=== barvinn_mvu_csr_bridge_flat ===
barvinn_mvu_csr_bridge_flat/logic_types.png
Scale bar: 100 um.
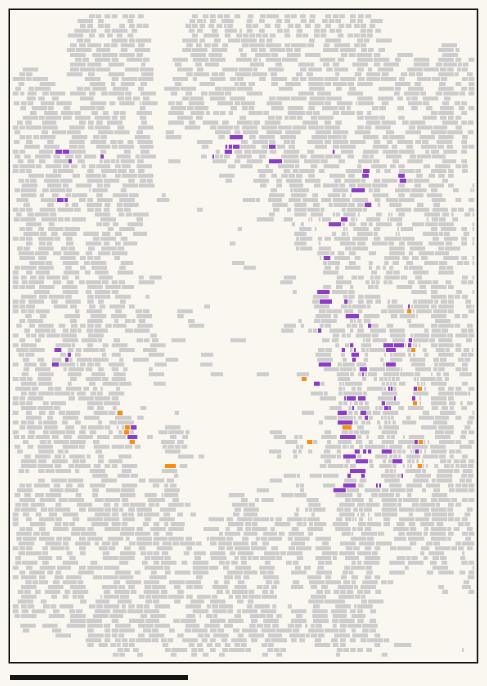

--- src/rtl/barvinn_mvu_csr_bridge_if.sv ---
// CSR access port between the pito barrel core and the MVU CSR bridge.
// The core is the master; the bridge answers combinationally.
interface barvinn_mvu_csr_bridge_if #(
    parameter int unsigned N_HARTS = 8,
    parameter int unsigned XLEN    = 32,
    parameter int unsigned ADDR_W  = 12
);
    localparam int unsigned HW = (N_HARTS > 1) ? $clog2(N_HARTS) : 1;

    logic              csr_we;
    logic [HW-1:0]     csr_hart_id;
    logic [ADDR_W-1:0] csr_addr;
    logic [XLEN-1:0]   csr_wdata;
    logic [XLEN-1:0]   csr_rdata;
    logic              csr_hit;

    modport master (
        output csr_we, csr_hart_id, csr_addr, csr_wdata,
        input  csr_rdata, csr_hit
    );

    modport slave (
        input  csr_we, csr_hart_id, csr_addr, csr_wdata,
        output csr_rdata, csr_hit
    );
endinterface

--- src/rtl/barvinn_mvu_csr_bridge.sv ---
// Per-hart custom CSR bank for the MVUs: config registers, job launch,
// busy tracking and a level interrupt on MVU completion.
module barvinn_mvu_csr_bridge #(
    parameter int unsigned N_HARTS = 8,
    parameter int unsigned XLEN    = 32,
    parameter int unsigned ADDR_W  = 12
) (
    input  logic                   clk,
    input  logic                   rst_n,
    barvinn_mvu_csr_bridge_if.slave csr_bus,
    output logic [N_HARTS-1:0]     mvu_start,
    input  logic [N_HARTS-1:0]     mvu_done,
    output logic [N_HARTS*6-1:0]   mvu_wprec,
    output logic [N_HARTS*6-1:0]   mvu_iprec,
    output logic [N_HARTS*6-1:0]   mvu_oprec,
    output logic [N_HARTS*15-1:0]  mvu_wbase,
    output logic [N_HARTS*15-1:0]  mvu_ibase,
    output logic [N_HARTS*15-1:0]  mvu_obase,
    output logic [N_HARTS*15-1:0]  mvu_countdown,
    output logic [N_HARTS*2-1:0]   mvu_mul_mode,
    output logic [N_HARTS-1:0]     mvu_irq
);
    localparam int unsigned HW = (N_HARTS > 1) ? $clog2(N_HARTS) : 1;
    localparam logic [ADDR_W-1:0] CSR_BASE = 'h7C0;
    localparam logic [ADDR_W-1:0] CSR_LAST = 'h7C9;

    typedef enum logic [3:0] {
        CSR_WPREC   = 4'd0,
        CSR_IPREC   = 4'd1,
        CSR_OPREC   = 4'd2,
        CSR_WBASE   = 4'd3,
        CSR_IBASE   = 4'd4,
        CSR_OBASE   = 4'd5,
        CSR_CNTDN   = 4'd6,
        CSR_MULMODE = 4'd7,
        CSR_CMD     = 4'd8,
        CSR_STATUS  = 4'd9
    } csr_idx_e;

    typedef enum logic {
        S_IDLE = 1'b0,
        S_BUSY = 1'b1
    } hart_state_e;

    logic [5:0]  wprec_q [N_HARTS];
    logic [5:0]  iprec_q [N_HARTS];
    logic [5:0]  oprec_q [N_HARTS];
    logic [14:0] wbase_q [N_HARTS];
    logic [14:0] ibase_q [N_HARTS];
    logic [14:0] obase_q [N_HARTS];
    logic [14:0] cntdn_q [N_HARTS];
    logic [1:0]  mode_q  [N_HARTS];

    hart_state_e       state_q [N_HARTS];
    hart_state_e       state_d [N_HARTS];
    logic [N_HARTS-1:0] irq_q, irq_d, err_q, err_d, start_q, start_d, cfg_we;

    logic     hit;
    csr_idx_e idx;
    logic     unused_wdata;

    assign hit          = (csr_bus.csr_addr >= CSR_BASE) && (csr_bus.csr_addr <= CSR_LAST);
    assign idx          = csr_idx_e'(4'(csr_bus.csr_addr - CSR_BASE));
    assign unused_wdata = ^csr_bus.csr_wdata[XLEN-1:15];
    assign csr_bus.csr_hit = hit;

    // Done is applied after the CSR write so that a done coinciding with a
    // status clear leaves irq_pending set, and a coinciding command sees busy.
    always_comb begin
        for (int unsigned h = 0; h < N_HARTS; h++) begin
            state_d[h] = state_q[h];
            irq_d[h]   = irq_q[h];
            err_d[h]   = err_q[h];
            start_d[h] = 1'b0;
            cfg_we[h]  = 1'b0;
            if (csr_bus.csr_we && hit && (csr_bus.csr_hart_id == HW'(h))) begin
                case (idx)
                    CSR_CMD: begin
                        if (csr_bus.csr_wdata[0]) begin
                            if (state_q[h] == S_BUSY) begin
                                err_d[h] = 1'b1;
                            end else begin
                                start_d[h] = 1'b1;
                                state_d[h] = S_BUSY;
                            end
                        end
                    end
                    CSR_STATUS: begin
                        if (csr_bus.csr_wdata[1]) irq_d[h] = 1'b0;
                        if (csr_bus.csr_wdata[2]) err_d[h] = 1'b0;
                    end
                    default: begin
                        if (state_q[h] == S_BUSY) err_d[h]  = 1'b1;
                        else                      cfg_we[h] = 1'b1;
                    end
                endcase
            end
            if (mvu_done[h] && (state_q[h] == S_BUSY)) begin
                state_d[h] = S_IDLE;
                irq_d[h]   = 1'b1;
            end
        end
    end

    always_ff @(posedge clk or negedge rst_n) begin
        if (!rst_n) begin
            for (int unsigned h = 0; h < N_HARTS; h++) state_q[h] <= S_IDLE;
            irq_q   <= '0;
            err_q   <= '0;
            start_q <= '0;
        end else begin
            for (int unsigned h = 0; h < N_HARTS; h++) state_q[h] <= state_d[h];
            irq_q   <= irq_d;
            err_q   <= err_d;
            start_q <= start_d;
        end
    end

    always_ff @(posedge clk or negedge rst_n) begin
        if (!rst_n) begin
            for (int unsigned h = 0; h < N_HARTS; h++) begin
                wprec_q[h] <= '0;
                iprec_q[h] <= '0;
                oprec_q[h] <= '0;
                wbase_q[h] <= '0;
                ibase_q[h] <= '0;
                obase_q[h] <= '0;
                cntdn_q[h] <= '0;
                mode_q[h]  <= '0;
            end
        end else begin
            for (int unsigned h = 0; h < N_HARTS; h++) begin
                if (cfg_we[h]) begin
                    case (idx)
                        CSR_WPREC:   wprec_q[h] <= csr_bus.csr_wdata[5:0];
                        CSR_IPREC:   iprec_q[h] <= csr_bus.csr_wdata[5:0];
                        CSR_OPREC:   oprec_q[h] <= csr_bus.csr_wdata[5:0];
                        CSR_WBASE:   wbase_q[h] <= csr_bus.csr_wdata[14:0];
                        CSR_IBASE:   ibase_q[h] <= csr_bus.csr_wdata[14:0];
                        CSR_OBASE:   obase_q[h] <= csr_bus.csr_wdata[14:0];
                        CSR_CNTDN:   cntdn_q[h] <= csr_bus.csr_wdata[14:0];
                        CSR_MULMODE: mode_q[h]  <= csr_bus.csr_wdata[1:0];
                        default: ;
                    endcase
                end
            end
        end
    end

    always_comb begin
        csr_bus.csr_rdata = '0;
        if (hit) begin
            case (idx)
                CSR_WPREC:   csr_bus.csr_rdata = XLEN'(wprec_q[csr_bus.csr_hart_id]);
                CSR_IPREC:   csr_bus.csr_rdata = XLEN'(iprec_q[csr_bus.csr_hart_id]);
                CSR_OPREC:   csr_bus.csr_rdata = XLEN'(oprec_q[csr_bus.csr_hart_id]);
                CSR_WBASE:   csr_bus.csr_rdata = XLEN'(wbase_q[csr_bus.csr_hart_id]);
                CSR_IBASE:   csr_bus.csr_rdata = XLEN'(ibase_q[csr_bus.csr_hart_id]);
                CSR_OBASE:   csr_bus.csr_rdata = XLEN'(obase_q[csr_bus.csr_hart_id]);
                CSR_CNTDN:   csr_bus.csr_rdata = XLEN'(cntdn_q[csr_bus.csr_hart_id]);
                CSR_MULMODE: csr_bus.csr_rdata = XLEN'(mode_q[csr_bus.csr_hart_id]);
                CSR_STATUS:  csr_bus.csr_rdata = XLEN'({err_q[csr_bus.csr_hart_id],
                                                        irq_q[csr_bus.csr_hart_id],
                                                        state_q[csr_bus.csr_hart_id] == S_BUSY});
                default:     csr_bus.csr_rdata = '0;
            endcase
        end
    end

    always_comb begin
        for (int unsigned h = 0; h < N_HARTS; h++) begin
            mvu_wprec[6*h +: 6]      = wprec_q[h];
            mvu_iprec[6*h +: 6]      = iprec_q[h];
            mvu_oprec[6*h +: 6]      = oprec_q[h];
            mvu_wbase[15*h +: 15]    = wbase_q[h];
            mvu_ibase[15*h +: 15]    = ibase_q[h];
            mvu_obase[15*h +: 15]    = obase_q[h];
            mvu_countdown[15*h +: 15] = cntdn_q[h];
            mvu_mul_mode[2*h +: 2]   = mode_q[h];
        end
    end

    assign mvu_start = start_q;
    assign mvu_irq   = irq_q;
endmodule

--- src/flat_wrapper.sv ---
// flat-port wrapper written by rule: the top's interface ports become plain ports
module barvinn_mvu_csr_bridge_flat 
#(
    parameter int unsigned N_HARTS = 8,
    parameter int unsigned XLEN    = 32,
    parameter int unsigned ADDR_W  = 12
)
  (clk, rst_n, mvu_start, mvu_done, mvu_wprec, mvu_iprec, mvu_oprec, mvu_wbase, mvu_ibase, mvu_obase, mvu_countdown, mvu_mul_mode, mvu_irq, csr_bus_csr_we, csr_bus_csr_hart_id, csr_bus_csr_addr, csr_bus_csr_wdata, csr_bus_csr_rdata, csr_bus_csr_hit);
  barvinn_mvu_csr_bridge_if #(.N_HARTS(N_HARTS), .XLEN(XLEN), .ADDR_W(ADDR_W)) csr_bus_i ();
  input  logic clk;
  input  logic rst_n;
  output logic [N_HARTS-1:0] mvu_start;
  input  logic [N_HARTS-1:0] mvu_done;
  output logic [N_HARTS*6-1:0] mvu_wprec;
  output logic [N_HARTS*6-1:0] mvu_iprec;
  output logic [N_HARTS*6-1:0] mvu_oprec;
  output logic [N_HARTS*15-1:0] mvu_wbase;
  output logic [N_HARTS*15-1:0] mvu_ibase;
  output logic [N_HARTS*15-1:0] mvu_obase;
  output logic [N_HARTS*15-1:0] mvu_countdown;
  output logic [N_HARTS*2-1:0] mvu_mul_mode;
  output logic [N_HARTS-1:0] mvu_irq;
  input wire logic [$bits(csr_bus_i.csr_we)-1:0] csr_bus_csr_we;
  input wire logic [$bits(csr_bus_i.csr_hart_id)-1:0] csr_bus_csr_hart_id;
  input wire logic [$bits(csr_bus_i.csr_addr)-1:0] csr_bus_csr_addr;
  input wire logic [$bits(csr_bus_i.csr_wdata)-1:0] csr_bus_csr_wdata;
  output wire logic [$bits(csr_bus_i.csr_rdata)-1:0] csr_bus_csr_rdata;
  output wire logic [$bits(csr_bus_i.csr_hit)-1:0] csr_bus_csr_hit;
  assign csr_bus_i.csr_we = csr_bus_csr_we;
  assign csr_bus_i.csr_hart_id = csr_bus_csr_hart_id;
  assign csr_bus_i.csr_addr = csr_bus_csr_addr;
  assign csr_bus_i.csr_wdata = csr_bus_csr_wdata;
  assign csr_bus_csr_rdata = csr_bus_i.csr_rdata;
  assign csr_bus_csr_hit = csr_bus_i.csr_hit;
  barvinn_mvu_csr_bridge #(.N_HARTS(N_HARTS), .XLEN(XLEN), .ADDR_W(ADDR_W)) u_core (.clk(clk), .rst_n(rst_n), .csr_bus(csr_bus_i), .mvu_start(mvu_start), .mvu_done(mvu_done), .mvu_wprec(mvu_wprec), .mvu_iprec(mvu_iprec), .mvu_oprec(mvu_oprec), .mvu_wbase(mvu_wbase), .mvu_ibase(mvu_ibase), .mvu_obase(mvu_obase), .mvu_countdown(mvu_countdown), .mvu_mul_mode(mvu_mul_mode), .mvu_irq(mvu_irq));
endmodule
--- config.mk ---
export PLATFORM = sky130hd
export DESIGN_NAME = barvinn_mvu_csr_bridge_flat
export DESIGN_NICKNAME = d
export VERILOG_FILES = /design/src/rtl/barvinn_mvu_csr_bridge_if.sv /design/src/rtl/barvinn_mvu_csr_bridge.sv /design/src/flat_wrapper.sv
export SDC_FILE = /design/constraint.sdc
export NUM_CORES = 1
export LEC_CHECK = 0
export CORE_ASPECT_RATIO = 1.4
export CORE_UTILIZATION = 33
export DETAILED_ROUTE_END_ITERATION = 12
export SYNTH_ARGS = -nofsm -noshare
export SYNTH_HDL_FRONTEND = slang
export SYNTH_SLANG_ARGS = --single-unit
--- constraint.sdc ---
create_clock -name clk -period 3.05 [get_ports clk]
set_clock_uncertainty 0.1 [all_clocks]
set_input_delay 0.61 -clock clk [delete_from_list [all_inputs] [get_ports clk]]
set_output_delay 0.61 -clock clk [all_outputs]
set_load 0.05 [all_outputs]
=== cond_branch_unit ===
--- src/rtl/cond_branch_unit_pkg.sv ---
// Shared types for the conditional branch unit: condition codes, flag bit positions, FSM states.
// Latency: n/a (declarations only).
// Backpressure: n/a.
package cond_branch_unit_pkg;

  // Condition codes as encoded in the B.cond instruction field.
  typedef enum logic [3:0] {
    CC_EQ = 4'h0,
    CC_NE = 4'h1,
    CC_HS = 4'h2,
    CC_LO = 4'h3,
    CC_MI = 4'h4,
    CC_PL = 4'h5,
    CC_VS = 4'h6,
    CC_VC = 4'h7,
    CC_HI = 4'h8,
    CC_LS = 4'h9,
    CC_GE = 4'hA,
    CC_LT = 4'hB,
    CC_GT = 4'hC,
    CC_LE = 4'hD,
    CC_AL = 4'hE,
    CC_NV = 4'hF
  } cond_t;

  // Bit positions inside the 4-bit flags vector.
  localparam int FLAG_N = 0;
  localparam int FLAG_Z = 1;
  localparam int FLAG_V = 2;
  localparam int FLAG_C = 3;

  // REDIRECT is the single wrong-path cycle following a taken branch.
  typedef enum logic {
    ST_IDLE     = 1'b0,
    ST_REDIRECT = 1'b1
  } state_t;

  // Statistics counters stick at all-ones rather than wrapping.
  function automatic logic [31:0] sat_inc(input logic [31:0] v);
    return (v == 32'hFFFF_FFFF) ? v : v + 32'd1;
  endfunction

endpackage

--- src/rtl/cond_branch_unit_cond_eval.sv ---
// Evaluates a condition code against a flags vector; pass=1 when the condition holds.
// Latency: purely combinational, zero cycles.
// Backpressure: none, no state.
module cond_eval
  import cond_branch_unit_pkg::*;
(
  input  logic [3:0] flags,
  input  logic [3:0] cond,
  output logic       pass
);

  logic n, z, v, c;

  assign n = flags[FLAG_N];
  assign z = flags[FLAG_Z];
  assign v = flags[FLAG_V];
  assign c = flags[FLAG_C];

  // Condition-code truth table; AL and NV both mean "always".
  always_comb begin
    pass = 1'b0;
    case (cond)
      CC_EQ:   pass = z;
      CC_NE:   pass = !z;
      CC_HS:   pass = c;
      CC_LO:   pass = !c;
      CC_MI:   pass = n;
      CC_PL:   pass = !n;
      CC_VS:   pass = v;
      CC_VC:   pass = !v;
      CC_HI:   pass = c & !z;
      CC_LS:   pass = !c | z;
      CC_GE:   pass = (n == v);
      CC_LT:   pass = (n != v);
      CC_GT:   pass = !z & (n == v);
      CC_LE:   pass = z | (n != v);
      default: pass = 1'b1;
    endcase
  end

endmodule

--- src/rtl/cond_branch_unit.sv ---
// Resolves B / B.cond / CBZ in decode, emitting a registered redirect pulse and statistics.
// Latency: one cycle from decode inputs to br_taken_o / br_target_o / flush_o.
// Backpressure: none; the cycle after a taken branch is wrong-path and its decode input is dropped.
module cond_branch_unit
  import cond_branch_unit_pkg::*;
(
  input  logic        clk,
  input  logic        reset,
  input  logic        id_valid,
  input  logic        id_is_b,
  input  logic        id_is_bcond,
  input  logic        id_is_cbz,
  input  logic [3:0]  id_cond,
  input  logic [63:0] id_pc,
  input  logic [25:0] id_imm,
  input  logic [63:0] id_rt_val,
  input  logic [3:0]  flags_q,
  input  logic        ex_flag_en,
  input  logic [3:0]  ex_flags,
  output logic        br_taken_o,
  output logic [63:0] br_target_o,
  output logic        flush_o,
  output logic [31:0] resolved_cnt_o,
  output logic [31:0] taken_cnt_o
);

  state_t      state_q, state_d;
  logic        taken_d, flush_d;
  logic [63:0] target_d;
  logic [31:0] res_cnt_d, tak_cnt_d;

  logic [3:0]  eff_flags;
  logic        cond_pass;
  logic        is_branch;
  logic        take;
  logic [63:0] offset;
  logic [63:0] target;

  // An ADDS/SUBS in EX overrides committed flags so B.cond never stalls.
  assign eff_flags = ex_flag_en ? ex_flags : flags_q;

  cond_eval u_cond_eval (
    .flags (eff_flags),
    .cond  (id_cond),
    .pass  (cond_pass)
  );

  assign is_branch = id_is_b | id_is_bcond | id_is_cbz;

  // Class priority B > B.cond > CBZ decides both the taken test and offset width.
  always_comb begin
    take   = 1'b0;
    offset = {{45{id_imm[18]}}, id_imm[18:0]};
    if (id_is_b) begin
      take   = 1'b1;
      offset = {{38{id_imm[25]}}, id_imm};
    end else if (id_is_bcond) begin
      take   = cond_pass;
    end else if (id_is_cbz) begin
      take   = (id_rt_val == 64'd0);
    end
  end

  // Word-aligned offset; addition wraps naturally at 64 bits.
  assign target = id_pc + {offset[61:0], 2'b00};

  // Next-state and next-output logic; REDIRECT discards whatever decode presents.
  always_comb begin
    state_d   = state_q;
    taken_d   = 1'b0;
    flush_d   = 1'b0;
    target_d  = br_target_o;
    res_cnt_d = resolved_cnt_o;
    tak_cnt_d = taken_cnt_o;
    case (state_q)
      ST_IDLE: begin
        if (id_valid && is_branch) begin
          res_cnt_d = sat_inc(resolved_cnt_o);
          if (take) begin
            tak_cnt_d = sat_inc(taken_cnt_o);
            taken_d   = 1'b1;
            flush_d   = 1'b1;
            target_d  = target;
            state_d   = ST_REDIRECT;
          end
        end
      end
      ST_REDIRECT: begin
        state_d = ST_IDLE;
      end
    endcase
  end

  // State and registered outputs; reset cancels any in-flight redirect pulse at once.
  always_ff @(posedge clk or negedge reset) begin
    if (!reset) begin
      state_q        <= ST_IDLE;
      br_taken_o     <= 1'b0;
      flush_o        <= 1'b0;
      br_target_o    <= 64'd0;
      resolved_cnt_o <= 32'd0;
      taken_cnt_o    <= 32'd0;
    end else begin
      state_q        <= state_d;
      br_taken_o     <= taken_d;
      flush_o        <= flush_d;
      br_target_o    <= target_d;
      resolved_cnt_o <= res_cnt_d;
      taken_cnt_o    <= tak_cnt_d;
    end
  end

endmodule

--- config.mk ---
export PLATFORM = sky130hd
export DESIGN_NAME = cond_branch_unit
export DESIGN_NICKNAME = d
export VERILOG_FILES = /design/src/rtl/cond_branch_unit_pkg.sv /design/src/rtl/cond_branch_unit_cond_eval.sv /design/src/rtl/cond_branch_unit.sv
export SDC_FILE = /design/constraint.sdc
export NUM_CORES = 1
export LEC_CHECK = 0
export CAP_MARGIN = 0
export CORE_ASPECT_RATIO = 0.9
export CORE_UTILIZATION = 43
export CTS_CLUSTER_DIAMETER = 40
export DETAILED_ROUTE_END_ITERATION = 6
export PLACE_DENSITY = 0.77
export SYNTH_ARGS = -nofsm -noshare
export SYNTH_HDL_FRONTEND = slang
export SYNTH_SLANG_ARGS = --single-unit
export TNS_END_PERCENT = 5
--- constraint.sdc ---
create_clock -name clk -period 2.5 [get_ports clk]
set_input_delay 0.375 -clock clk [delete_from_list [all_inputs] [get_ports clk]]
set_output_delay 0.375 -clock clk [all_outputs]
set_load 0.005 [all_outputs]
cond_branch_unit/cell_density.png
The die is cut into 16 by 14 equal tiles; dark blue is low, red is high, 0 to 100% covered.
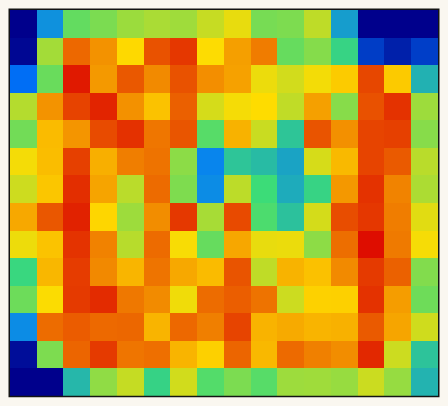
fullest tile: 99%
nearly empty tiles: 3.1%
tiles over 75% full: 54%
mean over tiles: 71%
emptiest ninth of the die: upper right
fp_density: 44.0%
Core Area: 0.0208 mm^2
post-layout util: 76.2%

cond_branch_unit/congestion.png
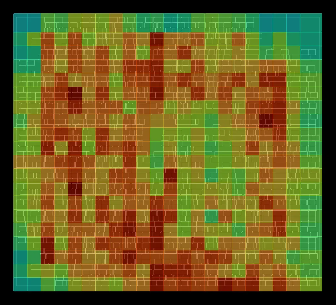
GRT busiest layer: met2
met2 usage: 49.3%
met1 Usage GRT: 41.5%
overall routing resource usage: 30.6%

==> results.yml, cond_branch_unit <==
# synthesis and place-and-route metrics
run_status:
  status: "finished, violations left"
  violations: "negative setup slack"
global_route:
  grt_max_degree: 70
  antenna_found_initial: 5
clock_network:
  clockBufferDepth: 2
  clk_root_buffer_cell: "clkbuf_16"
  cts_tree: "built"
route:
  routedWlPerCell_um: 17.8
  wl_met2_um: 16200
  vias: 10400
setup_path:
  criticalPathCategory: "input pin to flop"
  reg2regPathDepth: 9
  crit_chain: "clkdlybuf4s50_1 > ha_1 > o21ai_0 > a21oi_1 > nand2_1 > a2111oi_1 > nor3_2 > o41ai_4 > a21oi_1 > a21oi_1 > xnor2_1 > o21ai_1"
  cp.depth: 12
  cp_common_cell: "a21oi_1"
logic_synthesis:
  edf_count: 0
  yosys-top-cells-area: "dfrtp_1 35%, ha_1 8.6%, nand2_1 6.9%"
  ys_sh_adder_pct: 8.82
  top_cell: "nand2_1"
timing:
  fin_crit_ns: 2.97
  finalSetupViolCount: 41
  clock_skew_ns: 0.0113
  setup_slack_ns: -0.474
  fin_crit_sh_pct: 119
floorplanning:
  die_x_um: 156
finish:
  largest-register: "br_target_o"
  syn2layout_area_growth_pct: 73.2
==> cond_branch_unit: timing repair <==
action / in CTS / in global routing
buffers inserted: 10 / 9
setup endpoints to repair: 96 / 93
hold buffers: 1 / 0
gates cloned: 2 / 0
resized: 99 / 89
pin swaps: 46 / 43
hold endpoints to repair: 66 / 0
==> cond_branch_unit: area by class of cell <==
class / count / area (um^2) / share of cell area [%]
inverter: 27 / 115 / 0.725
sequential: 129 / 3230 / 20.3
antenna: 4 / 10.0 / 0.0630
multi-input combinational: 865 / 6410 / 40.4
clock buffer: 18 / 429 / 2.70
timing repair buffer: 573 / 5190 / 32.7
clock inverter: 14 / 141 / 0.890
tap: 286 / 358 / 2.25
==> cond_branch_unit: worst paths after layout <==
check	end	start	slack, ns
worst max-delay path	br_target_o[63]	id_pc[17]	-0.47
worst min-delay path	br_target_o[1]	br_target_o[1]	0.47
worst max register to register	taken_cnt_o[24]	taken_cnt_o[9]	-0.02
worst min register to register	br_target_o[1]	br_target_o[1]	0.47
max in group asynchronous	br_target_o[49]	reset	1.25
min in group asynchronous	resolved_cnt_o[14]	reset	0.53
barvinn_mvu_csr_bridge_flat/cell_density.png
The die is cut into 26 by 37 equal tiles; dark blue is low, red is high, 0 to 100% covered.
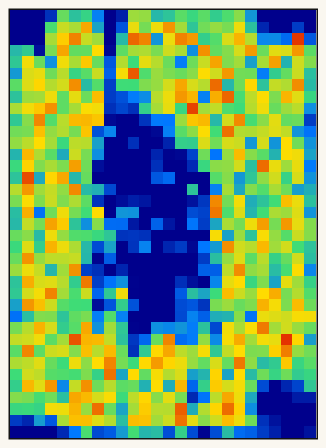
tiles over 75% full: 13%
nearly empty tiles: 14%
fullest tile: 94%
emptiest ninth of the die: centre
mean over tiles: 47%
post-layout util: 49.7%
fp_density: 33.3%
Core Area: 0.0940 mm^2

barvinn_mvu_csr_bridge_flat/congestion.png
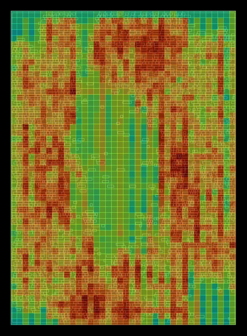
met3 usage: 7.35%
DR WL/cell: 31.7 um
GRT busiest layer: met2

Notes on barvinn_mvu_csr_bridge_flat/logic_types.png above:
| colour | family | cells |
|---|---|---|
| purple | NOR gates | 86 |
| orange | AND-OR and OR-AND gates | 14 |
Comb/total area: 30.7%
fin cells: 4279
dominant logic cell type in the layout: clkdlybuf4s50_1

==> results.yml, barvinn_mvu_csr_bridge_flat <==
# synthesis and place-and-route metrics
route:
  drt_iter0_markers: 1559
  wl_met3_um: 9780
  vias: 23100
  antenna_left: 0
  drc: 0
finish:
  nonClockInverterCount: 8
  drive_above_1_share_pct: 47.8
  logic_gate_count: 1172
timing:
  finalSetupViolCount: 15
  maxSlewViolCount: 0
  setup_slack_ns: -0.306
  hold_viol: 0
run_status:
  violations: "negative setup slack"
  status: "finished, violations left"
setup_path:
  worst-path-buf-inv: 6
  r2r_setup_slack_ns: 0.96
  crit_chain: "buf_16 > buf_4 > buf_8 > buf_16 > buf_4 > mux4_2 > mux2i_1 > o22ai_2 > nor4_4 > nor2_4 > buf_12"
  reg2reg_from: "u_core.state_q[0]"
logic_synthesis:
  synth_cell_types: 54
  yosysTopAreaCellShare_pct: 53.7
pwr:
  p_switching_mw: 4.60
  switching_share_pct: 24.0
global_route:
  grt_max_degree: 102
clock_network:
  clkTransAtPathRegs_ns: 0.06
==> barvinn_mvu_csr_bridge_flat: state kept, by name, indices dropped and copies added, names as in the netlist <==
signal                count
u_core.mvu_countdown    120
u_core.mvu_ibase        120
u_core.mvu_obase        120
u_core.mvu_wbase        120
u_core.mvu_iprec         48
u_core.mvu_oprec         48
u_core.mvu_wprec         48
u_core.mvu_mul_mode      16
u_core.err_q              8
u_core.mvu_irq            8
u_core.mvu_start          8
u_core.state_q            8
==> barvinn_mvu_csr_bridge_flat: cells by family after synthesis <==
family                 share of synthesized area (%)
AND-OR/OR-AND                                   2.23
AND/OR/NAND/NOR                                 4.02
other                                         0.0120
buffers and inverters                           3.05
flip-flops                                      53.7
multiplexers                                    37.0
==> barvinn_mvu_csr_bridge_flat: through the flow <==
| stage | utilization (%) | cell area (um^2) | setup TNS [ns] | total power [mW] |
|---|---|---|---|---|
| floorplan | - | 31700 | -0.0463 | 9.58 |
| global placement | 45.5 | 42800 | -62.24 | 10.2 |
| detailed placement | 45.5 | 42800 | -77.07 | 10.2 |
| CTS | 49.4 | 46400 | -3.06 | 19.4 |
| global route | 49.7 | 46700 | -4.09 | 19.8 |
| finish | 49.7 | 46700 | -3.29 | 19.2 |

==> screenshots <==
Signal wires by layer.
Plate I
Scale bar: 100 um.
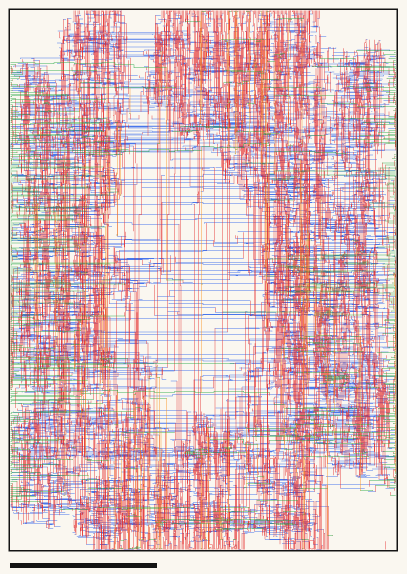
Plate II
Scale bar: 50 um.
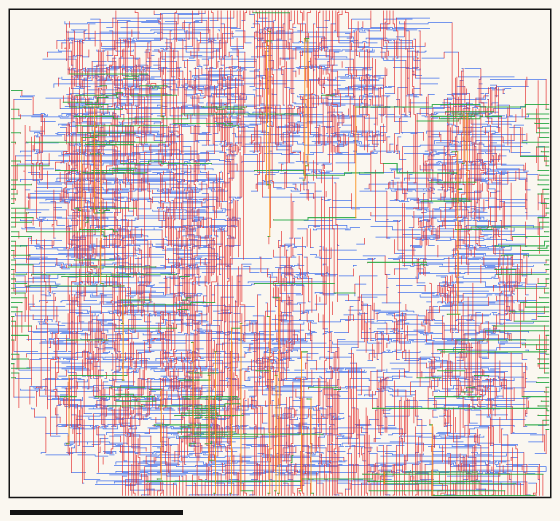
cond_branch_unit: Plate II
barvinn_mvu_csr_bridge_flat: Plate I


=== fpu_arbiter ===
fpu_arbiter/logic_types.png
Scale bar: 50 um.
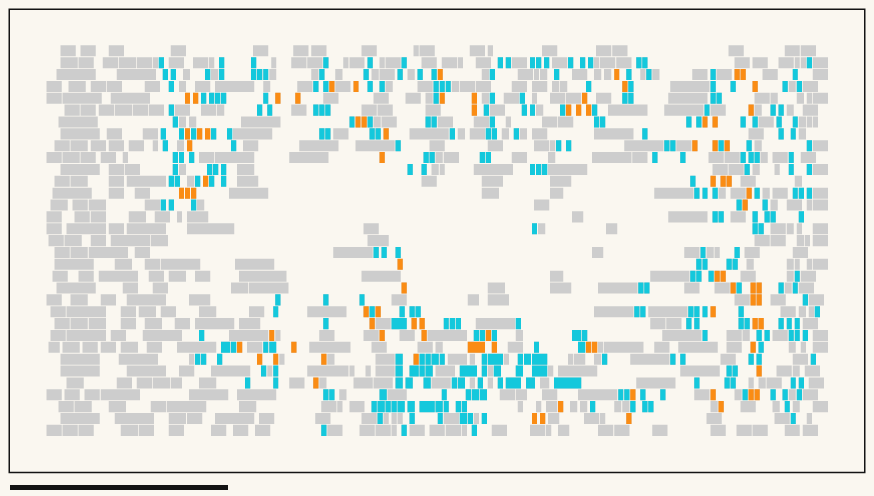

`src/rtl/fpu_pkg.sv`:
```
// Shared types and constants for the FPU request arbiter: FSM encoding,
// opcode values and the packed fixed-point operand layout.
package fpu_pkg;

    localparam int unsigned OPND_W = 17;
    localparam int unsigned OP_W   = 2;
    localparam int unsigned ID_W   = 3;
    localparam int unsigned RES_W  = 32;

    localparam logic [OP_W-1:0] OP_ADD = 2'd0;
    localparam logic [OP_W-1:0] OP_SUB = 2'd1;
    localparam logic [OP_W-1:0] OP_MUL = 2'd2;
    localparam logic [OP_W-1:0] OP_DIV = 2'd3;

    typedef enum logic [2:0] {
        ST_IDLE,
        ST_ISSUE,
        ST_GUARD,
        ST_WAIT,
        ST_RESP
    } state_e;

    typedef struct packed {
        logic       sign;
        logic [7:0] int_part;
        logic [7:0] frac;
    } operand_t;

endpackage

```
`src/rtl/rr_arbiter.sv`:
```
// Combinational round-robin picker: searches from last_i+1 upward (wrapping)
// and returns a one-hot grant, or zero when nothing is requesting.
module rr_arbiter
    import fpu_pkg::*;
#(
    parameter int unsigned NUM_REQ = 4
) (
    input  logic [NUM_REQ-1:0] req_i,
    input  logic [ID_W-1:0]    last_i,
    output logic [NUM_REQ-1:0] grant_o
);

    localparam int unsigned IDX_W = (NUM_REQ > 1) ? $clog2(NUM_REQ) : 1;

    logic [IDX_W-1:0] idx;
    logic             found;

    always_comb begin
        grant_o = '0;
        found   = 1'b0;
        idx     = '0;
        for (int unsigned i = 1; i <= NUM_REQ; i++) begin
            idx = IDX_W'((32'(last_i) + i) % NUM_REQ);
            if (!found && req_i[idx]) begin
                grant_o[idx] = 1'b1;
                found        = 1'b1;
            end
        end
    end

endmodule

```
`src/rtl/fpu_arbiter.sv`:
```
// Round-robin front end sharing one FPU core among NUM_REQ requesters.
// Optional WAIT watchdog enabled by defining FPU_ARB_TIMEOUT_EN.
module fpu_arbiter
    import fpu_pkg::*;
#(
    parameter int unsigned NUM_REQ     = 4,
    parameter int unsigned TIMEOUT_CYC = 255
) (
    input  logic                      clk,
    input  logic                      reset_n,
    input  logic [NUM_REQ-1:0]        req_valid,
    output logic [NUM_REQ-1:0]        req_ready,
    input  logic [NUM_REQ*OPND_W-1:0] req_a,
    input  logic [NUM_REQ*OPND_W-1:0] req_b,
    input  logic [NUM_REQ*OP_W-1:0]   req_op,
    output logic                      rsp_valid,
    input  logic                      rsp_ready,
    output logic [ID_W-1:0]           rsp_id,
    output logic [RES_W-1:0]          rsp_result,
    output logic                      rsp_err,
    output logic                      fpu_start,
    output logic                      fpu_sign_a,
    output logic                      fpu_sign_b,
    output logic [7:0]                fpu_int_a,
    output logic [7:0]                fpu_int_b,
    output logic [7:0]                fpu_frac_a,
    output logic [7:0]                fpu_frac_b,
    output logic [OP_W-1:0]           fpu_op,
    input  logic [RES_W-1:0]          fpu_result,
    input  logic                      fpu_done
);

    state_e           state_q, state_d;
    logic [ID_W-1:0]  last_q, last_d;
    logic [ID_W-1:0]  id_q, id_d;
    operand_t         a_q, a_d, b_q, b_d;
    logic [OP_W-1:0]  op_q, op_d;
    logic             start_q, start_d;
    logic             rsp_valid_q, rsp_valid_d;
    logic [RES_W-1:0] result_q, result_d;

    logic [NUM_REQ-1:0] grant;
    operand_t           sel_a, sel_b;
    logic [OP_W-1:0]    sel_op;
    logic [ID_W-1:0]    sel_id;

`ifdef FPU_ARB_TIMEOUT_EN
    localparam int unsigned CNT_W = $clog2(TIMEOUT_CYC + 1);
    logic [CNT_W-1:0] cnt_q, cnt_d;
    logic             err_q, err_d;
`else
    logic unused_timeout;
    assign unused_timeout = ^TIMEOUT_CYC;
`endif

    rr_arbiter #(.NUM_REQ(NUM_REQ)) u_rr (
        .req_i   (req_valid),
        .last_i  (last_q),
        .grant_o (grant)
    );

    // Accept is only offered in IDLE; gated by reset so outputs are low while held.
    assign req_ready = (state_q == ST_IDLE && reset_n) ? grant : '0;

    // Operand/opcode/index of the granted requester.
    always_comb begin
        sel_a  = '0;
        sel_b  = '0;
        sel_op = '0;
        sel_id = '0;
        for (int unsigned i = 0; i < NUM_REQ; i++) begin
            if (grant[i]) begin
                sel_a  = operand_t'(req_a[i*OPND_W +: OPND_W]);
                sel_b  = operand_t'(req_b[i*OPND_W +: OPND_W]);
                sel_op = req_op[i*OP_W +: OP_W];
                sel_id = ID_W'(i);
            end
        end
    end

    always_comb begin
        state_d     = state_q;
        last_d      = last_q;
        id_d        = id_q;
        a_d         = a_q;
        b_d         = b_q;
        op_d        = op_q;
        start_d     = 1'b0;
        rsp_valid_d = rsp_valid_q;
        result_d    = result_q;
`ifdef FPU_ARB_TIMEOUT_EN
        cnt_d       = cnt_q;
        err_d       = err_q;
`endif
        unique case (state_q)
            ST_IDLE: begin
                if (|grant) begin
                    a_d     = sel_a;
                    b_d     = sel_b;
                    op_d    = sel_op;
                    id_d    = sel_id;
                    start_d = 1'b1;
                    state_d = ST_ISSUE;
                end
            end
            ST_ISSUE: state_d = ST_GUARD;
            // A done left high by the previous operation is masked here.
            ST_GUARD: begin
                state_d = ST_WAIT;
`ifdef FPU_ARB_TIMEOUT_EN
                cnt_d   = '0;
`endif
            end
            ST_WAIT: begin
                if (fpu_done) begin
                    result_d    = fpu_result;
                    rsp_valid_d = 1'b1;
                    state_d     = ST_RESP;
`ifdef FPU_ARB_TIMEOUT_EN
                    err_d       = 1'b0;
                end else if (cnt_q == CNT_W'(TIMEOUT_CYC - 1)) begin
                    result_d    = '0;
                    err_d       = 1'b1;
                    rsp_valid_d = 1'b1;
                    state_d     = ST_RESP;
                end else begin
                    cnt_d       = cnt_q + CNT_W'(1);
`endif
                end
            end
            ST_RESP: begin
                if (rsp_ready) begin
                    rsp_valid_d = 1'b0;
                    last_d      = id_q;
                    state_d     = ST_IDLE;
                end
            end
            default: state_d = ST_IDLE;
        endcase
    end

    always_ff @(posedge clk or negedge reset_n) begin
        if (!reset_n) begin
            state_q     <= ST_IDLE;
            last_q      <= ID_W'(NUM_REQ - 1);
            id_q        <= '0;
            a_q         <= '0;
            b_q         <= '0;
            op_q        <= '0;
            start_q     <= 1'b0;
            rsp_valid_q <= 1'b0;
            result_q    <= '0;
`ifdef FPU_ARB_TIMEOUT_EN
            cnt_q       <= '0;
            err_q       <= 1'b0;
`endif
        end else begin
            state_q     <= state_d;
            last_q      <= last_d;
            id_q        <= id_d;
            a_q         <= a_d;
            b_q         <= b_d;
            op_q        <= op_d;
            start_q     <= start_d;
            rsp_valid_q <= rsp_valid_d;
            result_q    <= result_d;
`ifdef FPU_ARB_TIMEOUT_EN
            cnt_q       <= cnt_d;
            err_q       <= err_d;
`endif
        end
    end

`ifdef FPU_ARB_TIMEOUT_EN
    assign rsp_err = err_q;
`else
    assign rsp_err = 1'b0;
`endif

    assign rsp_valid  = rsp_valid_q;
    assign rsp_id     = id_q;
    assign rsp_result = result_q;
    assign fpu_start  = start_q;
    assign fpu_sign_a = a_q.sign;
    assign fpu_sign_b = b_q.sign;
    assign fpu_int_a  = a_q.int_part;
    assign fpu_int_b  = b_q.int_part;
    assign fpu_frac_a = a_q.frac;
    assign fpu_frac_b = b_q.frac;
    assign fpu_op     = op_q;

endmodule

```
`config.mk`:
```
export PLATFORM = sky130hd
export DESIGN_NAME = fpu_arbiter
export DESIGN_NICKNAME = d
export VERILOG_FILES = /design/src/rtl/fpu_pkg.sv /design/src/rtl/rr_arbiter.sv /design/src/rtl/fpu_arbiter.sv
export SDC_FILE = /design/constraint.sdc
export NUM_CORES = 1
export LEC_CHECK = 0
export ABC_AREA = 1
export CAP_MARGIN = 40
export CORE_ASPECT_RATIO = 0.5
export CORE_MARGIN = 8
export CORE_UTILIZATION = 30
export CTS_BUF_LIST = sky130_fd_sc_hd__clkbuf_8
export DETAILED_ROUTE_END_ITERATION = 6
export GPL_TIMING_DRIVEN = 1
export PLACE_DENSITY = 0.63
export SLEW_MARGIN = 20
export SYNTH_ARGS = -nofsm -noshare
export SYNTH_HDL_FRONTEND = slang
export SYNTH_SLANG_ARGS = --single-unit
```
`constraint.sdc`:
```
create_clock -name clk -period 6 [get_ports clk]
set_input_delay 1.2 -clock clk [delete_from_list [all_inputs] [get_ports clk]]
set_output_delay 1.2 -clock clk [all_outputs]
set_load 0.05 [all_outputs]
```
=== mem_io_unit ===
`src/rtl/mem_io_unit.sv`:
```
// mem_io_unit: memory-stage responder with call-stack RAM, main/program RAM ports and frame-buffer port.
// Loads and pops return 1 cycle after acceptance; stall_mem_req holds the request while the FB path can't take it.
// FB_WRITE_BUFFER_EN adds a frame-buffer write FIFO; undefined, FB accesses go straight to the port.

`ifdef FB_WRITE_BUFFER_EN
// sync_fifo: generic show-ahead FIFO, head visible combinationally, 1-cycle write-to-head latency.
// No internal protection: caller must not push when full (unless popping) nor pop when empty.
module sync_fifo #(
  parameter int W     = 8,
  parameter int DEPTH = 4
) (
  input  logic         clock,
  input  logic         nreset,
  input  logic         push,
  input  logic [W-1:0] push_dat,
  input  logic         pop,
  output logic [W-1:0] head_dat,
  output logic         full,
  output logic         empty
);
  localparam int AW = $clog2(DEPTH);
  localparam int CW = $clog2(DEPTH + 1);

  logic [W-1:0]  mem [DEPTH];
  logic [AW-1:0] wr_ptr;
  logic [AW-1:0] rd_ptr;
  logic [CW-1:0] count;

  assign full     = (count == CW'(DEPTH));
  assign empty    = (count == '0);
  assign head_dat = mem[rd_ptr];

  always_ff @(posedge clock or negedge nreset) begin
    if (!nreset) begin
      wr_ptr <= '0;
      rd_ptr <= '0;
      count  <= '0;
    end else begin
      if (push) wr_ptr <= wr_ptr + 1'b1;
      if (pop)  rd_ptr <= rd_ptr + 1'b1;
      count <= count + CW'(push) - CW'(pop);
    end
  end

  always_ff @(posedge clock) begin
    if (push) mem[wr_ptr] <= push_dat;
  end
endmodule
`endif

module mem_io_unit #(
  parameter int FB_FIFO_DEPTH = 4
) (
  input  logic        clock,
  input  logic        nreset,
  input  logic        main_mem_en,
  input  logic        prog_mem_en,
  input  logic        fb_en,
  input  logic        call_stk_en,
  input  logic        mem_wen,
  input  logic [15:0] mem_addr,
  input  logic [7:0]  call_stk_addr,
  input  logic [11:0] write_data,
  input  logic [13:0] call_stk_write_data,
  output logic [11:0] read_data,
  output logic [13:0] call_stk_read_data,
  input  logic [13:0] prog_cntr_val,
  output logic [31:0] mem_fetch_instruction,
  output logic        mm_en,
  output logic        mm_wen,
  output logic [15:0] mm_addr,
  output logic [11:0] mm_wdata,
  input  logic [11:0] mm_rdata,
  output logic [13:0] pm_fetch_addr,
  input  logic [31:0] pm_fetch_data,
  output logic [13:0] pm_data_addr,
  input  logic [31:0] pm_data_rdata,
  output logic        fb_port_en,
  output logic        fb_port_wen,
  output logic [15:0] fb_port_addr,
  output logic [11:0] fb_port_wdata,
  input  logic [11:0] fb_port_rdata,
  input  logic        fb_busy,
  output logic        stall_mem_req,
  output logic        mem_fault
);
  logic        sel_cs;
  logic        sel_mm;
  logic        sel_fb;
  logic        sel_pm;
  logic [2:0]  en_cnt;
  logic        fb_rd_go;
  logic        unused_bits;
  logic [13:0] cs_ram [256];

  // Fixed priority: call stack > main > frame buffer > program memory.
  assign sel_cs = call_stk_en;
  assign sel_mm = main_mem_en & ~call_stk_en;
  assign sel_fb = fb_en & ~main_mem_en & ~call_stk_en;
  assign sel_pm = prog_mem_en & ~fb_en & ~main_mem_en & ~call_stk_en;
  assign en_cnt = 3'(main_mem_en) + 3'(prog_mem_en) + 3'(fb_en) + 3'(call_stk_en);

  assign mm_en    = sel_mm;
  assign mm_wen   = sel_mm & mem_wen;
  assign mm_addr  = sel_mm ? mem_addr : '0;
  assign mm_wdata = (sel_mm & mem_wen) ? write_data : '0;

  assign pm_fetch_addr         = prog_cntr_val;
  assign mem_fetch_instruction = pm_fetch_data;
  assign pm_data_addr          = mem_addr[13:0];

`ifdef FB_WRITE_BUFFER_EN
  logic        fifo_full;
  logic        fifo_empty;
  logic        fifo_push;
  logic        fifo_pop;
  logic [27:0] fifo_head;

  // A full FIFO still accepts the write in a cycle that drains the head.
  assign fifo_pop      = ~fb_busy & ~fifo_empty;
  assign fifo_push     = sel_fb & mem_wen & (~fifo_full | fifo_pop);
  assign fb_rd_go      = sel_fb & ~mem_wen & fifo_empty & ~fb_busy;
  assign stall_mem_req = sel_fb & (mem_wen ? (fifo_full & ~fifo_pop) : ~fb_rd_go);

  sync_fifo #(.W(28), .DEPTH(FB_FIFO_DEPTH)) u_fb_fifo (
    .clock    (clock),
    .nreset   (nreset),
    .push     (fifo_push),
    .push_dat ({mem_addr, write_data}),
    .pop      (fifo_pop),
    .head_dat (fifo_head),
    .full     (fifo_full),
    .empty    (fifo_empty)
  );

  assign fb_port_en    = fifo_pop | fb_rd_go;
  assign fb_port_wen   = fifo_pop;
  assign fb_port_addr  = fifo_pop ? fifo_head[27:12] : (fb_rd_go ? mem_addr : '0);
  assign fb_port_wdata = fifo_pop ? fifo_head[11:0] : '0;
  assign unused_bits   = ^pm_data_rdata[31:12];
`else
  logic fb_go;

  assign fb_go         = sel_fb & ~fb_busy;
  assign fb_rd_go      = fb_go & ~mem_wen;
  assign stall_mem_req = sel_fb & fb_busy;
  assign fb_port_en    = fb_go;
  assign fb_port_wen   = fb_go & mem_wen;
  assign fb_port_addr  = fb_go ? mem_addr : '0;
  assign fb_port_wdata = (fb_go & mem_wen) ? write_data : '0;
  assign unused_bits   = ^{pm_data_rdata[31:12], 1'(FB_FIFO_DEPTH)};
`endif

  always_ff @(posedge clock) begin
    if (sel_cs & mem_wen) cs_ram[call_stk_addr] <= call_stk_write_data;
  end

  // Call-stack port is write-first: a push also returns the pushed value.
  always_ff @(posedge clock or negedge nreset) begin
    if (!nreset) begin
      read_data          <= '0;
      call_stk_read_data <= '0;
      mem_fault          <= 1'b0;
    end else begin
      mem_fault <= ((en_cnt > 3'd1) | (sel_pm & mem_wen)) & ~stall_mem_req;
      if (sel_cs)
        call_stk_read_data <= mem_wen ? call_stk_write_data : cs_ram[call_stk_addr];
      if (sel_mm & ~mem_wen)
        read_data <= mm_rdata;
      else if (sel_pm)
        read_data <= mem_wen ? 12'h000 : pm_data_rdata[11:0];
      else if (fb_rd_go)
        read_data <= fb_port_rdata;
    end
  end
endmodule
```
`config.mk`:
```
export PLATFORM = sky130hd
export DESIGN_NAME = mem_io_unit
export DESIGN_NICKNAME = d
export VERILOG_FILES = /design/src/rtl/mem_io_unit.sv
export SDC_FILE = /design/constraint.sdc
export NUM_CORES = 2
export LEC_CHECK = 0
export ABC_CLOCK_PERIOD_IN_PS = 5500
export CORE_ASPECT_RATIO = 0.7
export CORE_MARGIN = 2
export CORE_UTILIZATION = 45
export DETAILED_ROUTE_END_ITERATION = 8
export DONT_BUFFER_PORTS = 1
export GPL_ROUTABILITY_DRIVEN = 0
export SYNTH_ARGS = -nofsm -noshare
export SYNTH_HDL_FRONTEND = slang
export SYNTH_SLANG_ARGS = --single-unit
```
`constraint.sdc`:
```
create_clock -name clock -period 5.5 [get_ports clock]
set_input_delay 1.1 -clock clock [delete_from_list [all_inputs] [get_ports clock]]
set_output_delay 1.1 -clock clock [all_outputs]
set_load 0.01 [all_outputs]
```
fpu_arbiter/congestion.png
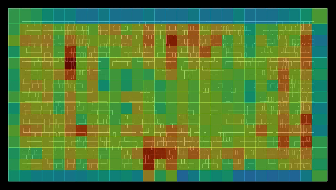
met1 Usage GRT: 23.9%
met2 usage: 26.1%
overall routing resource usage: 18.2%
met3 usage: 9.99%
DR WL/cell: 16.8 um

fpu_arbiter/clk_routes.png
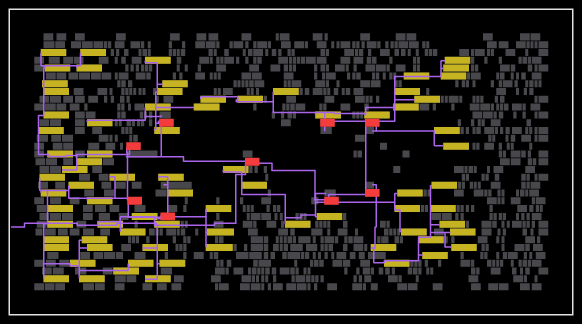
[purple] clock wires | length: 1110 um
[yellow] flip-flops | count: 77
[red] clock drivers | count: 9
routed clock nets: 10
Power Clock: 0.469 mW
Worst-Skew Late Latency: 0.36 ns

## Picture notes: fpu_arbiter/logic_types.png
| colour | family | cells | where |
|---|---|---|---|
| cyan | NAND gates | 323 | all over the die |
| orange | NOR gates | 85 | all over the die |
fin cells: 1155
dominant logic cell type in the layout: nand2_1
Comb/total area: 32.1%

==> results.yml, fpu_arbiter <==
# synthesis and place-and-route metrics
setup_path:
  cp_slowest_stage_delay_ns: 0.80
  reg2regPathDepth: 17
  worst-path-buf-inv: 3
floorplanning:
  core_mm2: 0.0161
  io_pins: 262
  floorplanUtilization_pct: 30.1
logic_synthesis:
  synthTopCellsByCount: "290 x nand2_1, 84 x nor2_1, 75 x a21oi_1, 75 x dfrtp_1, 52 x inv_1"
  synthArstFlopShare_pct: 100
  synth_area_mm2: 0.00485
  ys_seq_share_pct: 39.8
  ys_sh_adder_pct: 2.06
  yosys-top-cells-area: "dfrtp_1 39%, nand2_1 22%, a21oi_1 7.7%"
finish:
  final_util_pct: 48.3
global_route:
  antenna_found_initial: 0
  grt_pass1_vias: 5091
run_status:
  status: "finished, final reports clean"
pwr:
  p_switching_mw: 3.06
  irDropWorstVdd_uv: 341
route:
  drt_iter0_markers: 370
  drc: 0
  top_layer_used: "met4"
place:
  hpwlAfterDp_um: 15000
  numPortBuffers: 259
  place_inst: 1139
clock_network:
  h-tree-depth: 3
  cts_resized: 0
timing:
  fin_crit_sh_pct: 76.6
[fpu_arbiter: path summary, 6_finish.rpt]
check	endpoint	slack, ns
max	req_ready[2]	1.40
min	fpu_int_a[6]	0.48
max reg2reg	fpu_int_b[3]	1.94
min reg2reg	fpu_int_a[6]	0.48
max in group asynchronous	last_q[0]	4.23
min in group asynchronous	rsp_result[0]	0.80
[fpu_arbiter: metrics by stage]
step	hold WS (ns)	area, um^2	worst slack, ns
after floorplan	0.529	4860	1.92
after global placement	0.456	7540	1.48
after detailed placement	0.464	7540	1.42
after CTS	0.487	7780	1.41
after global routing	0.501	7780	1.26
final	0.482	7780	1.40
[fpu_arbiter: layout make-up]
type / instances / area [um^2]
fill: 1616 / 8320
timing repair buffer: 267 / 2650
multi-input combinational: 528 / 2490
sequential: 77 / 1930
tap: 210 / 263
inverter: 57 / 214
clock buffer: 9 / 124
clock inverter: 7 / 111
[fpu_arbiter: layer usage]
| layer | up-vias | global-route usage, % |
|---|---|---|
| li1 | 2646 | - |
| met1 | 2310 | 23.9 |
| met2 | 231 | 26.1 |
| met3 | 14 | 9.99 |
| met4 | 0 | 3.17 |
| met5 | - | 0 |
mem_io_unit/congestion.png
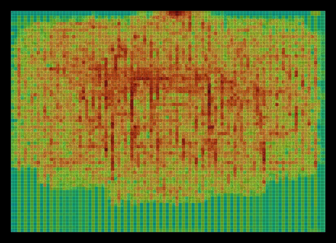
met2 usage: 35.7%
met1 Usage GRT: 38.2%
GRT busiest layer: met1
met3 usage: 7.84%

==> results.yml, mem_io_unit <==
# synthesis and place-and-route metrics
run_status:
  status: "finished, violations left"
  violations: "max-slew violations"
clock_network:
  h-tree-depth: 5
  cts_hold_buf: 2
  clkTransAtPathRegs_ns: 0.07
  clkLatencyLatePin_ns: 0.91
place:
  pre_cts_ws_ns: -1.06
logic_synthesis:
  yosys-top-cells-area: "edfxtp_1 76%, mux4_2 13%, mux2i_1 1.8%"
  syn_inst: 6583
  ys_sh_simple_pct: 2.69
  ys_sh_xor_pct: 0
  edf_count: 3584
  mux_area_share_pct: 15.5
floorplanning:
  die_x_um: 672
setup_path:
  end_kind: "flop"
  worst-path-buf-inv: 5
  rr_endpoint: "call_stk_read_data[7]"
  startpoint_type: "input pin"
timing:
  maxSlewViolCount: 149
  rsz0062_at_grt: "no"
finish:
  lay_top_count: "edfxtp_1"
global_route:
  antenna_found_initial: 29
pwr:
  pg_seq_mw: 30.4
  switching_share_pct: 20.9
==> mem_io_unit: metrics by stage <==
step	cell area [um^2]	util (%)	hold WS (ns)	total power, mW
3_3_place_gp	148000	47.7	0.553	33.1
4_1_cts	158000	51.0	0.282	55.1
3_5_place_dp	148000	47.7	0.551	33.1
6_report	159000	51.1	0.335	55.1
5_1_grt	159000	51.0	0.288	56.4
2_1_floorplan	141000	-	0.516	32.5
==> mem_io_unit: state kept, by name (all words and copies together) (netlist names) <==
name	cells
mem_fault	1
call_stk_read_data	14
read_data	12
cs_ram	3584
==> mem_io_unit: worst max path at each step <==
| stage | from | to | slack [ns] | cells past startpoint |
|---|---|---|---|---|
| after global routing | call_stk_addr[1] | call_stk_read_data[4] | 0.03 | 12 |
| final | call_stk_addr[1] | call_stk_read_data[4] | 0.27 | 12 |
| after floorplan | call_stk_addr[1] | cs_ram[150][0] | 1.55 | 10 |
| after detailed placement | call_stk_addr[1] | call_stk_read_data[4] | -1.06 | 12 |
| after CTS | call_stk_addr[1] | call_stk_read_data[4] | 0.35 | 12 |
| after global placement | call_stk_addr[1] | call_stk_read_data[4] | -1.11 | 12 |

=== apb_uart_rx ===
apb_uart_rx/clk_routes.png
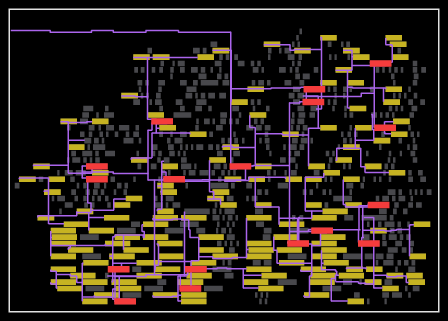

`src/rtl/apb_uart_rx_pkg.sv`:
```
// Shared definitions for the APB UART receiver.
//   Register offsets (PADDR[1:0]), STATUS bit positions, minimum divisor,
//   RX FSM state type and the divisor clamp helper.
package apb_uart_rx_pkg;

  // Register offsets, decoded from PADDR[1:0]
  localparam logic [1:0] UART_RX_DATA   = 2'd0;
  localparam logic [1:0] UART_RX_STATUS = 2'd1;
  localparam logic [1:0] UART_RX_BAUD   = 2'd2;

  // STATUS bit positions; count occupies [3:0]
  localparam int unsigned STAT_OVR   = 7;
  localparam int unsigned STAT_FERR  = 6;
  localparam int unsigned STAT_FULL  = 5;
  localparam int unsigned STAT_EMPTY = 4;

  // Smallest divisor that still leaves room for a mid-bit sample
  localparam logic [15:0] MIN_DIV = 16'd4;

  typedef enum logic [1:0] {
    StIdle,
    StStart,
    StData,
    StStop
  } rx_state_t;

  function automatic logic [15:0] clamp_div(input logic [15:0] v);
    return (v < MIN_DIV) ? MIN_DIV : v;
  endfunction

endpackage

```
`src/rtl/apb_uart_rx_fifo.sv`:
```
// Synchronous FIFO shared by the UART slaves.
// Ports:
//   clk, reset     rising-edge clock, synchronous active-high reset
//   push, wdata    write request and data; dropped when full unless a pop coincides
//   pop, rdata     read request (ignored when empty); rdata shows the head entry
//   full, empty    level flags
//   count          occupancy 0..DEPTH
//   overflow       pulse: push was dropped this cycle
module apb_uart_rx_fifo #(
  parameter int unsigned WIDTH = 8,
  parameter int unsigned DEPTH = 8,
  parameter int unsigned AW    = 3
) (
  input  logic             clk,
  input  logic             reset,
  input  logic             push,
  input  logic [WIDTH-1:0] wdata,
  input  logic             pop,
  output logic [WIDTH-1:0] rdata,
  output logic             full,
  output logic             empty,
  output logic [AW:0]      count,
  output logic             overflow
);

  localparam logic [AW:0] DepthC = (AW + 1)'(DEPTH);

  logic [WIDTH-1:0] mem [DEPTH];
  logic [AW-1:0]    wr_ptr;
  logic [AW-1:0]    rd_ptr;
  logic             do_push;
  logic             do_pop;

  assign empty    = (count == '0);
  assign full     = (count == DepthC);
  assign do_pop   = pop & ~empty;
  // A pop in the same cycle frees the slot, so a full FIFO still accepts the push
  assign do_push  = push & (~full | do_pop);
  assign overflow = push & full & ~do_pop;
  assign rdata    = mem[rd_ptr];

  always_ff @(posedge clk) begin
    if (do_push) begin
      mem[wr_ptr] <= wdata;
    end
  end

  always_ff @(posedge clk) begin
    if (reset) begin
      wr_ptr <= '0;
      rd_ptr <= '0;
      count  <= '0;
    end else begin
      if (do_push) begin
        wr_ptr <= wr_ptr + 1'b1;
      end
      if (do_pop) begin
        rd_ptr <= rd_ptr + 1'b1;
      end
      case ({do_push, do_pop})
        2'b10:   count <= count + 1'b1;
        2'b01:   count <= count - 1'b1;
        default: count <= count;
      endcase
    end
  end

endmodule

```
`src/rtl/apb_uart_rx.sv`:
```
// APB slave UART receiver (8N1, programmable divisor, RX FIFO).
// Ports:
//   clk, reset                  rising-edge clock, synchronous active-high reset
//   S_PADDR..S_PWDATA           APB slave inputs; only PADDR[1:0] decoded
//   S_PRDATA, S_PREADY          APB read data and ready (zero wait state)
//   rx                          asynchronous serial input, idle high
//   irq                         registered, high while the FIFO holds data
// Registers: 0 DATA (read pops), 1 STATUS (write 1 to bit7/6 clears ovr/ferr),
//            2 BAUD (clocks per bit, clamped to MIN_DIV), 3 reserved.
module apb_uart_rx
  import apb_uart_rx_pkg::*;
#(
  parameter int unsigned DEFAULT_DIV = 434,
  parameter int unsigned FIFO_DEPTH  = 8,
  parameter int unsigned FIFO_AW     = 3
) (
  input  logic        clk,
  input  logic        reset,
  input  logic [15:0] S_PADDR,
  input  logic        S_PWRITE,
  input  logic        S_PSELx,
  input  logic        S_PENABLE,
  input  logic [15:0] S_PWDATA,
  output logic [15:0] S_PRDATA,
  output logic        S_PREADY,
  input  logic        rx,
  output logic        irq
);

  localparam logic [15:0] DefaultDivC = 16'(DEFAULT_DIV);

  logic [1:0]  addr;
  logic        access;
  logic        rd_access;
  logic        wr_access;
  logic        unused_paddr;

  logic [15:0] baud;
  logic        ovr;
  logic        ferr;

  logic        rx_meta;
  logic        rx_s;

  rx_state_t   state;
  logic [15:0] cnt;
  logic [15:0] div_l;
  logic [2:0]  bi;
  logic [7:0]  shreg;

  logic         fifo_push;
  logic         fifo_pop;
  logic [7:0]   fifo_head;
  logic         fifo_full;
  logic         fifo_empty;
  logic [FIFO_AW:0] fifo_count;
  logic         fifo_ovf;
  logic         ferr_set;

  assign addr         = S_PADDR[1:0];
  assign unused_paddr = ^S_PADDR[15:2];
  assign access       = S_PSELx & S_PENABLE;
  assign rd_access    = access & ~S_PWRITE;
  assign wr_access    = access & S_PWRITE;
  assign S_PREADY     = access;

  // Only the access phase of a DATA read pops; the FIFO ignores pops when empty
  assign fifo_pop  = rd_access & (addr == UART_RX_DATA);
  assign fifo_push = (state == StStop) & (cnt == '0) & rx_s;
  assign ferr_set  = (state == StStop) & (cnt == '0) & ~rx_s;

  apb_uart_rx_fifo #(
    .WIDTH (8),
    .DEPTH (FIFO_DEPTH),
    .AW    (FIFO_AW)
  ) u_fifo (
    .clk      (clk),
    .reset    (reset),
    .push     (fifo_push),
    .wdata    (shreg),
    .pop      (fifo_pop),
    .rdata    (fifo_head),
    .full     (fifo_full),
    .empty    (fifo_empty),
    .count    (fifo_count),
    .overflow (fifo_ovf)
  );

  always_comb begin
    S_PRDATA = 16'h0000;
    if (rd_access) begin
      case (addr)
        UART_RX_DATA:   S_PRDATA = fifo_empty ? 16'h0000 : {8'h00, fifo_head};
        UART_RX_STATUS: begin
          S_PRDATA[STAT_OVR]   = ovr;
          S_PRDATA[STAT_FERR]  = ferr;
          S_PRDATA[STAT_FULL]  = fifo_full;
          S_PRDATA[STAT_EMPTY] = fifo_empty;
          S_PRDATA[3:0]        = 4'(fifo_count);
        end
        UART_RX_BAUD:   S_PRDATA = baud;
        default:        S_PRDATA = 16'h0000;
      endcase
    end
  end

  always_ff @(posedge clk) begin
    if (reset) begin
      baud <= DefaultDivC;
    end else if (wr_access && (addr == UART_RX_BAUD)) begin
      baud <= clamp_div(S_PWDATA);
    end
  end

  // Sticky error flags; a set in the same cycle as a clear wins
  always_ff @(posedge clk) begin
    if (reset) begin
      ovr  <= 1'b0;
      ferr <= 1'b0;
    end else begin
      if (fifo_ovf) begin
        ovr <= 1'b1;
      end else if (wr_access && (addr == UART_RX_STATUS) && S_PWDATA[STAT_OVR]) begin
        ovr <= 1'b0;
      end
      if (ferr_set) begin
        ferr <= 1'b1;
      end else if (wr_access && (addr == UART_RX_STATUS) && S_PWDATA[STAT_FERR]) begin
        ferr <= 1'b0;
      end
    end
  end

  always_ff @(posedge clk) begin
    if (reset) begin
      rx_meta <= 1'b1;
      rx_s    <= 1'b1;
    end else begin
      rx_meta <= rx;
      rx_s    <= rx_meta;
    end
  end

  always_ff @(posedge clk) begin
    if (reset) begin
      irq <= 1'b0;
    end else begin
      irq <= (fifo_count != '0);
    end
  end

  // Receive FSM. cnt counts down to the next mid-bit sample point; the divisor is
  // latched at the start bit so BAUD writes never disturb a frame in flight.
  always_ff @(posedge clk) begin
    if (reset) begin
      state <= StIdle;
      cnt   <= '0;
      div_l <= DefaultDivC;
      bi    <= '0;
      shreg <= '0;
    end else begin
      case (state)
        StIdle: begin
          if (!rx_s) begin
            state <= StStart;
            cnt   <= baud >> 1;
            div_l <= baud;
          end
        end
        StStart: begin
          if (cnt == '0) begin
            if (!rx_s) begin
              state <= StData;
              cnt   <= div_l - 16'd1;
              bi    <= '0;
            end else begin
              // Start bit vanished by mid-bit: treat as a glitch
              state <= StIdle;
            end
          end else begin
            cnt <= cnt - 16'd1;
          end
        end
        StData: begin
          if (cnt == '0) begin
            shreg[bi] <= rx_s;
            cnt       <= div_l - 16'd1;
            if (bi == 3'd7) begin
              state <= StStop;
            end else begin
              bi <= bi + 3'd1;
            end
          end else begin
            cnt <= cnt - 16'd1;
          end
        end
        StStop: begin
          // Push or framing error is decoded combinationally from this state
          if (cnt == '0) begin
            state <= StIdle;
          end else begin
            cnt <= cnt - 16'd1;
          end
        end
        default: state <= StIdle;
      endcase
    end
  end

endmodule

```
`config.mk`:
```
export PLATFORM = sky130hd
export DESIGN_NAME = apb_uart_rx
export DESIGN_NICKNAME = d
export VERILOG_FILES = /design/src/rtl/apb_uart_rx_pkg.sv /design/src/rtl/apb_uart_rx_fifo.sv /design/src/rtl/apb_uart_rx.sv
export SDC_FILE = /design/constraint.sdc
export NUM_CORES = 1
export LEC_CHECK = 0
export ABC_CLOCK_PERIOD_IN_PS = 7650
export CELL_PAD_IN_SITES_DETAIL_PLACEMENT = 1
export CELL_PAD_IN_SITES_GLOBAL_PLACEMENT = 2
export CORE_ASPECT_RATIO = 0.7
export CORE_UTILIZATION = 30
export DETAILED_ROUTE_END_ITERATION = 16
export DONT_BUFFER_PORTS = 1
export GPL_ROUTABILITY_DRIVEN = 0
export PLACE_DENSITY = 0.64
export SYNTH_ARGS = -nofsm -noshare
export SYNTH_HDL_FRONTEND = slang
export SYNTH_SLANG_ARGS = --single-unit
```
`constraint.sdc`:
```
create_clock -name clk -period 7.65 [get_ports clk]
set_clock_uncertainty 0.15 [all_clocks]
set_input_delay 2.295 -clock clk [delete_from_list [all_inputs] [get_ports clk]]
set_output_delay 2.295 -clock clk [all_outputs]
set_load 0.02 [all_outputs]
```
=== multicycle_control_fsm ===
## src/rtl/mips_ctrl_pkg.sv

```systemverilog
// Shared encodings for the multicycle control unit: opcodes, ALU commands,
// branch types, FSM states and instruction classes.
package mips_ctrl_pkg;

  localparam logic [5:0] OP_NOP  = 6'b000000;
  localparam logic [5:0] OP_ADD  = 6'b000001;
  localparam logic [5:0] OP_SUB  = 6'b000011;
  localparam logic [5:0] OP_AND  = 6'b000101;
  localparam logic [5:0] OP_OR   = 6'b000110;
  localparam logic [5:0] OP_NOR  = 6'b000111;
  localparam logic [5:0] OP_XOR  = 6'b001000;
  localparam logic [5:0] OP_SLA  = 6'b001001;
  localparam logic [5:0] OP_SLL  = 6'b001010;
  localparam logic [5:0] OP_SRA  = 6'b001011;
  localparam logic [5:0] OP_SRL  = 6'b001100;
  localparam logic [5:0] OP_ADDI = 6'b100000;
  localparam logic [5:0] OP_SUBI = 6'b100001;
  localparam logic [5:0] OP_LD   = 6'b100100;
  localparam logic [5:0] OP_ST   = 6'b100101;
  localparam logic [5:0] OP_BEZ  = 6'b101000;
  localparam logic [5:0] OP_BNE  = 6'b101001;
  localparam logic [5:0] OP_JMP  = 6'b101010;

  localparam logic [3:0] CMD_ADD = 4'b0000;
  localparam logic [3:0] CMD_SUB = 4'b0010;
  localparam logic [3:0] CMD_AND = 4'b0100;
  localparam logic [3:0] CMD_OR  = 4'b0101;
  localparam logic [3:0] CMD_NOR = 4'b0110;
  localparam logic [3:0] CMD_XOR = 4'b0111;
  localparam logic [3:0] CMD_SLL = 4'b1000;
  localparam logic [3:0] CMD_SRA = 4'b1001;
  localparam logic [3:0] CMD_SRL = 4'b1010;

  localparam logic [1:0] BR_NONE = 2'b00;
  localparam logic [1:0] BR_BEZ  = 2'b01;
  localparam logic [1:0] BR_BNE  = 2'b10;
  localparam logic [1:0] BR_JMP  = 2'b11;

  typedef enum logic [2:0] {
    S_FETCH  = 3'd0,
    S_DECODE = 3'd1,
    S_EXEC   = 3'd2,
    S_MEM    = 3'd3,
    S_WB     = 3'd4,
    S_ERROR  = 3'd7
  } state_e;

  typedef enum logic [2:0] {
    CLS_ALU = 3'd0,
    CLS_LD  = 3'd1,
    CLS_ST  = 3'd2,
    CLS_BR  = 3'd3,
    CLS_NOP = 3'd4,
    CLS_ILL = 3'd5
  } op_class_e;

endpackage

```

## src/rtl/mc_opcode_decoder.sv

```systemverilog
// Combinational opcode decoder: ALU command, immediate select, branch type
// and instruction class for one opcode.
module mc_opcode_decoder
  import mips_ctrl_pkg::*;
#(
  parameter int OPCODE_W   = 6,
  parameter int EXEC_CMD_W = 4
) (
  input  logic [OPCODE_W-1:0]   i_op,
  output logic [EXEC_CMD_W-1:0] o_exec_command,
  output logic                  o_is_immediate,
  output logic [1:0]            o_branch_type,
  output logic [2:0]            o_class
);

  logic [3:0] w_cmd;

  // Opcode table lookup; anything not listed is illegal
  always_comb begin
    w_cmd          = CMD_ADD;
    o_is_immediate = 1'b0;
    o_branch_type  = BR_NONE;
    o_class        = CLS_ALU;
    case (i_op)
      OPCODE_W'(OP_NOP):  o_class = CLS_NOP;
      OPCODE_W'(OP_ADD):  w_cmd = CMD_ADD;
      OPCODE_W'(OP_SUB):  w_cmd = CMD_SUB;
      OPCODE_W'(OP_AND):  w_cmd = CMD_AND;
      OPCODE_W'(OP_OR):   w_cmd = CMD_OR;
      OPCODE_W'(OP_NOR):  w_cmd = CMD_NOR;
      OPCODE_W'(OP_XOR):  w_cmd = CMD_XOR;
      OPCODE_W'(OP_SLA),
      OPCODE_W'(OP_SLL):  w_cmd = CMD_SLL;
      OPCODE_W'(OP_SRA):  w_cmd = CMD_SRA;
      OPCODE_W'(OP_SRL):  w_cmd = CMD_SRL;
      OPCODE_W'(OP_ADDI): o_is_immediate = 1'b1;
      OPCODE_W'(OP_SUBI): begin
        w_cmd          = CMD_SUB;
        o_is_immediate = 1'b1;
      end
      OPCODE_W'(OP_LD): begin
        o_class        = CLS_LD;
        o_is_immediate = 1'b1;
      end
      OPCODE_W'(OP_ST): begin
        o_class        = CLS_ST;
        o_is_immediate = 1'b1;
      end
      OPCODE_W'(OP_BEZ): begin
        o_class        = CLS_BR;
        o_is_immediate = 1'b1;
        o_branch_type  = BR_BEZ;
      end
      OPCODE_W'(OP_BNE): begin
        o_class        = CLS_BR;
        o_is_immediate = 1'b1;
        o_branch_type  = BR_BNE;
      end
      OPCODE_W'(OP_JMP): begin
        o_class        = CLS_BR;
        o_branch_type  = BR_JMP;
      end
      default: o_class = CLS_ILL;
    endcase
  end

  assign o_exec_command = EXEC_CMD_W'(w_cmd);

endmodule

```

## src/rtl/multicycle_control_fsm.sv

```systemverilog
// Multicycle control unit: FETCH/DECODE/EXEC/MEM/WB sequencing with memory
// timeout and retired-instruction counter. Option macro: ILLEGAL_OP_TRAP_EN.
module multicycle_control_fsm
  import mips_ctrl_pkg::*;
#(
  parameter int OPCODE_W   = 6,
  parameter int EXEC_CMD_W = 4,
  parameter int CNT_W      = 16,
  parameter int TIMEOUT    = 16
) (
  input  logic                  clk,
  input  logic                  rst,
  input  logic [OPCODE_W-1:0]   opcode,
  input  logic                  mem_ready,
  input  logic                  branch_taken,
  output logic [EXEC_CMD_W-1:0] exec_command,
  output logic                  mem_read,
  output logic                  mem_write,
  output logic                  wb_enable,
  output logic                  is_immediate,
  output logic [1:0]            branch_type,
  output logic                  if_req,
  output logic                  ir_write,
  output logic                  pc_write,
  output logic [2:0]            state,
  output logic [CNT_W-1:0]      retired_count,
`ifdef ILLEGAL_OP_TRAP_EN
  output logic                  illegal_op,
`endif
  output logic                  timeout_err
);

  localparam int WAIT_W = $clog2(TIMEOUT);
  localparam logic [WAIT_W-1:0] WAIT_LAST = WAIT_W'(TIMEOUT - 1);

  state_e                r_state;
  logic [OPCODE_W-1:0]   r_op_q;
  logic [WAIT_W-1:0]     r_wait_cnt;
  logic [CNT_W-1:0]      r_retired;
  logic                  r_timeout_err;

  logic [EXEC_CMD_W-1:0] w_cmd;
  logic                  w_imm;
  logic [1:0]            w_br;
  logic [2:0]            w_cls;

  mc_opcode_decoder #(.OPCODE_W(OPCODE_W), .EXEC_CMD_W(EXEC_CMD_W)) u_dec (
    .i_op           (r_op_q),
    .o_exec_command (w_cmd),
    .o_is_immediate (w_imm),
    .o_branch_type  (w_br),
    .o_class        (w_cls)
  );

`ifdef ILLEGAL_OP_TRAP_EN
  logic                  r_illegal_op;
  logic [EXEC_CMD_W-1:0] w_in_cmd;
  logic                  w_in_imm;
  logic [1:0]            w_in_br;
  logic [2:0]            w_in_cls;

  // The live opcode is screened in DECODE, before it reaches op_q
  mc_opcode_decoder #(.OPCODE_W(OPCODE_W), .EXEC_CMD_W(EXEC_CMD_W)) u_dec_in (
    .i_op           (opcode),
    .o_exec_command (w_in_cmd),
    .o_is_immediate (w_in_imm),
    .o_branch_type  (w_in_br),
    .o_class        (w_in_cls)
  );

  assign illegal_op = r_illegal_op;
`endif

  // Sequencer state, wait counter, retire counter and sticky errors
  always_ff @(posedge clk or posedge rst) begin
    if (rst) begin
      r_state       <= S_FETCH;
      r_op_q        <= {OPCODE_W{1'b0}};
      r_wait_cnt    <= {WAIT_W{1'b0}};
      r_retired     <= {CNT_W{1'b0}};
      r_timeout_err <= 1'b0;
`ifdef ILLEGAL_OP_TRAP_EN
      r_illegal_op  <= 1'b0;
`endif
    end else begin
      case (r_state)
        S_FETCH: begin
          if (mem_ready) begin
            r_state <= S_DECODE;
          end else if (r_wait_cnt == WAIT_LAST) begin
            r_state       <= S_ERROR;
            r_timeout_err <= 1'b1;
          end else begin
            r_wait_cnt <= r_wait_cnt + WAIT_W'(1);
          end
        end
        S_DECODE: begin
          r_op_q <= opcode;
`ifdef ILLEGAL_OP_TRAP_EN
          if (w_in_cls == CLS_ILL) begin
            r_state      <= S_ERROR;
            r_illegal_op <= 1'b1;
          end else begin
            r_state <= S_EXEC;
          end
`else
          r_state <= S_EXEC;
`endif
        end
        S_EXEC: begin
          case (w_cls)
            CLS_ALU: r_state <= S_WB;
            CLS_LD, CLS_ST: begin
              r_state    <= S_MEM;
              r_wait_cnt <= {WAIT_W{1'b0}};
            end
            default: begin
              r_state    <= S_FETCH;
              r_wait_cnt <= {WAIT_W{1'b0}};
              r_retired  <= r_retired + CNT_W'(1);
            end
          endcase
        end
        S_MEM: begin
          if (mem_ready) begin
            if (w_cls == CLS_LD) begin
              r_state <= S_WB;
            end else begin
              r_state    <= S_FETCH;
              r_wait_cnt <= {WAIT_W{1'b0}};
              r_retired  <= r_retired + CNT_W'(1);
            end
          end else if (r_wait_cnt == WAIT_LAST) begin
            r_state       <= S_ERROR;
            r_timeout_err <= 1'b1;
          end else begin
            r_wait_cnt <= r_wait_cnt + WAIT_W'(1);
          end
        end
        S_WB: begin
          r_state    <= S_FETCH;
          r_wait_cnt <= {WAIT_W{1'b0}};
          r_retired  <= r_retired + CNT_W'(1);
        end
        S_ERROR: r_state <= S_ERROR;
        default: r_state <= S_ERROR;
      endcase
    end
  end

  // Strobes follow state/op_q; only the handshakes see live inputs
  always_comb begin
    if_req       = 1'b0;
    ir_write     = 1'b0;
    pc_write     = 1'b0;
    mem_read     = 1'b0;
    mem_write    = 1'b0;
    wb_enable    = 1'b0;
    exec_command = {EXEC_CMD_W{1'b0}};
    is_immediate = 1'b0;
    branch_type  = BR_NONE;
    case (r_state)
      S_FETCH: begin
        if_req   = 1'b1;
        ir_write = mem_ready;
        pc_write = mem_ready;
      end
      S_EXEC: begin
        exec_command = w_cmd;
        is_immediate = w_imm;
        branch_type  = w_br;
        pc_write     = (w_br == BR_JMP) || ((w_br != BR_NONE) && branch_taken);
      end
      S_MEM: begin
        exec_command = w_cmd;
        is_immediate = w_imm;
        mem_read     = (w_cls == CLS_LD);
        mem_write    = (w_cls == CLS_ST);
      end
      S_WB: begin
        exec_command = w_cmd;
        is_immediate = w_imm;
        wb_enable    = 1'b1;
      end
      default: begin
        if_req = 1'b0;
      end
    endcase
  end

  assign state         = r_state;
  assign retired_count = r_retired;
  assign timeout_err   = r_timeout_err;

endmodule

```

## config.mk

```make
export PLATFORM = sky130hd
export DESIGN_NAME = multicycle_control_fsm
export DESIGN_NICKNAME = d
export VERILOG_FILES = /design/src/rtl/mips_ctrl_pkg.sv /design/src/rtl/mc_opcode_decoder.sv /design/src/rtl/multicycle_control_fsm.sv
export SDC_FILE = /design/constraint.sdc
export NUM_CORES = 1
export LEC_CHECK = 0
export CAP_MARGIN = 15
export CORE_MARGIN = 3
export CORE_UTILIZATION = 50
export CTS_CLUSTER_SIZE = 12
export DETAILED_ROUTE_END_ITERATION = 10
export PLACE_DENSITY = 0.79
export SLEW_MARGIN = 10
export SYNTH_ARGS = -nofsm -noshare
export SYNTH_HDL_FRONTEND = slang
export SYNTH_SLANG_ARGS = --single-unit
```

## constraint.sdc

```tcl
create_clock -name clk -period 2.8 [get_ports clk]
set_input_delay 0.56 -clock clk [delete_from_list [all_inputs] [get_ports clk]]
set_output_delay 0.56 -clock clk [all_outputs]
set_load 0.03 [all_outputs]
```

=== tt_um_ran_daniel_zhu ===
### src/rtl/ran_pkg.sv
// ran_pkg: shared constants, output-mode enum and die helpers for the PRNG tile.
package ran_pkg;
  localparam int LFSR_W = 16;
  localparam logic [LFSR_W-1:0] RESET_SEED = 16'hACE1;
  localparam logic [7:0] SEED_LO = 8'hE1;
  localparam logic [LFSR_W-1:0] TAPS = 16'hB400;
  typedef enum logic [1:0] {RAW_LO, DIE, RAW_HI, DIE_SEG} mode_e;
  localparam logic [6:0][7:0] SEG7 = {8'h7D, 8'h6D, 8'h66, 8'h4F, 8'h5B, 8'h06, 8'h00};
  function automatic logic [2:0] die(input logic [7:0] v);
    return 3'(v % 8'd6) + 3'd1;
  endfunction
endpackage

### src/rtl/lfsr16.sv
// lfsr16: 16-bit Fibonacci LFSR with seed load and step enable.
module lfsr16
  import ran_pkg::*;
(
  input  logic              clk,
  input  logic              rst_n,
  input  logic              ena,
  input  logic              load,
  input  logic [7:0]        seed,
  input  logic              step,
  output logic [LFSR_W-1:0] state
);
  logic [LFSR_W-1:0] state_q, state_d;
  logic fb;
  always_comb begin
    fb = ^(state_q & TAPS);
    state_d = !ena ? state_q : load ? {seed, SEED_LO} : step ? {state_q[14:0], fb} : state_q;
  end
  // rst_n is active-high despite its name.
  always_ff @(posedge clk)
    if (rst_n) state_q <= RESET_SEED;
    else state_q <= state_d;
  assign state = state_q;
endmodule

### src/rtl/tt_um_ran_daniel_zhu.sv
// tt_um_ran_daniel_zhu: TinyTapeout PRNG tile showing raw bits, a die roll or its 7-seg pattern.
module tt_um_ran_daniel_zhu
  import ran_pkg::*;
(
  input  logic       clk,
  input  logic       rst_n,
  input  logic       ena,
  input  logic [7:0] ui_in,
  input  logic [7:0] uio_in,
  output logic [7:0] uo_out,
  output logic [7:0] uio_out,
  output logic [7:0] uio_oe
);
  logic [LFSR_W-1:0] lfsr;
  logic [7:0] out_q, out_d;
  logic [2:0] d;
  mode_e mode;
  logic unused;
  lfsr16 u_lfsr (
    .clk(clk), .rst_n(rst_n), .ena(ena), .load(ui_in[1]),
    .seed(uio_in), .step(ui_in[0]), .state(lfsr)
  );
  always_comb begin
    mode = mode_e'(ui_in[3:2]);
    d = die(lfsr[7:0]);
    out_d = !ena ? out_q :
            mode == RAW_LO ? lfsr[7:0] :
            mode == DIE ? {5'b0, d} :
            mode == RAW_HI ? lfsr[15:8] : SEG7[d];
  end
  always_ff @(posedge clk)
    if (rst_n) out_q <= 8'h00;
    else out_q <= out_d;
  assign uo_out = out_q;
  assign uio_out = 8'h00;
  assign uio_oe = 8'h00;
  assign unused = &{1'b0, ui_in[7:4]};
endmodule

### config.mk
export PLATFORM = sky130hd
export DESIGN_NAME = tt_um_ran_daniel_zhu
export DESIGN_NICKNAME = d
export VERILOG_FILES = /design/src/rtl/ran_pkg.sv /design/src/rtl/lfsr16.sv /design/src/rtl/tt_um_ran_daniel_zhu.sv
export SDC_FILE = /design/constraint.sdc
export NUM_CORES = 1
export LEC_CHECK = 0
export ABC_AREA = 0
export CAP_MARGIN = 5
export CORE_ASPECT_RATIO = 1.5
export CORE_MARGIN = 4
export CORE_UTILIZATION = 40
export DETAILED_ROUTE_END_ITERATION = 6
export MAX_ROUTING_LAYER = met4
export PLACE_DENSITY = 0.67
export SYNTH_ARGS = -nofsm -noshare
export SYNTH_HDL_FRONTEND = slang
export SYNTH_SLANG_ARGS = --single-unit
### constraint.sdc
create_clock -name clk -period 4.3 [get_ports clk]
set_clock_uncertainty 0.05 [all_clocks]
set_input_delay 0.86 -clock clk [delete_from_list [all_inputs] [get_ports clk]]
set_output_delay 0.86 -clock clk [all_outputs]
set_load 0.02 [all_outputs]
=== out_trans_gen ===
## src/rtl/usb_out_pkg.sv

```systemverilog
// Shared types for the USB OUT transaction generator: failure causes, FSM states
// and the bundle of registered transaction outputs.
package usb_out_pkg;

    typedef enum logic [1:0] {
        FAIL_NONE    = 2'd0,
        FAIL_TIMEOUT = 2'd1,
        FAIL_NAK     = 2'd2,
        FAIL_STALL   = 2'd3
    } fail_code_t;

    typedef enum logic [1:0] {
        StIdle         = 2'd0,
        StWaitSendOut  = 2'd1,
        StWaitSendData = 2'd2,
        StWaitResponse = 2'd3
    } out_state_t;

    // Everything the FSM drives towards the outside world, registered as one word.
    typedef struct packed {
        logic       sending;
        logic       done;
        logic       success;
        logic       failure;
        fail_code_t fail_code;
        logic       send_out;
        logic       send_data;
        logic       data_pid1;
    } out_ctrl_t;

endpackage

```

## src/rtl/out_retry_cnt.sv

```systemverilog
// Bounded retry counter: counts retries up to Limit-1 and flags when the next
// failure of the same kind must end the transaction.
module out_retry_cnt #(
    parameter int unsigned CntW  = 16,
    parameter int unsigned Limit = 8
) (
    input  logic clock,
    input  logic reset,
    input  logic clr,
    input  logic inc,
    output logic at_limit
);

    localparam logic [CntW-1:0] LastVal = CntW'(Limit - 1);

    logic [CntW-1:0] count_q;

    assign at_limit = (count_q == LastVal);

    // Saturates at the limit value so the count can never wrap.
    always_ff @(posedge clock or posedge reset) begin
        if (reset) begin
            count_q <= '0;
        end else if (clr) begin
            count_q <= '0;
        end else if (inc && !at_limit) begin
            count_q <= count_q + 1'b1;
        end
    end

endmodule

```

## src/rtl/out_trans_gen.sv

```systemverilog
// USB OUT transaction generator: OUT token, DATA packet, then handshake wait with
// NAK/timeout retries. Define OUT_TRANS_TOGGLE_EN to enable the DATA0/DATA1 toggle.
module out_trans_gen
    import usb_out_pkg::*;
#(
    parameter int unsigned TIMEOUT_CYCLES = 255,
    parameter int unsigned MAX_TIMEOUTS   = 8,
    parameter int unsigned MAX_NAKS       = 8,
    parameter int unsigned CNT_W          = 16
) (
    input  logic       clock,
    input  logic       reset,
    input  logic       start,
    output logic       sending,
    output logic       done,
    output logic       success,
    output logic       failure,
    output fail_code_t fail_code,
    input  logic       sent,
    output logic       send_OUT,
    output logic       send_DATA,
    output logic       data_pid1,
    input  logic       rec_ACK,
    input  logic       rec_NAK,
    input  logic       rec_STALL,
    input  logic       rec_start,
    input  logic       toggle_clr
);

    localparam logic [CNT_W-1:0] TimeoutLast = CNT_W'(TIMEOUT_CYCLES - 1);

    out_state_t       state_q, state_d;
    logic [CNT_W-1:0] cyc_q, cyc_d;
    out_ctrl_t        ctrl_q, ctrl_d;

    logic in_resp;
    logic ev_ack, ev_stall, ev_nak, ev_to;
    logic nak_at_limit, to_at_limit;
    logic cnt_clr, nak_inc, to_inc;
    logic retry, txn_end;
    logic toggle;

    // Response decode in priority order: rec_start masks everything below it.
    assign in_resp  = (state_q == StWaitResponse);
    assign ev_ack   = in_resp & ~rec_start & rec_ACK;
    assign ev_stall = in_resp & ~rec_start & ~rec_ACK & rec_STALL;
    assign ev_nak   = in_resp & ~rec_start & ~rec_ACK & ~rec_STALL & rec_NAK;
    assign ev_to    = in_resp & ~rec_start & ~rec_ACK & ~rec_STALL & ~rec_NAK &
                      (cyc_q == TimeoutLast);

    assign nak_inc = ev_nak & ~nak_at_limit;
    assign to_inc  = ev_to & ~to_at_limit;
    assign retry   = nak_inc | to_inc;
    assign txn_end = ev_ack | ev_stall | (ev_nak & nak_at_limit) | (ev_to & to_at_limit);
    assign cnt_clr = (state_q == StWaitSendOut) & sent;

    out_retry_cnt #(
        .CntW (CNT_W),
        .Limit(MAX_NAKS)
    ) u_nak_cnt (
        .clock   (clock),
        .reset   (reset),
        .clr     (cnt_clr),
        .inc     (nak_inc),
        .at_limit(nak_at_limit)
    );

    out_retry_cnt #(
        .CntW (CNT_W),
        .Limit(MAX_TIMEOUTS)
    ) u_to_cnt (
        .clock   (clock),
        .reset   (reset),
        .clr     (cnt_clr),
        .inc     (to_inc),
        .at_limit(to_at_limit)
    );

`ifdef OUT_TRANS_TOGGLE_EN
    logic toggle_q, toggle_d;

    // toggle_clr takes precedence over an ACK flip in the same cycle.
    always_comb begin
        toggle_d = toggle_q;
        if (toggle_clr) begin
            toggle_d = 1'b0;
        end else if (ev_ack) begin
            toggle_d = ~toggle_q;
        end
    end

    always_ff @(posedge clock or posedge reset) begin
        if (reset) begin
            toggle_q <= 1'b0;
        end else begin
            toggle_q <= toggle_d;
        end
    end

    assign toggle = toggle_q;
`else
    logic unused_toggle_clr;

    assign unused_toggle_clr = toggle_clr;
    assign toggle            = 1'b0;
`endif

    always_ff @(posedge clock or posedge reset) begin
        if (reset) begin
            state_q <= StIdle;
            cyc_q   <= '0;
        end else begin
            state_q <= state_d;
            cyc_q   <= cyc_d;
        end
    end

    always_comb begin
        state_d = state_q;
        cyc_d   = cyc_q;
        case (state_q)
            StIdle: begin
                if (start) state_d = StWaitSendOut;
            end
            StWaitSendOut: begin
                if (sent) state_d = StWaitSendData;
            end
            StWaitSendData: begin
                if (sent) begin
                    state_d = StWaitResponse;
                    cyc_d   = '0;
                end
            end
            StWaitResponse: begin
                cyc_d = rec_start ? '0 : cyc_q + 1'b1;
                if (txn_end) begin
                    state_d = start ? StWaitSendOut : StIdle;
                end else if (retry) begin
                    state_d = StWaitSendData;
                end
            end
            default: state_d = StIdle;
        endcase
    end

    always_comb begin
        ctrl_d           = '0;
        ctrl_d.fail_code = ctrl_q.fail_code;
        case (state_q)
            StIdle: begin
                ctrl_d.send_out = start;
            end
            StWaitSendOut: begin
                if (sent) begin
                    ctrl_d.send_data = 1'b1;
                    ctrl_d.data_pid1 = toggle;
                end else begin
                    ctrl_d.sending = 1'b1;
                end
            end
            StWaitSendData: begin
                ctrl_d.sending = ~sent;
            end
            StWaitResponse: begin
                if (txn_end) begin
                    ctrl_d.done     = 1'b1;
                    ctrl_d.success  = ev_ack;
                    ctrl_d.failure  = ~ev_ack;
                    ctrl_d.send_out = start;
                    if (ev_stall) begin
                        ctrl_d.fail_code = FAIL_STALL;
                    end else if (ev_nak) begin
                        ctrl_d.fail_code = FAIL_NAK;
                    end else if (ev_to) begin
                        ctrl_d.fail_code = FAIL_TIMEOUT;
                    end else begin
                        ctrl_d.fail_code = FAIL_NONE;
                    end
                end else if (retry) begin
                    // Retries resend with the unchanged toggle, so the PID is repeated.
                    ctrl_d.send_data = 1'b1;
                    ctrl_d.data_pid1 = toggle;
                end
            end
            default: ;
        endcase
    end

    always_ff @(posedge clock or posedge reset) begin
        if (reset) begin
            ctrl_q <= '0;
        end else begin
            ctrl_q <= ctrl_d;
        end
    end

    assign sending   = ctrl_q.sending;
    assign done      = ctrl_q.done;
    assign success   = ctrl_q.success;
    assign failure   = ctrl_q.failure;
    assign fail_code = ctrl_q.fail_code;
    assign send_OUT  = ctrl_q.send_out;
    assign send_DATA = ctrl_q.send_data;
    assign data_pid1 = ctrl_q.data_pid1;

endmodule

```

## config.mk

```make
export PLATFORM = sky130hd
export DESIGN_NAME = out_trans_gen
export DESIGN_NICKNAME = d
export VERILOG_FILES = /design/src/rtl/usb_out_pkg.sv /design/src/rtl/out_retry_cnt.sv /design/src/rtl/out_trans_gen.sv
export SDC_FILE = /design/constraint.sdc
export NUM_CORES = 1
export LEC_CHECK = 0
export CORE_MARGIN = 1
export CORE_UTILIZATION = 25
export DETAILED_ROUTE_END_ITERATION = 10
export HOLD_SLACK_MARGIN = 0.08
export PLACE_DENSITY = 0.48
export REMOVE_ABC_BUFFERS = 1
export SYNTH_ARGS = -nofsm -noshare
export SYNTH_HDL_FRONTEND = slang
export SYNTH_HIERARCHICAL = 1
export SYNTH_SLANG_ARGS = --single-unit
```

## constraint.sdc

```tcl
create_clock -name clock -period 3.36 [get_ports clock]
set_input_delay 1.008 -clock clock [delete_from_list [all_inputs] [get_ports clock]]
set_output_delay 1.008 -clock clock [all_outputs]
set_load 0.01 [all_outputs]
```

out_trans_gen/cell_density.png
The die is cut into 12 by 12 equal tiles; dark blue is low, red is high, 0 to 100% covered.
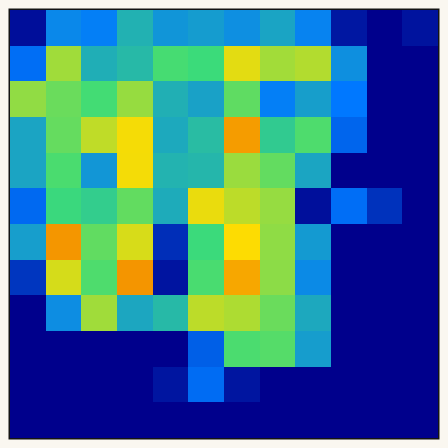
tiles over 75% full: 2.8%
mean over tiles: 28%
emptiest ninth of the die: lower right
nearly empty tiles: 35%
fullest tile: 83%
post-layout util: 32.2%
Core Area: 0.0128 mm^2

==> results.yml, out_trans_gen <==
# synthesis and place-and-route metrics
hold_path:
  worstHoldEndpoint: "fail_code[1]"
logic_synthesis:
  ys_ff: 58
  logic_family: "simple AND/OR/NAND/NOR gates"
  ys_seq_share_pct: 43.6
  edf_count: 0
  synthTopCellsByCount: "58 x dfrtp_1, 50 x nor2_1, 20 x nand2_1, 19 x xnor2_1, 16 x inv_1"
  yosys_cells: 328
route:
  vias: 2458
  wl_um: 6840
place:
  numPortBuffers: 15
setup_path:
  reg2regPathDepth: 10
  critPathTopFamily: "simple AND/OR/NAND/NOR gates"
  rr_endpoint: "u_to_cnt/count_q[15]"
  worst-path-buf-inv: 3
timing:
  hold_viol: 0
  maxSlewViolCount: 0
run_status:
  status: "finished, final reports clean"
pwr:
  finalPower_mw: 2.42
  powerDensity_mw_per_mm2: 586
global_route:
  grt.overflow.total: 0
  grtUsageTotal_pct: 11.1
floorplanning:
  die_x_um: 117
clock_network:
  clockBufferDepth: 2
  cts.sinks: 58
  post-cts-setup-buffers: 0
finish:
  num-nets-final: 379
out_trans_gen: area by class of cell:
type | instances | area (um^2)
repair buffers | 28 | 260
inverters | 16 | 60.1
multi-input cells | 248 | 1790
clock inverters | 4 | 97.6
well taps | 172 | 215
flip-flops and latches | 58 | 1450
clock buffers | 12 | 256
fillers | 1354 | 8690
out_trans_gen: report_power, final:
group / switching [mW] / total [mW] / leakage [nW] / internal [mW]
logic: 0.296 / 0.527 / 0.720 / 0.230
clock network: 0.322 / 1.09 / 0.169 / 0.765
registers: 0.0490 / 0.809 / 0.798 / 0.760
out_trans_gen: per-stage QoR:
step,std cells,worst slack (ns)
global placement,522,-0.0231
finish,538,0.271
floorplan,322,0.421
detailed placement,522,-0.0410
global route,538,0.122
CTS,538,0.300
out_trans_gen: routing by layer:
layer	GRT usage, %	part of all wire [%]
met5	0	0
met3	2.58	2.8
met2	16.7	44
met1	15.4	51
met4	4.06	1.5
out_trans_gen: state kept, by name, indices dropped and copies added, names as in the netlist:
register	count
fail_code	2
send_DATA	1
state_q	2
success	1
u_nak_cnt/count_q	16
failure	1
cyc_q	16
u_to_cnt/count_q	16
sending	1
send_OUT	1
done	1
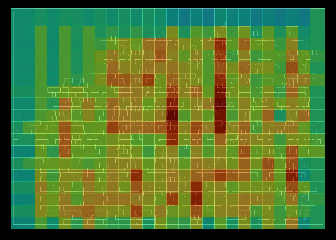
apb_uart_rx/congestion.png
GRT busiest layer: met1
met3 usage: 4.02%
met1 Usage GRT: 27.7%

apb_uart_rx/cell_density.png
The die is cut into 18 by 13 equal tiles; dark blue is low, red is high, 0 to 100% covered.
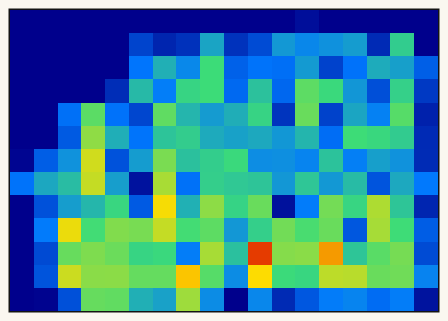
emptiest ninth of the die: upper left
tiles over 75% full: 1.3%
fullest tile: 93%
mean over tiles: 31%
nearly empty tiles: 19%
fp_density: 30.8%
Core Area: 0.0218 mm^2
post-layout util: 34.5%

About apb_uart_rx/clk_routes.png:
[red] clock drivers | count: 17
[purple] clock wires | length: 2210 um
[yellow] flip-flops | count: 143
routed clock nets: 18
Clock Power Share: 41.4%
Worst-Skew Late Latency: 0.43 ns
Power Clock: 0.823 mW

==> results.yml, apb_uart_rx <==
# synthesis and place-and-route metrics
run_status:
  status: "finished, final reports clean"
timing:
  finalSetupViolCount: 0
flow_run:
  cap_violations: 0
clock_network:
  cts_hold_buf: 0
  clk_root_buffer_cell: "clkbuf_16"
  cts_tree: "built"
  cts_resized: 0
setup_path:
  cp_slowest_stage_delay_ns: 0.51
  worstSetupEndpoint: "S_PRDATA[5]"
  end_kind: "output port"
logic_synthesis:
  synth-warning-count: 0
  ys_sh_xor_pct: 4.16
  yosys_cells: 646
floorplanning:
  die_x_um: 181
hold_path:
  worstHoldEndpoint: "rx_s"
global_route:
  grt_max_degree: 62
apb_uart_rx: cell usage in the layout, fill, tap and decap left out, drive strengths merged, types with 12 or more instances in the layout:
| cell type | instances |
|---|---|
| nand3 | 21 |
| ha | 14 |
| dfxtp | 79 |
| nand2 | 87 |
| xor2 | 19 |
| inv | 21 |
| clkbuf | 17 |
| mux2i | 12 |
| o21ai | 23 |
| nor2 | 47 |
| edfxtp | 64 |
| xnor2 | 13 |
| nor4 | 13 |
| mux4 | 16 |
| nor3 | 15 |
| a21oi | 60 |
apb_uart_rx: layer usage:
metal	part of all wire [%]	vias to the layer above
met4	1.2	0
met2	40	133
li1	-	2348
met5	0	-
met3	6.1	18
met1	53	2480
apb_uart_rx: final cells by class:
class / count / area [um^2]
Clock inverter: 14 / 143
Sequential cell: 143 / 3500
Inverter: 19 / 71.3
Fill cell: 2419 / 14300
Clock buffer: 17 / 425
Multi-Input combinational cell: 449 / 3030
Timing Repair Buffer: 3 / 22.5
Tap cell: 282 / 353
apb_uart_rx: power by group:
part	switching [mW]	internal, mW
logic	0.213	0.106
registers	0.0341	0.812
clock network	0.346	0.477
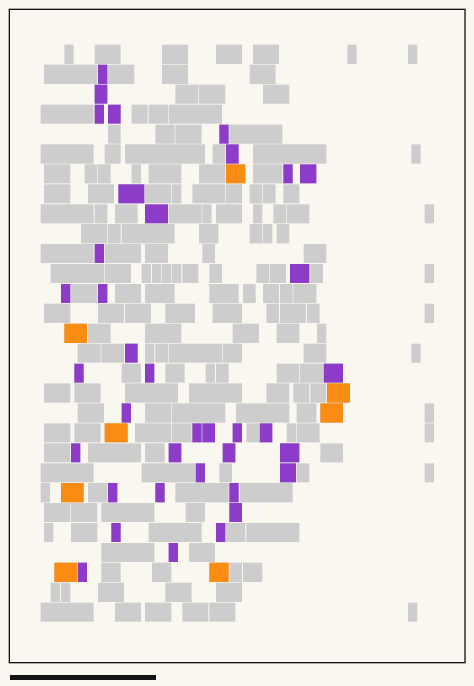
tt_um_ran_daniel_zhu/logic_types.png
Scale bar: 20 um.
| colour | family | cells |
|---|---|---|
| orange | AND-OR and OR-AND gates | 8 |
| purple | NOR gates | 37 |
fin cells: 265
dominant logic cell type in the layout: dfxtp_1
Comb/total area: 55.9%

==> results.yml, tt_um_ran_daniel_zhu <==
# synthesis and place-and-route metrics
route:
  drt-pass1-iter-count: 4
  met1_length_um: 1590
  wl_met3_um: 124
  drt_iter0_markers: 29
  top_layer_used: "met4"
  routedWlPerCell_um: 13.8
  drc: 0
  wl_met2_um: 1880
  viasPerCell: 5.48
logic_synthesis:
  synth_cell_types: 47
  compound_area_share_pct: 21.7
  synth-warning-count: 0
  top_area_cell: "dfxtp_1"
  mux_area_share_pct: 12.2
  edf_count: 0
  logic_family: "AND-OR/OR-AND gates"
  ys_sh_adder_pct: 2.72
place:
  place_inst: 261
  gp_congestion: 0.823
clock_network:
  clkTransAtPathRegs_ns: 0.08
setup_path:
  critPathTopFamily: "AND-OR/OR-AND gates"
  worst-path-buf-inv: 0
  crit_arrival_ns: 3.54
  crit_required_ns: 4.37
  cp_common_cell: "o21ai_0"
finish:
  diodes: 0
  num-nets-final: 242
global_route:
  grt_max_degree: 27
run_status:
  status: "finished, final reports clean"
tt_um_ran_daniel_zhu: how the worst max path moves through the flow:
stage                                from         to
after detailed placement  u_lfsr.state[4]  uo_out[0]
after CTS                 u_lfsr.state[4]  uo_out[0]
after global placement    u_lfsr.state[4]  uo_out[0]
after global routing      u_lfsr.state[4]  uo_out[0]
after floorplan           u_lfsr.state[6]  uo_out[4]
final                     u_lfsr.state[4]  uo_out[0]
tt_um_ran_daniel_zhu: layout make-up:
class / count / area, um^2
Clock buffer: 3 / 41.3
Clock inverter: 1 / 30.0
Fill cell: 422 / 2300
Inverter: 6 / 22.5
Multi-Input combinational cell: 162 / 1090
Sequential cell: 24 / 480
Tap cell: 46 / 57.6
Timing Repair Buffer: 23 / 228
tt_um_ran_daniel_zhu: report_power, final:
group          total, mW  switching (mW)  leakage, nW  internal (mW)
sequential         0.253          0.0160        0.198          0.237
clock              0.197          0.0724       0.0357          0.124
combinational      0.147          0.0785        0.558         0.0688
total              0.597           0.167        0.792          0.430
tt_um_ran_daniel_zhu: state kept, by name, indices dropped and copies added (netlist names):
name,cells
u_lfsr.state,16
uo_out,8
multicycle_control_fsm/wires.png
Scale bar: 20 um.
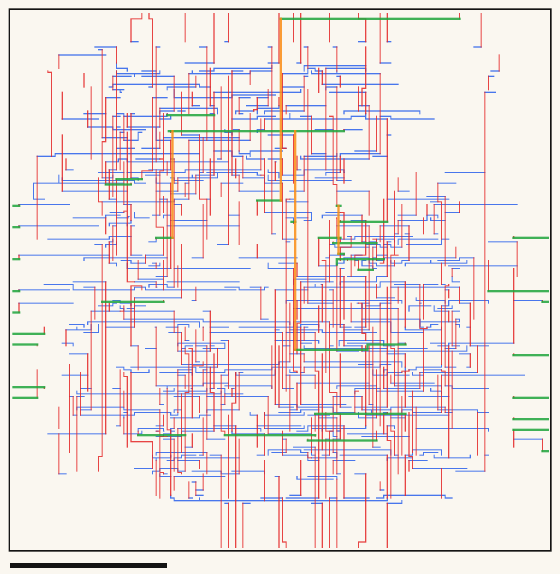
| colour | layer | wire length |
|---|---|---|
| blue | metal 1 | 2030 um |
| orange | metal 4 | 70.7 um |
| green | metal 3 | 195 um |
| red | metal 2 | 2080 um |
DR vias: 1736
Routed WL: 4380 um

multicycle_control_fsm/congestion.png
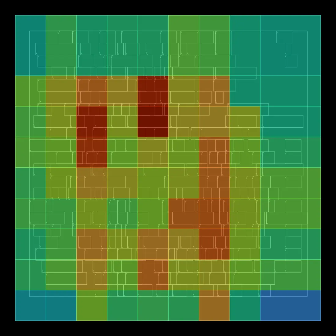
DR WL/cell: 14.4 um
post-layout util: 68.4%
met3 usage: 5.51%

==> results.yml, multicycle_control_fsm <==
# synthesis and place-and-route metrics
pwr:
  pg_seq_mw: 0.727
  p_leak_nw: 1.11
  pg_comb_mw: 1.52
  pwr-share-seq_pct: 27.8
  p_switching_mw: 1.20
logic_synthesis:
  yosys_cells: 207
  synthFlopType: "dfrtp_1"
  top_area_cell: "dfrtp_1"
timing:
  finalSetupViolCount: 0
  maxSlewViolCount: 0
  worst_pin_slew_ns: 0.567
  fin_crit_sh_pct: 93.0
route:
  met1_length_um: 2030
  antenna_left: 0
  drt-pass1-iter-count: 5
flow_run:
  warnings: 26
  cap_violations: 0
hold_path:
  min_path_cells: 1
floorplanning:
  floorplanUtilization_pct: 52.7
  io_pins: 43
global_route:
  grt_max_degree: 31
  antenna_found_initial: 0
  use_met2_pct: 33.0
finish:
  lay_top_count: "clkdlybuf4s50_1"
  drive_above_1_share_pct: 17.5
  syn2layout_area_growth_pct: 29.9
setup_path:
  cp_slowest_stage_delay_ns: 0.66
place:
  place_inst: 297
run_status:
  status: "finished, final reports clean"
[multicycle_control_fsm: registers in the layout, summed over array words and instances, names as in the netlist]
signal / count
state: 3
r_op_q: 6
timeout_err: 1
retired_count: 16
r_wait_cnt: 4
[multicycle_control_fsm: worst reg2reg max path: stages, from the launching register on]
cell and delay, ns:
dfrtp_1 0.42, buf_4 0.24, or4b_4 0.50, a31oi_4 0.20, nand4_4 0.12, nand2_1 0.13
mux2_4 0.31
[multicycle_control_fsm: area by class of cell]
class	instances	area share, %
inverter	5	0.733
tap	48	2.34
multi-input combinational	158	43.5
clock buffer	6	3.22
timing repair buffer	56	20.4
clock inverter	2	0.489
sequential	30	29.3
[multicycle_control_fsm: cell families after synthesis]
logic type / after synthesis / synth area share (%)
XOR/XNOR: 18 / 7.99
multiplexers: 5 / 3.05
flip-flops: 30 / 38.1
adder cells (fa/ha/maj): 2 / 1.27
AND-OR/OR-AND: 36 / 13.3
AND/OR/NAND/NOR: 97 / 30.6
buffers and inverters: 19 / 5.65
[multicycle_control_fsm: repair_timing]
| item | in CTS | in global routing |
|---|---|---|
| pin swaps | 0 | 0 |
| gates resized | 5 | 3 |
| endpoints found under the setup margin | 5 | 3 |
| buffers inserted | 0 | 0 |

=== mem_port_arbiter ===
mem_port_arbiter/logic_types.png
Scale bar: 20 um.
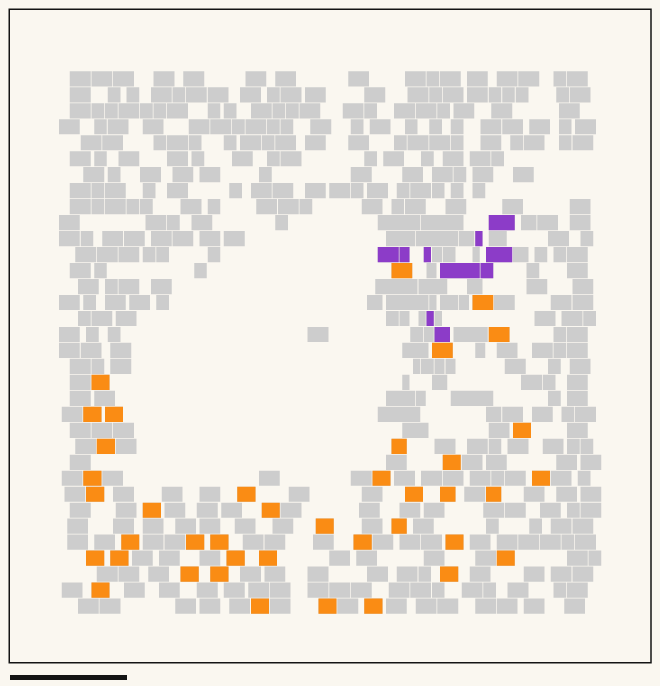

--- src/rtl/mem_arb_pkg.sv ---
// mem_arb_pkg: shared types and constants for the instruction/data RAM port arbiter.
package mem_arb_pkg;
   typedef enum logic [1:0] {IDLE, WAIT_GNT, WAIT_RVALID} arb_state_e;
   typedef enum logic [1:0] {OWN_NONE, OWN_INSTR, OWN_DATA} arb_owner_e;
   localparam int unsigned BE_MAX_W = 128;
   localparam logic [BE_MAX_W-1:0] BE_ALL = '1;
endpackage

--- src/rtl/mem_port_arbiter.sv ---
// mem_port_arbiter: shares one req/gnt/rvalid RAM port between fetch and load/store,
// data first, with a starvation bound that forces an instruction grant.
module mem_port_arbiter
   import mem_arb_pkg::*;
#(
   parameter int unsigned ADDR_W       = 32,
   parameter int unsigned DATA_W       = 32,
   parameter int unsigned STARVE_LIMIT = 4
) (
   input  logic                clk_i,
   input  logic                rst_ni,
   input  logic                instr_req_i,
   input  logic [ADDR_W-1:0]   instr_addr_i,
   output logic                instr_gnt_o,
   output logic                instr_rvalid_o,
   output logic [DATA_W-1:0]   instr_rdata_o,
   output logic                instr_err_o,
   input  logic                data_req_i,
   input  logic [ADDR_W-1:0]   data_addr_i,
   input  logic                data_we_i,
   input  logic [DATA_W/8-1:0] data_be_i,
   input  logic [DATA_W-1:0]   data_wdata_i,
   output logic                data_gnt_o,
   output logic                data_rvalid_o,
   output logic [DATA_W-1:0]   data_rdata_o,
   output logic                data_err_o,
   output logic                mem_req_o,
   output logic [ADDR_W-1:0]   mem_addr_o,
   output logic                mem_we_o,
   output logic [DATA_W/8-1:0] mem_be_o,
   output logic [DATA_W-1:0]   mem_wdata_o,
   input  logic                mem_gnt_i,
   input  logic                mem_rvalid_i,
   input  logic [DATA_W-1:0]   mem_rdata_i,
   input  logic                mem_err_i
);
   localparam int unsigned BE_W  = DATA_W / 8;
   localparam int unsigned CNT_W = $clog2(STARVE_LIMIT + 1);
   localparam logic [CNT_W-1:0] LIMIT = CNT_W'(STARVE_LIMIT);

   arb_state_e       state_q, state_d;
   arb_owner_e       owner_q, owner_d, sel;
   logic [CNT_W-1:0] starve_q, starve_d;
   logic             win_instr, sel_i, sel_d, gnt, rsp;

   // sel is the side currently presenting on the RAM port; it is locked to the owner once in WAIT_GNT
   always_comb begin
      win_instr      = instr_req_i & (~data_req_i | (starve_q == LIMIT));
      sel            = state_q == WAIT_GNT ? owner_q
                     : (state_q == IDLE && (instr_req_i || data_req_i)) ? (win_instr ? OWN_INSTR : OWN_DATA)
                     : OWN_NONE;
      sel_i          = rst_ni && sel == OWN_INSTR;
      sel_d          = rst_ni && sel == OWN_DATA;
      gnt            = (sel_i | sel_d) & mem_gnt_i;
      rsp            = rst_ni && state_q == WAIT_RVALID && mem_rvalid_i;
      state_d        = rsp ? IDLE : gnt ? WAIT_RVALID : (sel_i | sel_d) ? WAIT_GNT : state_q;
      owner_d        = rsp ? OWN_NONE : (sel_i | sel_d) ? sel : owner_q;
      starve_d       = !gnt ? starve_q
                     : (sel_d && instr_req_i) ? (starve_q == LIMIT ? LIMIT : starve_q + 1'b1)
                     : '0;
      mem_req_o      = sel_i | sel_d;
      mem_addr_o     = sel_i ? instr_addr_i : sel_d ? data_addr_i : '0;
      mem_we_o       = sel_d & data_we_i;
      mem_be_o       = sel_i ? BE_ALL[BE_W-1:0] : sel_d ? data_be_i : '0;
      mem_wdata_o    = sel_d ? data_wdata_i : '0;
      instr_gnt_o    = sel_i & mem_gnt_i;
      data_gnt_o     = sel_d & mem_gnt_i;
      instr_rvalid_o = rsp && owner_q == OWN_INSTR;
      data_rvalid_o  = rsp && owner_q == OWN_DATA;
      instr_rdata_o  = instr_rvalid_o ? mem_rdata_i : '0;
      data_rdata_o   = data_rvalid_o ? mem_rdata_i : '0;
      instr_err_o    = instr_rvalid_o & mem_err_i;
      data_err_o     = data_rvalid_o & mem_err_i;
   end

   always_ff @(posedge clk_i) begin
      if (!rst_ni) begin
         state_q  <= IDLE;
         owner_q  <= OWN_NONE;
         starve_q <= '0;
      end else begin
         state_q  <= state_d;
         owner_q  <= owner_d;
         starve_q <= starve_d;
      end
   end
endmodule

--- config.mk ---
export PLATFORM = sky130hd
export DESIGN_NAME = mem_port_arbiter
export DESIGN_NICKNAME = d
export VERILOG_FILES = /design/src/rtl/mem_arb_pkg.sv /design/src/rtl/mem_port_arbiter.sv
export SDC_FILE = /design/constraint.sdc
export NUM_CORES = 1
export LEC_CHECK = 0
export ABC_CLOCK_PERIOD_IN_PS = 4800
export CAP_MARGIN = 25
export CORE_AREA = 8 8 101 103
export CTS_CLUSTER_SIZE = 24
export DETAILED_ROUTE_END_ITERATION = 8
export DIE_AREA = 0 0 109 111
export HOLD_SLACK_MARGIN = 0.05
export PLACE_DENSITY_LB_ADDON = 0.25
export SLEW_MARGIN = 40
export SYNTH_ARGS = -nofsm -noshare
export SYNTH_HDL_FRONTEND = slang
export SYNTH_SLANG_ARGS = --single-unit
--- constraint.sdc ---
create_clock -name clk_i -period 4.8 [get_ports clk_i]
set_input_delay 0.48 -clock clk_i [delete_from_list [all_inputs] [get_ports clk_i]]
set_output_delay 0.48 -clock clk_i [all_outputs]
set_load 0.01 [all_outputs]
=== param_gray_code_counter ===
### config.mk
export PLATFORM = sky130hd
export DESIGN_NAME = param_gray_code_counter
export DESIGN_NICKNAME = d
export VERILOG_FILES = /design/src/rtl/param_gray_code_counter.sv
export SDC_FILE = /design/constraint.sdc
export NUM_CORES = 1
export LEC_CHECK = 0
export ABC_AREA = 1
export CAP_MARGIN = 40
export CORE_ASPECT_RATIO = 0.9
export CORE_MARGIN = 3
export CORE_UTILIZATION = 57
export CTS_CLUSTER_SIZE = 30
export DETAILED_ROUTE_END_ITERATION = 6
export GPL_TIMING_DRIVEN = 0
export PLACE_DENSITY = 0.79
export SETUP_SLACK_MARGIN = 0.1
export SLEW_MARGIN = 0
export SYNTH_ARGS = -nofsm -noshare
export SYNTH_HDL_FRONTEND = slang
export SYNTH_SLANG_ARGS = --single-unit
### constraint.sdc
create_clock -name clk -period 1.9 [get_ports clk]
set_input_delay 0.19 -clock clk [delete_from_list [all_inputs] [get_ports clk]]
set_output_delay 0.19 -clock clk [all_outputs]
set_load 0.03 [all_outputs]
### src/rtl/param_gray_code_counter.sv
// Up/down Gray-code counter with a step prescaler, Gray-coded load, sync clear,
// wrap or saturate at the ends, and one-cycle tick/wrap status pulses.
module param_gray_code_counter #(
    parameter int WIDTH    = 4,
    parameter int TICK_DIV = 50_000_000,
    parameter bit SATURATE = 1'b0
) (
    input  logic             clk,
    input  logic             rst_n,
    input  logic             i_en,
    input  logic             i_up,
    input  logic             i_load,
    input  logic [WIDTH-1:0] i_load_gray,
    input  logic             i_clr,
    output logic [WIDTH-1:0] o_gray_cnt,
    output logic [WIDTH-1:0] o_bin_cnt,
    output logic             o_tick,
    output logic             o_wrap
);

    localparam int              PW       = (TICK_DIV > 1) ? $clog2(TICK_DIV) : 1;
    localparam logic [PW-1:0]   P_LAST   = PW'(TICK_DIV - 1);
    localparam logic [WIDTH-1:0] ALL_ONES = '1;

    logic [PW-1:0]    r_pcnt;
    logic [WIDTH-1:0] r_bin;
    logic [WIDTH-1:0] r_gray;
    logic             r_tick;
    logic             r_wrap;

    logic             w_step;
    logic             w_at_end;
    logic             w_hold;
    logic             w_wrap_evt;
    logic [WIDTH-1:0] w_bin_next;
    logic [WIDTH-1:0] w_gray_next;
    logic [WIDTH-1:0] w_load_bin;

    assign w_step     = i_en && (r_pcnt == P_LAST);
    assign w_at_end   = i_up ? (r_bin == ALL_ONES) : (r_bin == '0);
    assign w_hold     = SATURATE && w_at_end;
    assign w_wrap_evt = !SATURATE && w_at_end;

    always_comb begin
        w_bin_next = r_bin;
        if (!w_hold) begin
            w_bin_next = i_up ? (r_bin + WIDTH'(1)) : (r_bin - WIDTH'(1));
        end
    end

    assign w_gray_next = w_bin_next ^ (w_bin_next >> 1);

    // Binary bit i is the XOR of all Gray bits from the MSB down to i.
    always_comb begin
        w_load_bin = '0;
        for (int i = 0; i < WIDTH; i++) begin
            w_load_bin[i] = ^(i_load_gray >> i);
        end
    end

    always_ff @(posedge clk) begin
        if (!rst_n) begin
            r_pcnt <= '0;
            r_bin  <= '0;
            r_gray <= '0;
            r_tick <= 1'b0;
            r_wrap <= 1'b0;
        end else if (i_clr) begin
            r_pcnt <= '0;
            r_bin  <= '0;
            r_gray <= '0;
            r_tick <= 1'b0;
            r_wrap <= 1'b0;
        end else if (i_load) begin
            r_pcnt <= '0;
            r_bin  <= w_load_bin;
            r_gray <= i_load_gray;
            r_tick <= 1'b0;
            r_wrap <= 1'b0;
        end else begin
            r_tick <= 1'b0;
            r_wrap <= 1'b0;
            if (w_step) begin
                r_pcnt <= '0;
                r_bin  <= w_bin_next;
                r_gray <= w_gray_next;
                r_tick <= 1'b1;
                r_wrap <= w_wrap_evt;
            end else if (i_en) begin
                r_pcnt <= r_pcnt + PW'(1);
            end
        end
    end

    assign o_gray_cnt = r_gray;
    assign o_bin_cnt  = r_bin;
    assign o_tick     = r_tick;
    assign o_wrap     = r_wrap;

endmodule


==> layout pictures side by side <==
Clock wires, drivers and flops.
panel A
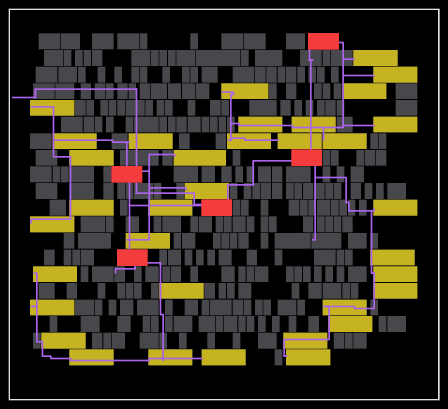
panel B
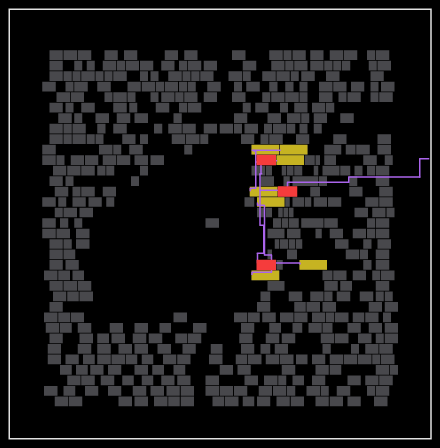
The one with the most sequential cells is panel A.
For param_gray_code_counter, see panel A.
For mem_port_arbiter, see panel B.

mem_port_arbiter/congestion.png
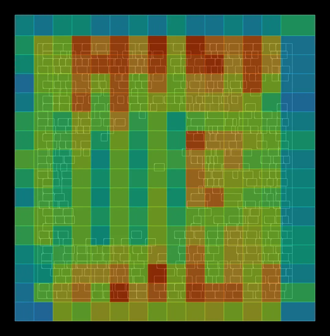
overall routing resource usage: 15.8%
met1 Usage GRT: 16.1%

mem_port_arbiter/wires.png
Scale bar: 20 um.
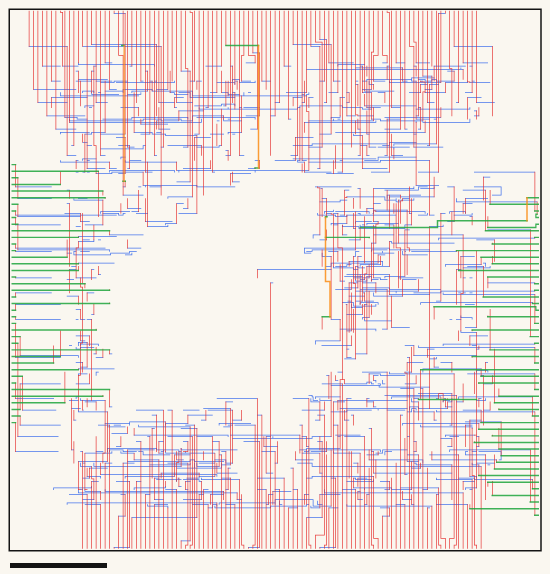
| colour | layer | wire length |
|---|---|---|
| red | metal 2 | 5830 um |
| blue | metal 1 | 3690 um |
| green | metal 3 | 801 um |
| orange | metal 4 | 79.1 um |
Routed WL: 10400 um
DR vias: 2448
DR WL/cell: 18.0 um

Notes on mem_port_arbiter/logic_types.png above:
| colour | family | cells |
|---|---|---|
| orange | AND-OR and OR-AND gates | 40 |
| purple | NOR gates | 10 |
dominant logic cell type in the layout: clkdlybuf4s50_1
Comb/total area: 28.1%
fin cells: 579

==> results.yml, mem_port_arbiter <==
# synthesis and place-and-route metrics
route:
  antenna_left: 0
floorplanning:
  floorplanUtilization_pct: 17.1
  io_pins: 280
  rows: 34
  core_mm2: 0.00855
  die_x_um: 109
global_route:
  grt.overflow.total: 0
finish:
  logic_area_mm2: 0.00123
  regArea_um2: 140
  largest-register: "starve_q"
  logic_gate_count: 175
  clkbuf_count: 4
logic_synthesis:
  yosys_area_mm2: 0.00146
  synth_area_mm2: 0.00146
setup_path:
  critPathTopFamily: "buffers and inverters"
  reg2reg_from: "starve_q[0]"
  cp_slowest_stage_delay_ns: 0.56
  worst-path-buf-inv: 3
clock_network:
  cts.sinks: 7
  clk_root_buffer_cell: "clkbuf_8"
pwr:
  finalPower_mw: 0.461
timing:
  rsz0062_at_grt: "no"
place:
  dpl_cell_area_mm2: 0.00433
  numPortBuffers: 279
run_status:
  status: "finished, final reports clean"
-- mem_port_arbiter: worst min-delay path by stage --
| stage | start | to | slack [ns] | cells past startpoint |
|---|---|---|---|---|
| 3_5_place_dp | starve_q[1] | starve_q[1] | 0.47 | 2 |
| 2_1_floorplan | starve_q[1] | starve_q[1] | 0.45 | 2 |
| 3_3_place_gp | starve_q[1] | starve_q[1] | 0.46 | 2 |
| 6_report | starve_q[1] | starve_q[1] | 0.48 | 2 |
| 5_1_grt | starve_q[1] | starve_q[1] | 0.51 | 2 |
| 4_1_cts | starve_q[1] | starve_q[1] | 0.49 | 2 |
-- mem_port_arbiter: per-layer routing --
layer	track usage, %	wire length, um	up-vias
met2	31.4	5830	99
met5	0	0	-
li1	-	-	1235
met3	3.72	800	9
met4	2.19	79	0
met1	16.1	3690	1105
-- mem_port_arbiter: cell usage in the layout, fill, tap and decap left out, drive strengths merged, types with 2 or more instances in the layout --
master         count
ha                 2
nor3b              4
a21oi              3
nand2b             2
dfxtp              7
nand2              3
and2             101
nor2               3
inv                2
clkdlybuf4s50    279
buf                4
clkbuf             4
a22o              32
nand3              3
o21ai              3
nand3b             2
nand4              2
a21o               4
nor3               2
param_gray_code_counter/wires.png
Scale bar: 20 um.
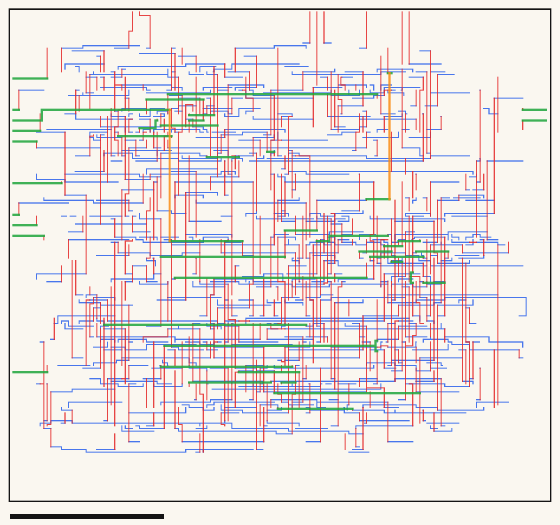
| colour | layer | wire length |
|---|---|---|
| red | metal 2 | 1950 um |
| blue | metal 1 | 2290 um |
| green | metal 3 | 334 um |
| orange | metal 4 | 33.3 um |
DR vias: 1988
Routed WL: 4610 um
DR WL/cell: 12.2 um

==> results.yml, param_gray_code_counter <==
# synthesis and place-and-route metrics
logic_synthesis:
  fp_nets: 323
  ys_sh_xor_pct: 7.50
  avgSynthCellArea_um2: 6.80
  synth-warning-count: 0
  mux_area_share_pct: 0
flow_run:
  warnings: 26
finish:
  logic_area_mm2: 0.00123
  fillCellCount: 310
  nonClockInverterCount: 36
  drive_above_1_share_pct: 12.5
clock_network:
  clkLatencyLatePin_ns: 0.28
  h-tree-depth: 2
place:
  hpwlAfterDp_um: 3550
  numPortBuffers: 18
pwr:
  clock_power_share_pct: 36.4
  irDropWorstVdd_uv: 361
  pg_clk_mw: 0.531
  switching_share_pct: 24.5
  p_leak_nw: 0.988
floorplanning:
  core_mm2: 0.00345
  floorplanUtilization_pct: 60.9
  nWellTaps: 44
timing:
  timing.fmax_mhz: 591
  clock_skew_ns: 0.00450
run_status:
  status: "finished, final reports clean"
global_route:
  grt.overflow.total: 0
==> param_gray_code_counter: metrics by stage <==
stage	power, mW	setup TNS, ns	instance area (um^2)	std cells	setup slack (ns)
final	1.46	0	2440	379	0.209
after CTS	1.47	0	2420	378	0.123
after global placement	0.939	-0.495	2340	371	-0.173
after detailed placement	0.940	-0.607	2340	371	-0.200
after floorplan	0.880	0	2100	309	0.103
after global routing	1.53	0	2440	379	0.101
==> param_gray_code_counter: worst max-delay path, stage by stage (launching register included) <==
cell	delay, ns
dfxtp_4	0.37
inv_1	0.07
fa_1	0.40
or2_2	0.30
nand2_2	0.09
nand2_1	0.06
o211ai_1	0.17
nor2_1	0.07
nor2_1	0.10
==> param_gray_code_counter: path summary, 6_finish.rpt <==
| kind | from | end | slack, ns | depth (start not counted) |
|---|---|---|---|---|
| worst max-delay path | o_bin_cnt[0] | o_gray_cnt[1] | 0.21 | 8 |
| worst min-delay path | i_en | r_pcnt[1] | 0.22 | 3 |
| worst min register to register | r_pcnt[1] | r_pcnt[1] | 0.49 | 2 |
| worst max register to register | o_bin_cnt[0] | o_gray_cnt[1] | 0.21 | 8 |


==> layout pictures side by side <==
Signal wires by layer.
image #1
Scale bar: 20 um.
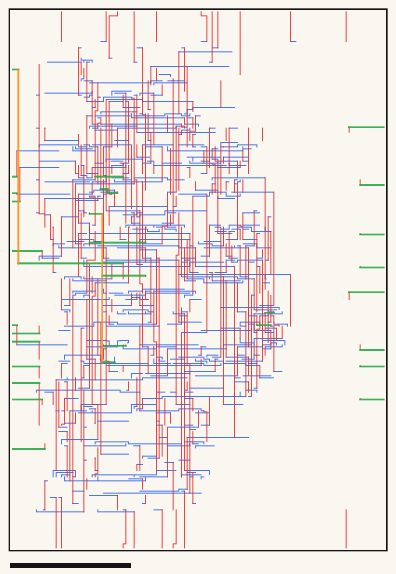
image #2
Scale bar: 50 um.
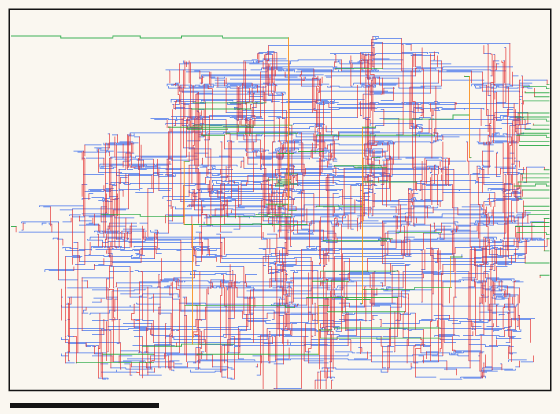
image #3
Scale bar: 50 um.
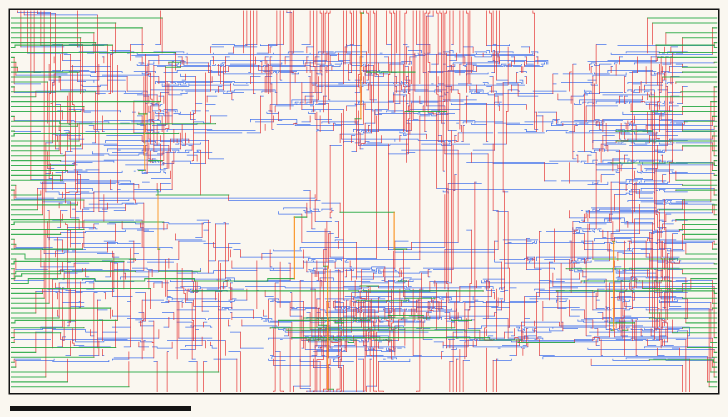
image #4
Scale bar: 200 um.
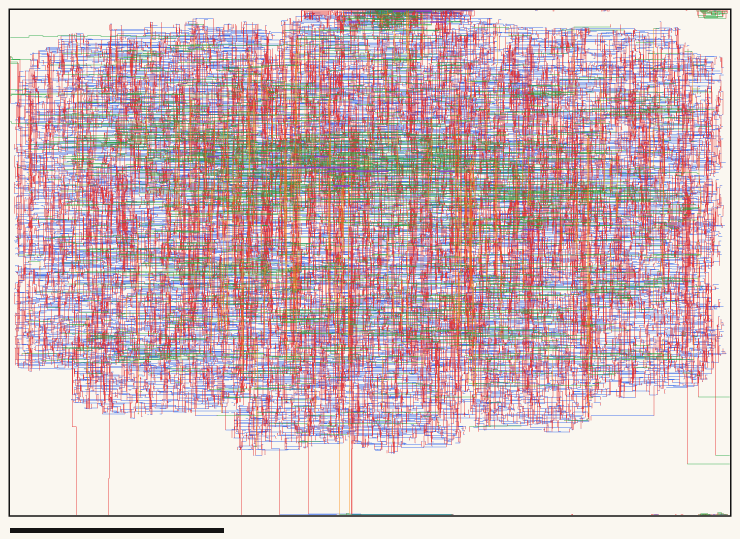
image #5
Scale bar: 20 um.
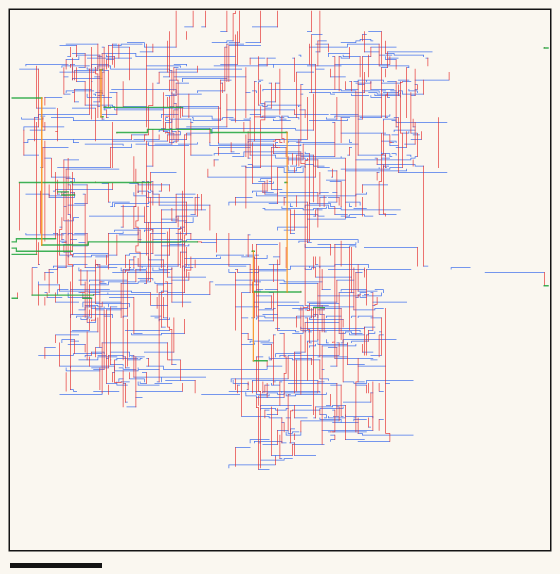
Of these, least wire: image #1
fpu_arbiter is image #3.
out_trans_gen is image #5.
apb_uart_rx is image #2.
mem_io_unit is image #4.
tt_um_ran_daniel_zhu is image #1.

Key to image #5:
| colour | layer | wire length |
|---|---|---|
| green | metal 3 | 194 um |
| orange | metal 4 | 101 um |
| red | metal 2 | 3040 um |
| blue | metal 1 | 3500 um |


==> layout pictures side by side <==
Logic cells by family.
picture 1
Scale bar: 20 um.
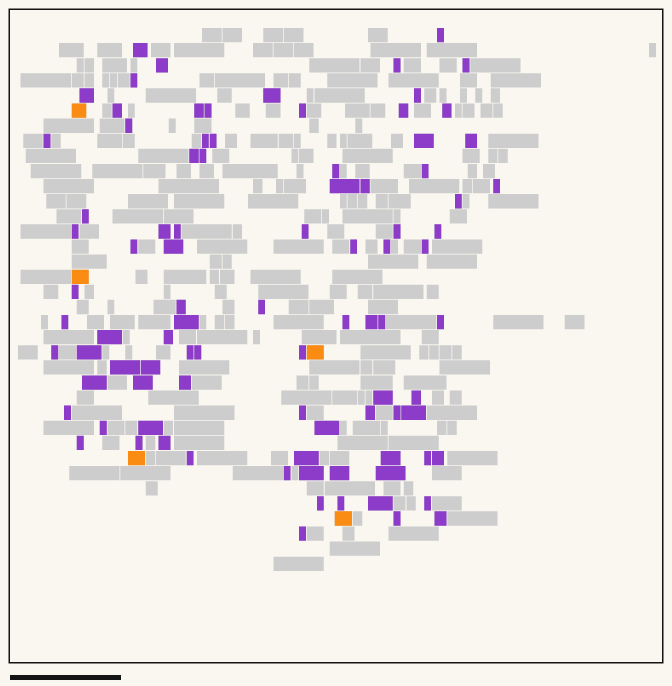
picture 2
Scale bar: 50 um.
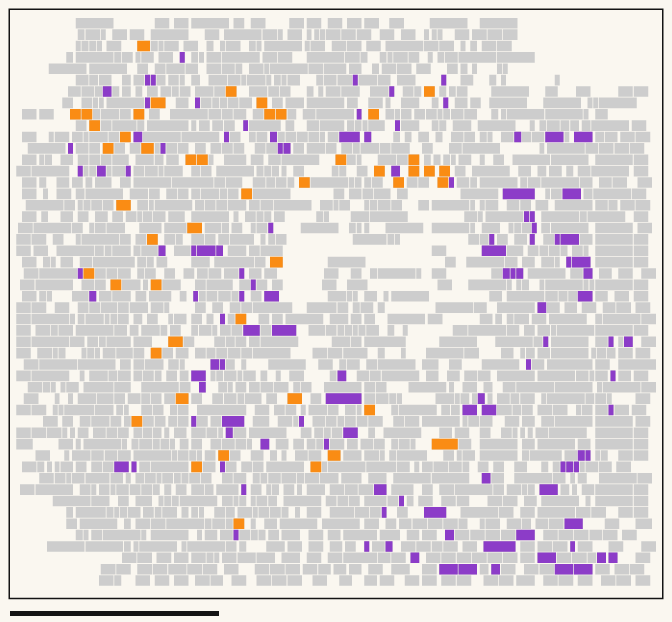
picture 3
Scale bar: 20 um.
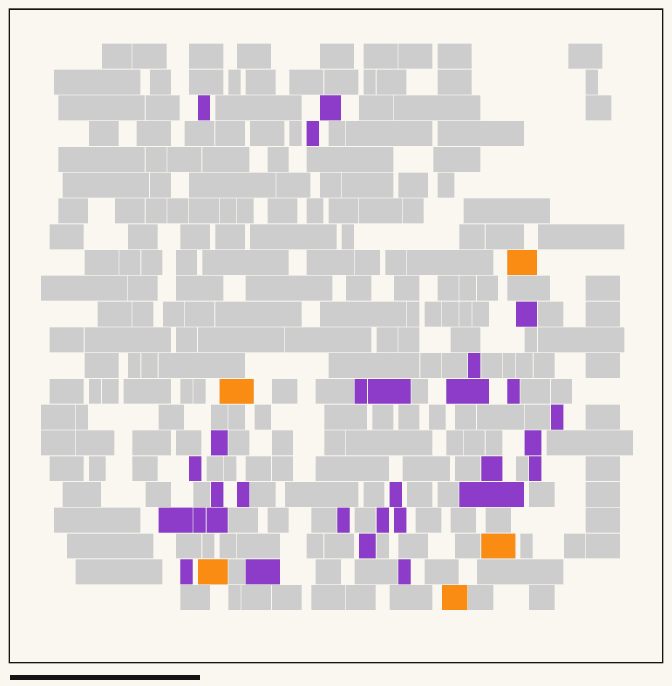
picture 4
Scale bar: 20 um.
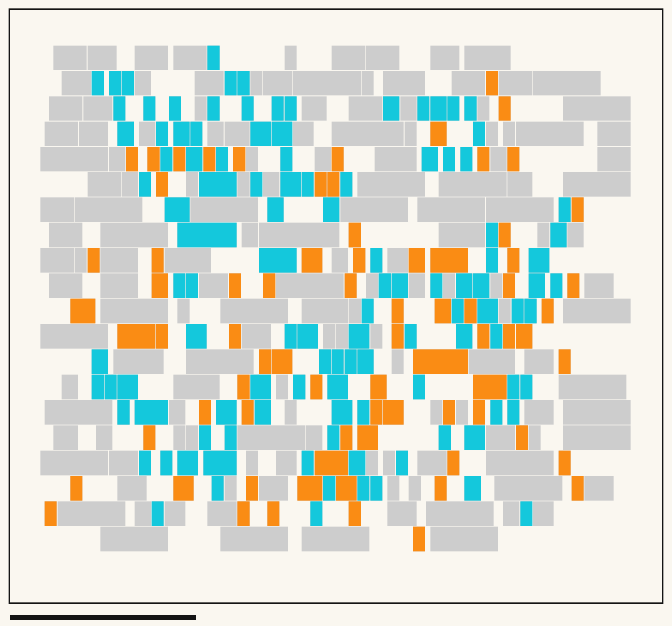
picture 5
Scale bar: 50 um.
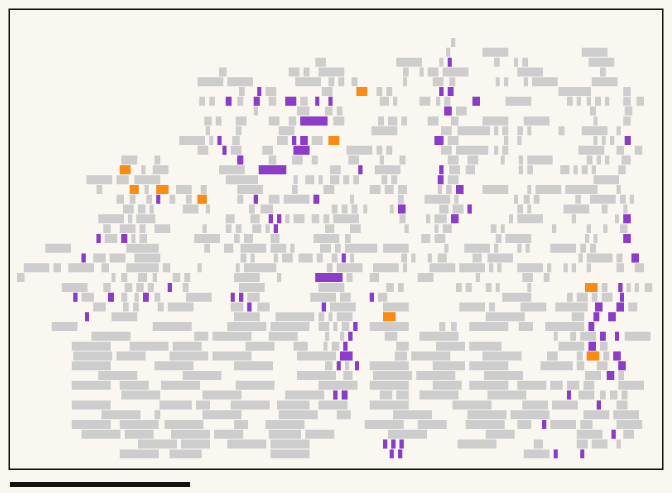
| picture | from |
|---|---|
| picture 3 | multicycle_control_fsm |
| picture 1 | out_trans_gen |
| picture 5 | apb_uart_rx |
| picture 4 | param_gray_code_counter |
| picture 2 | cond_branch_unit |
- most cells: picture 2

Key to picture 1:
| colour | family | cells |
|---|---|---|
| orange | AND-OR and OR-AND gates | 5 |
| purple | NOR gates | 91 |

Power is estimated from default activity; no workload was simulated.
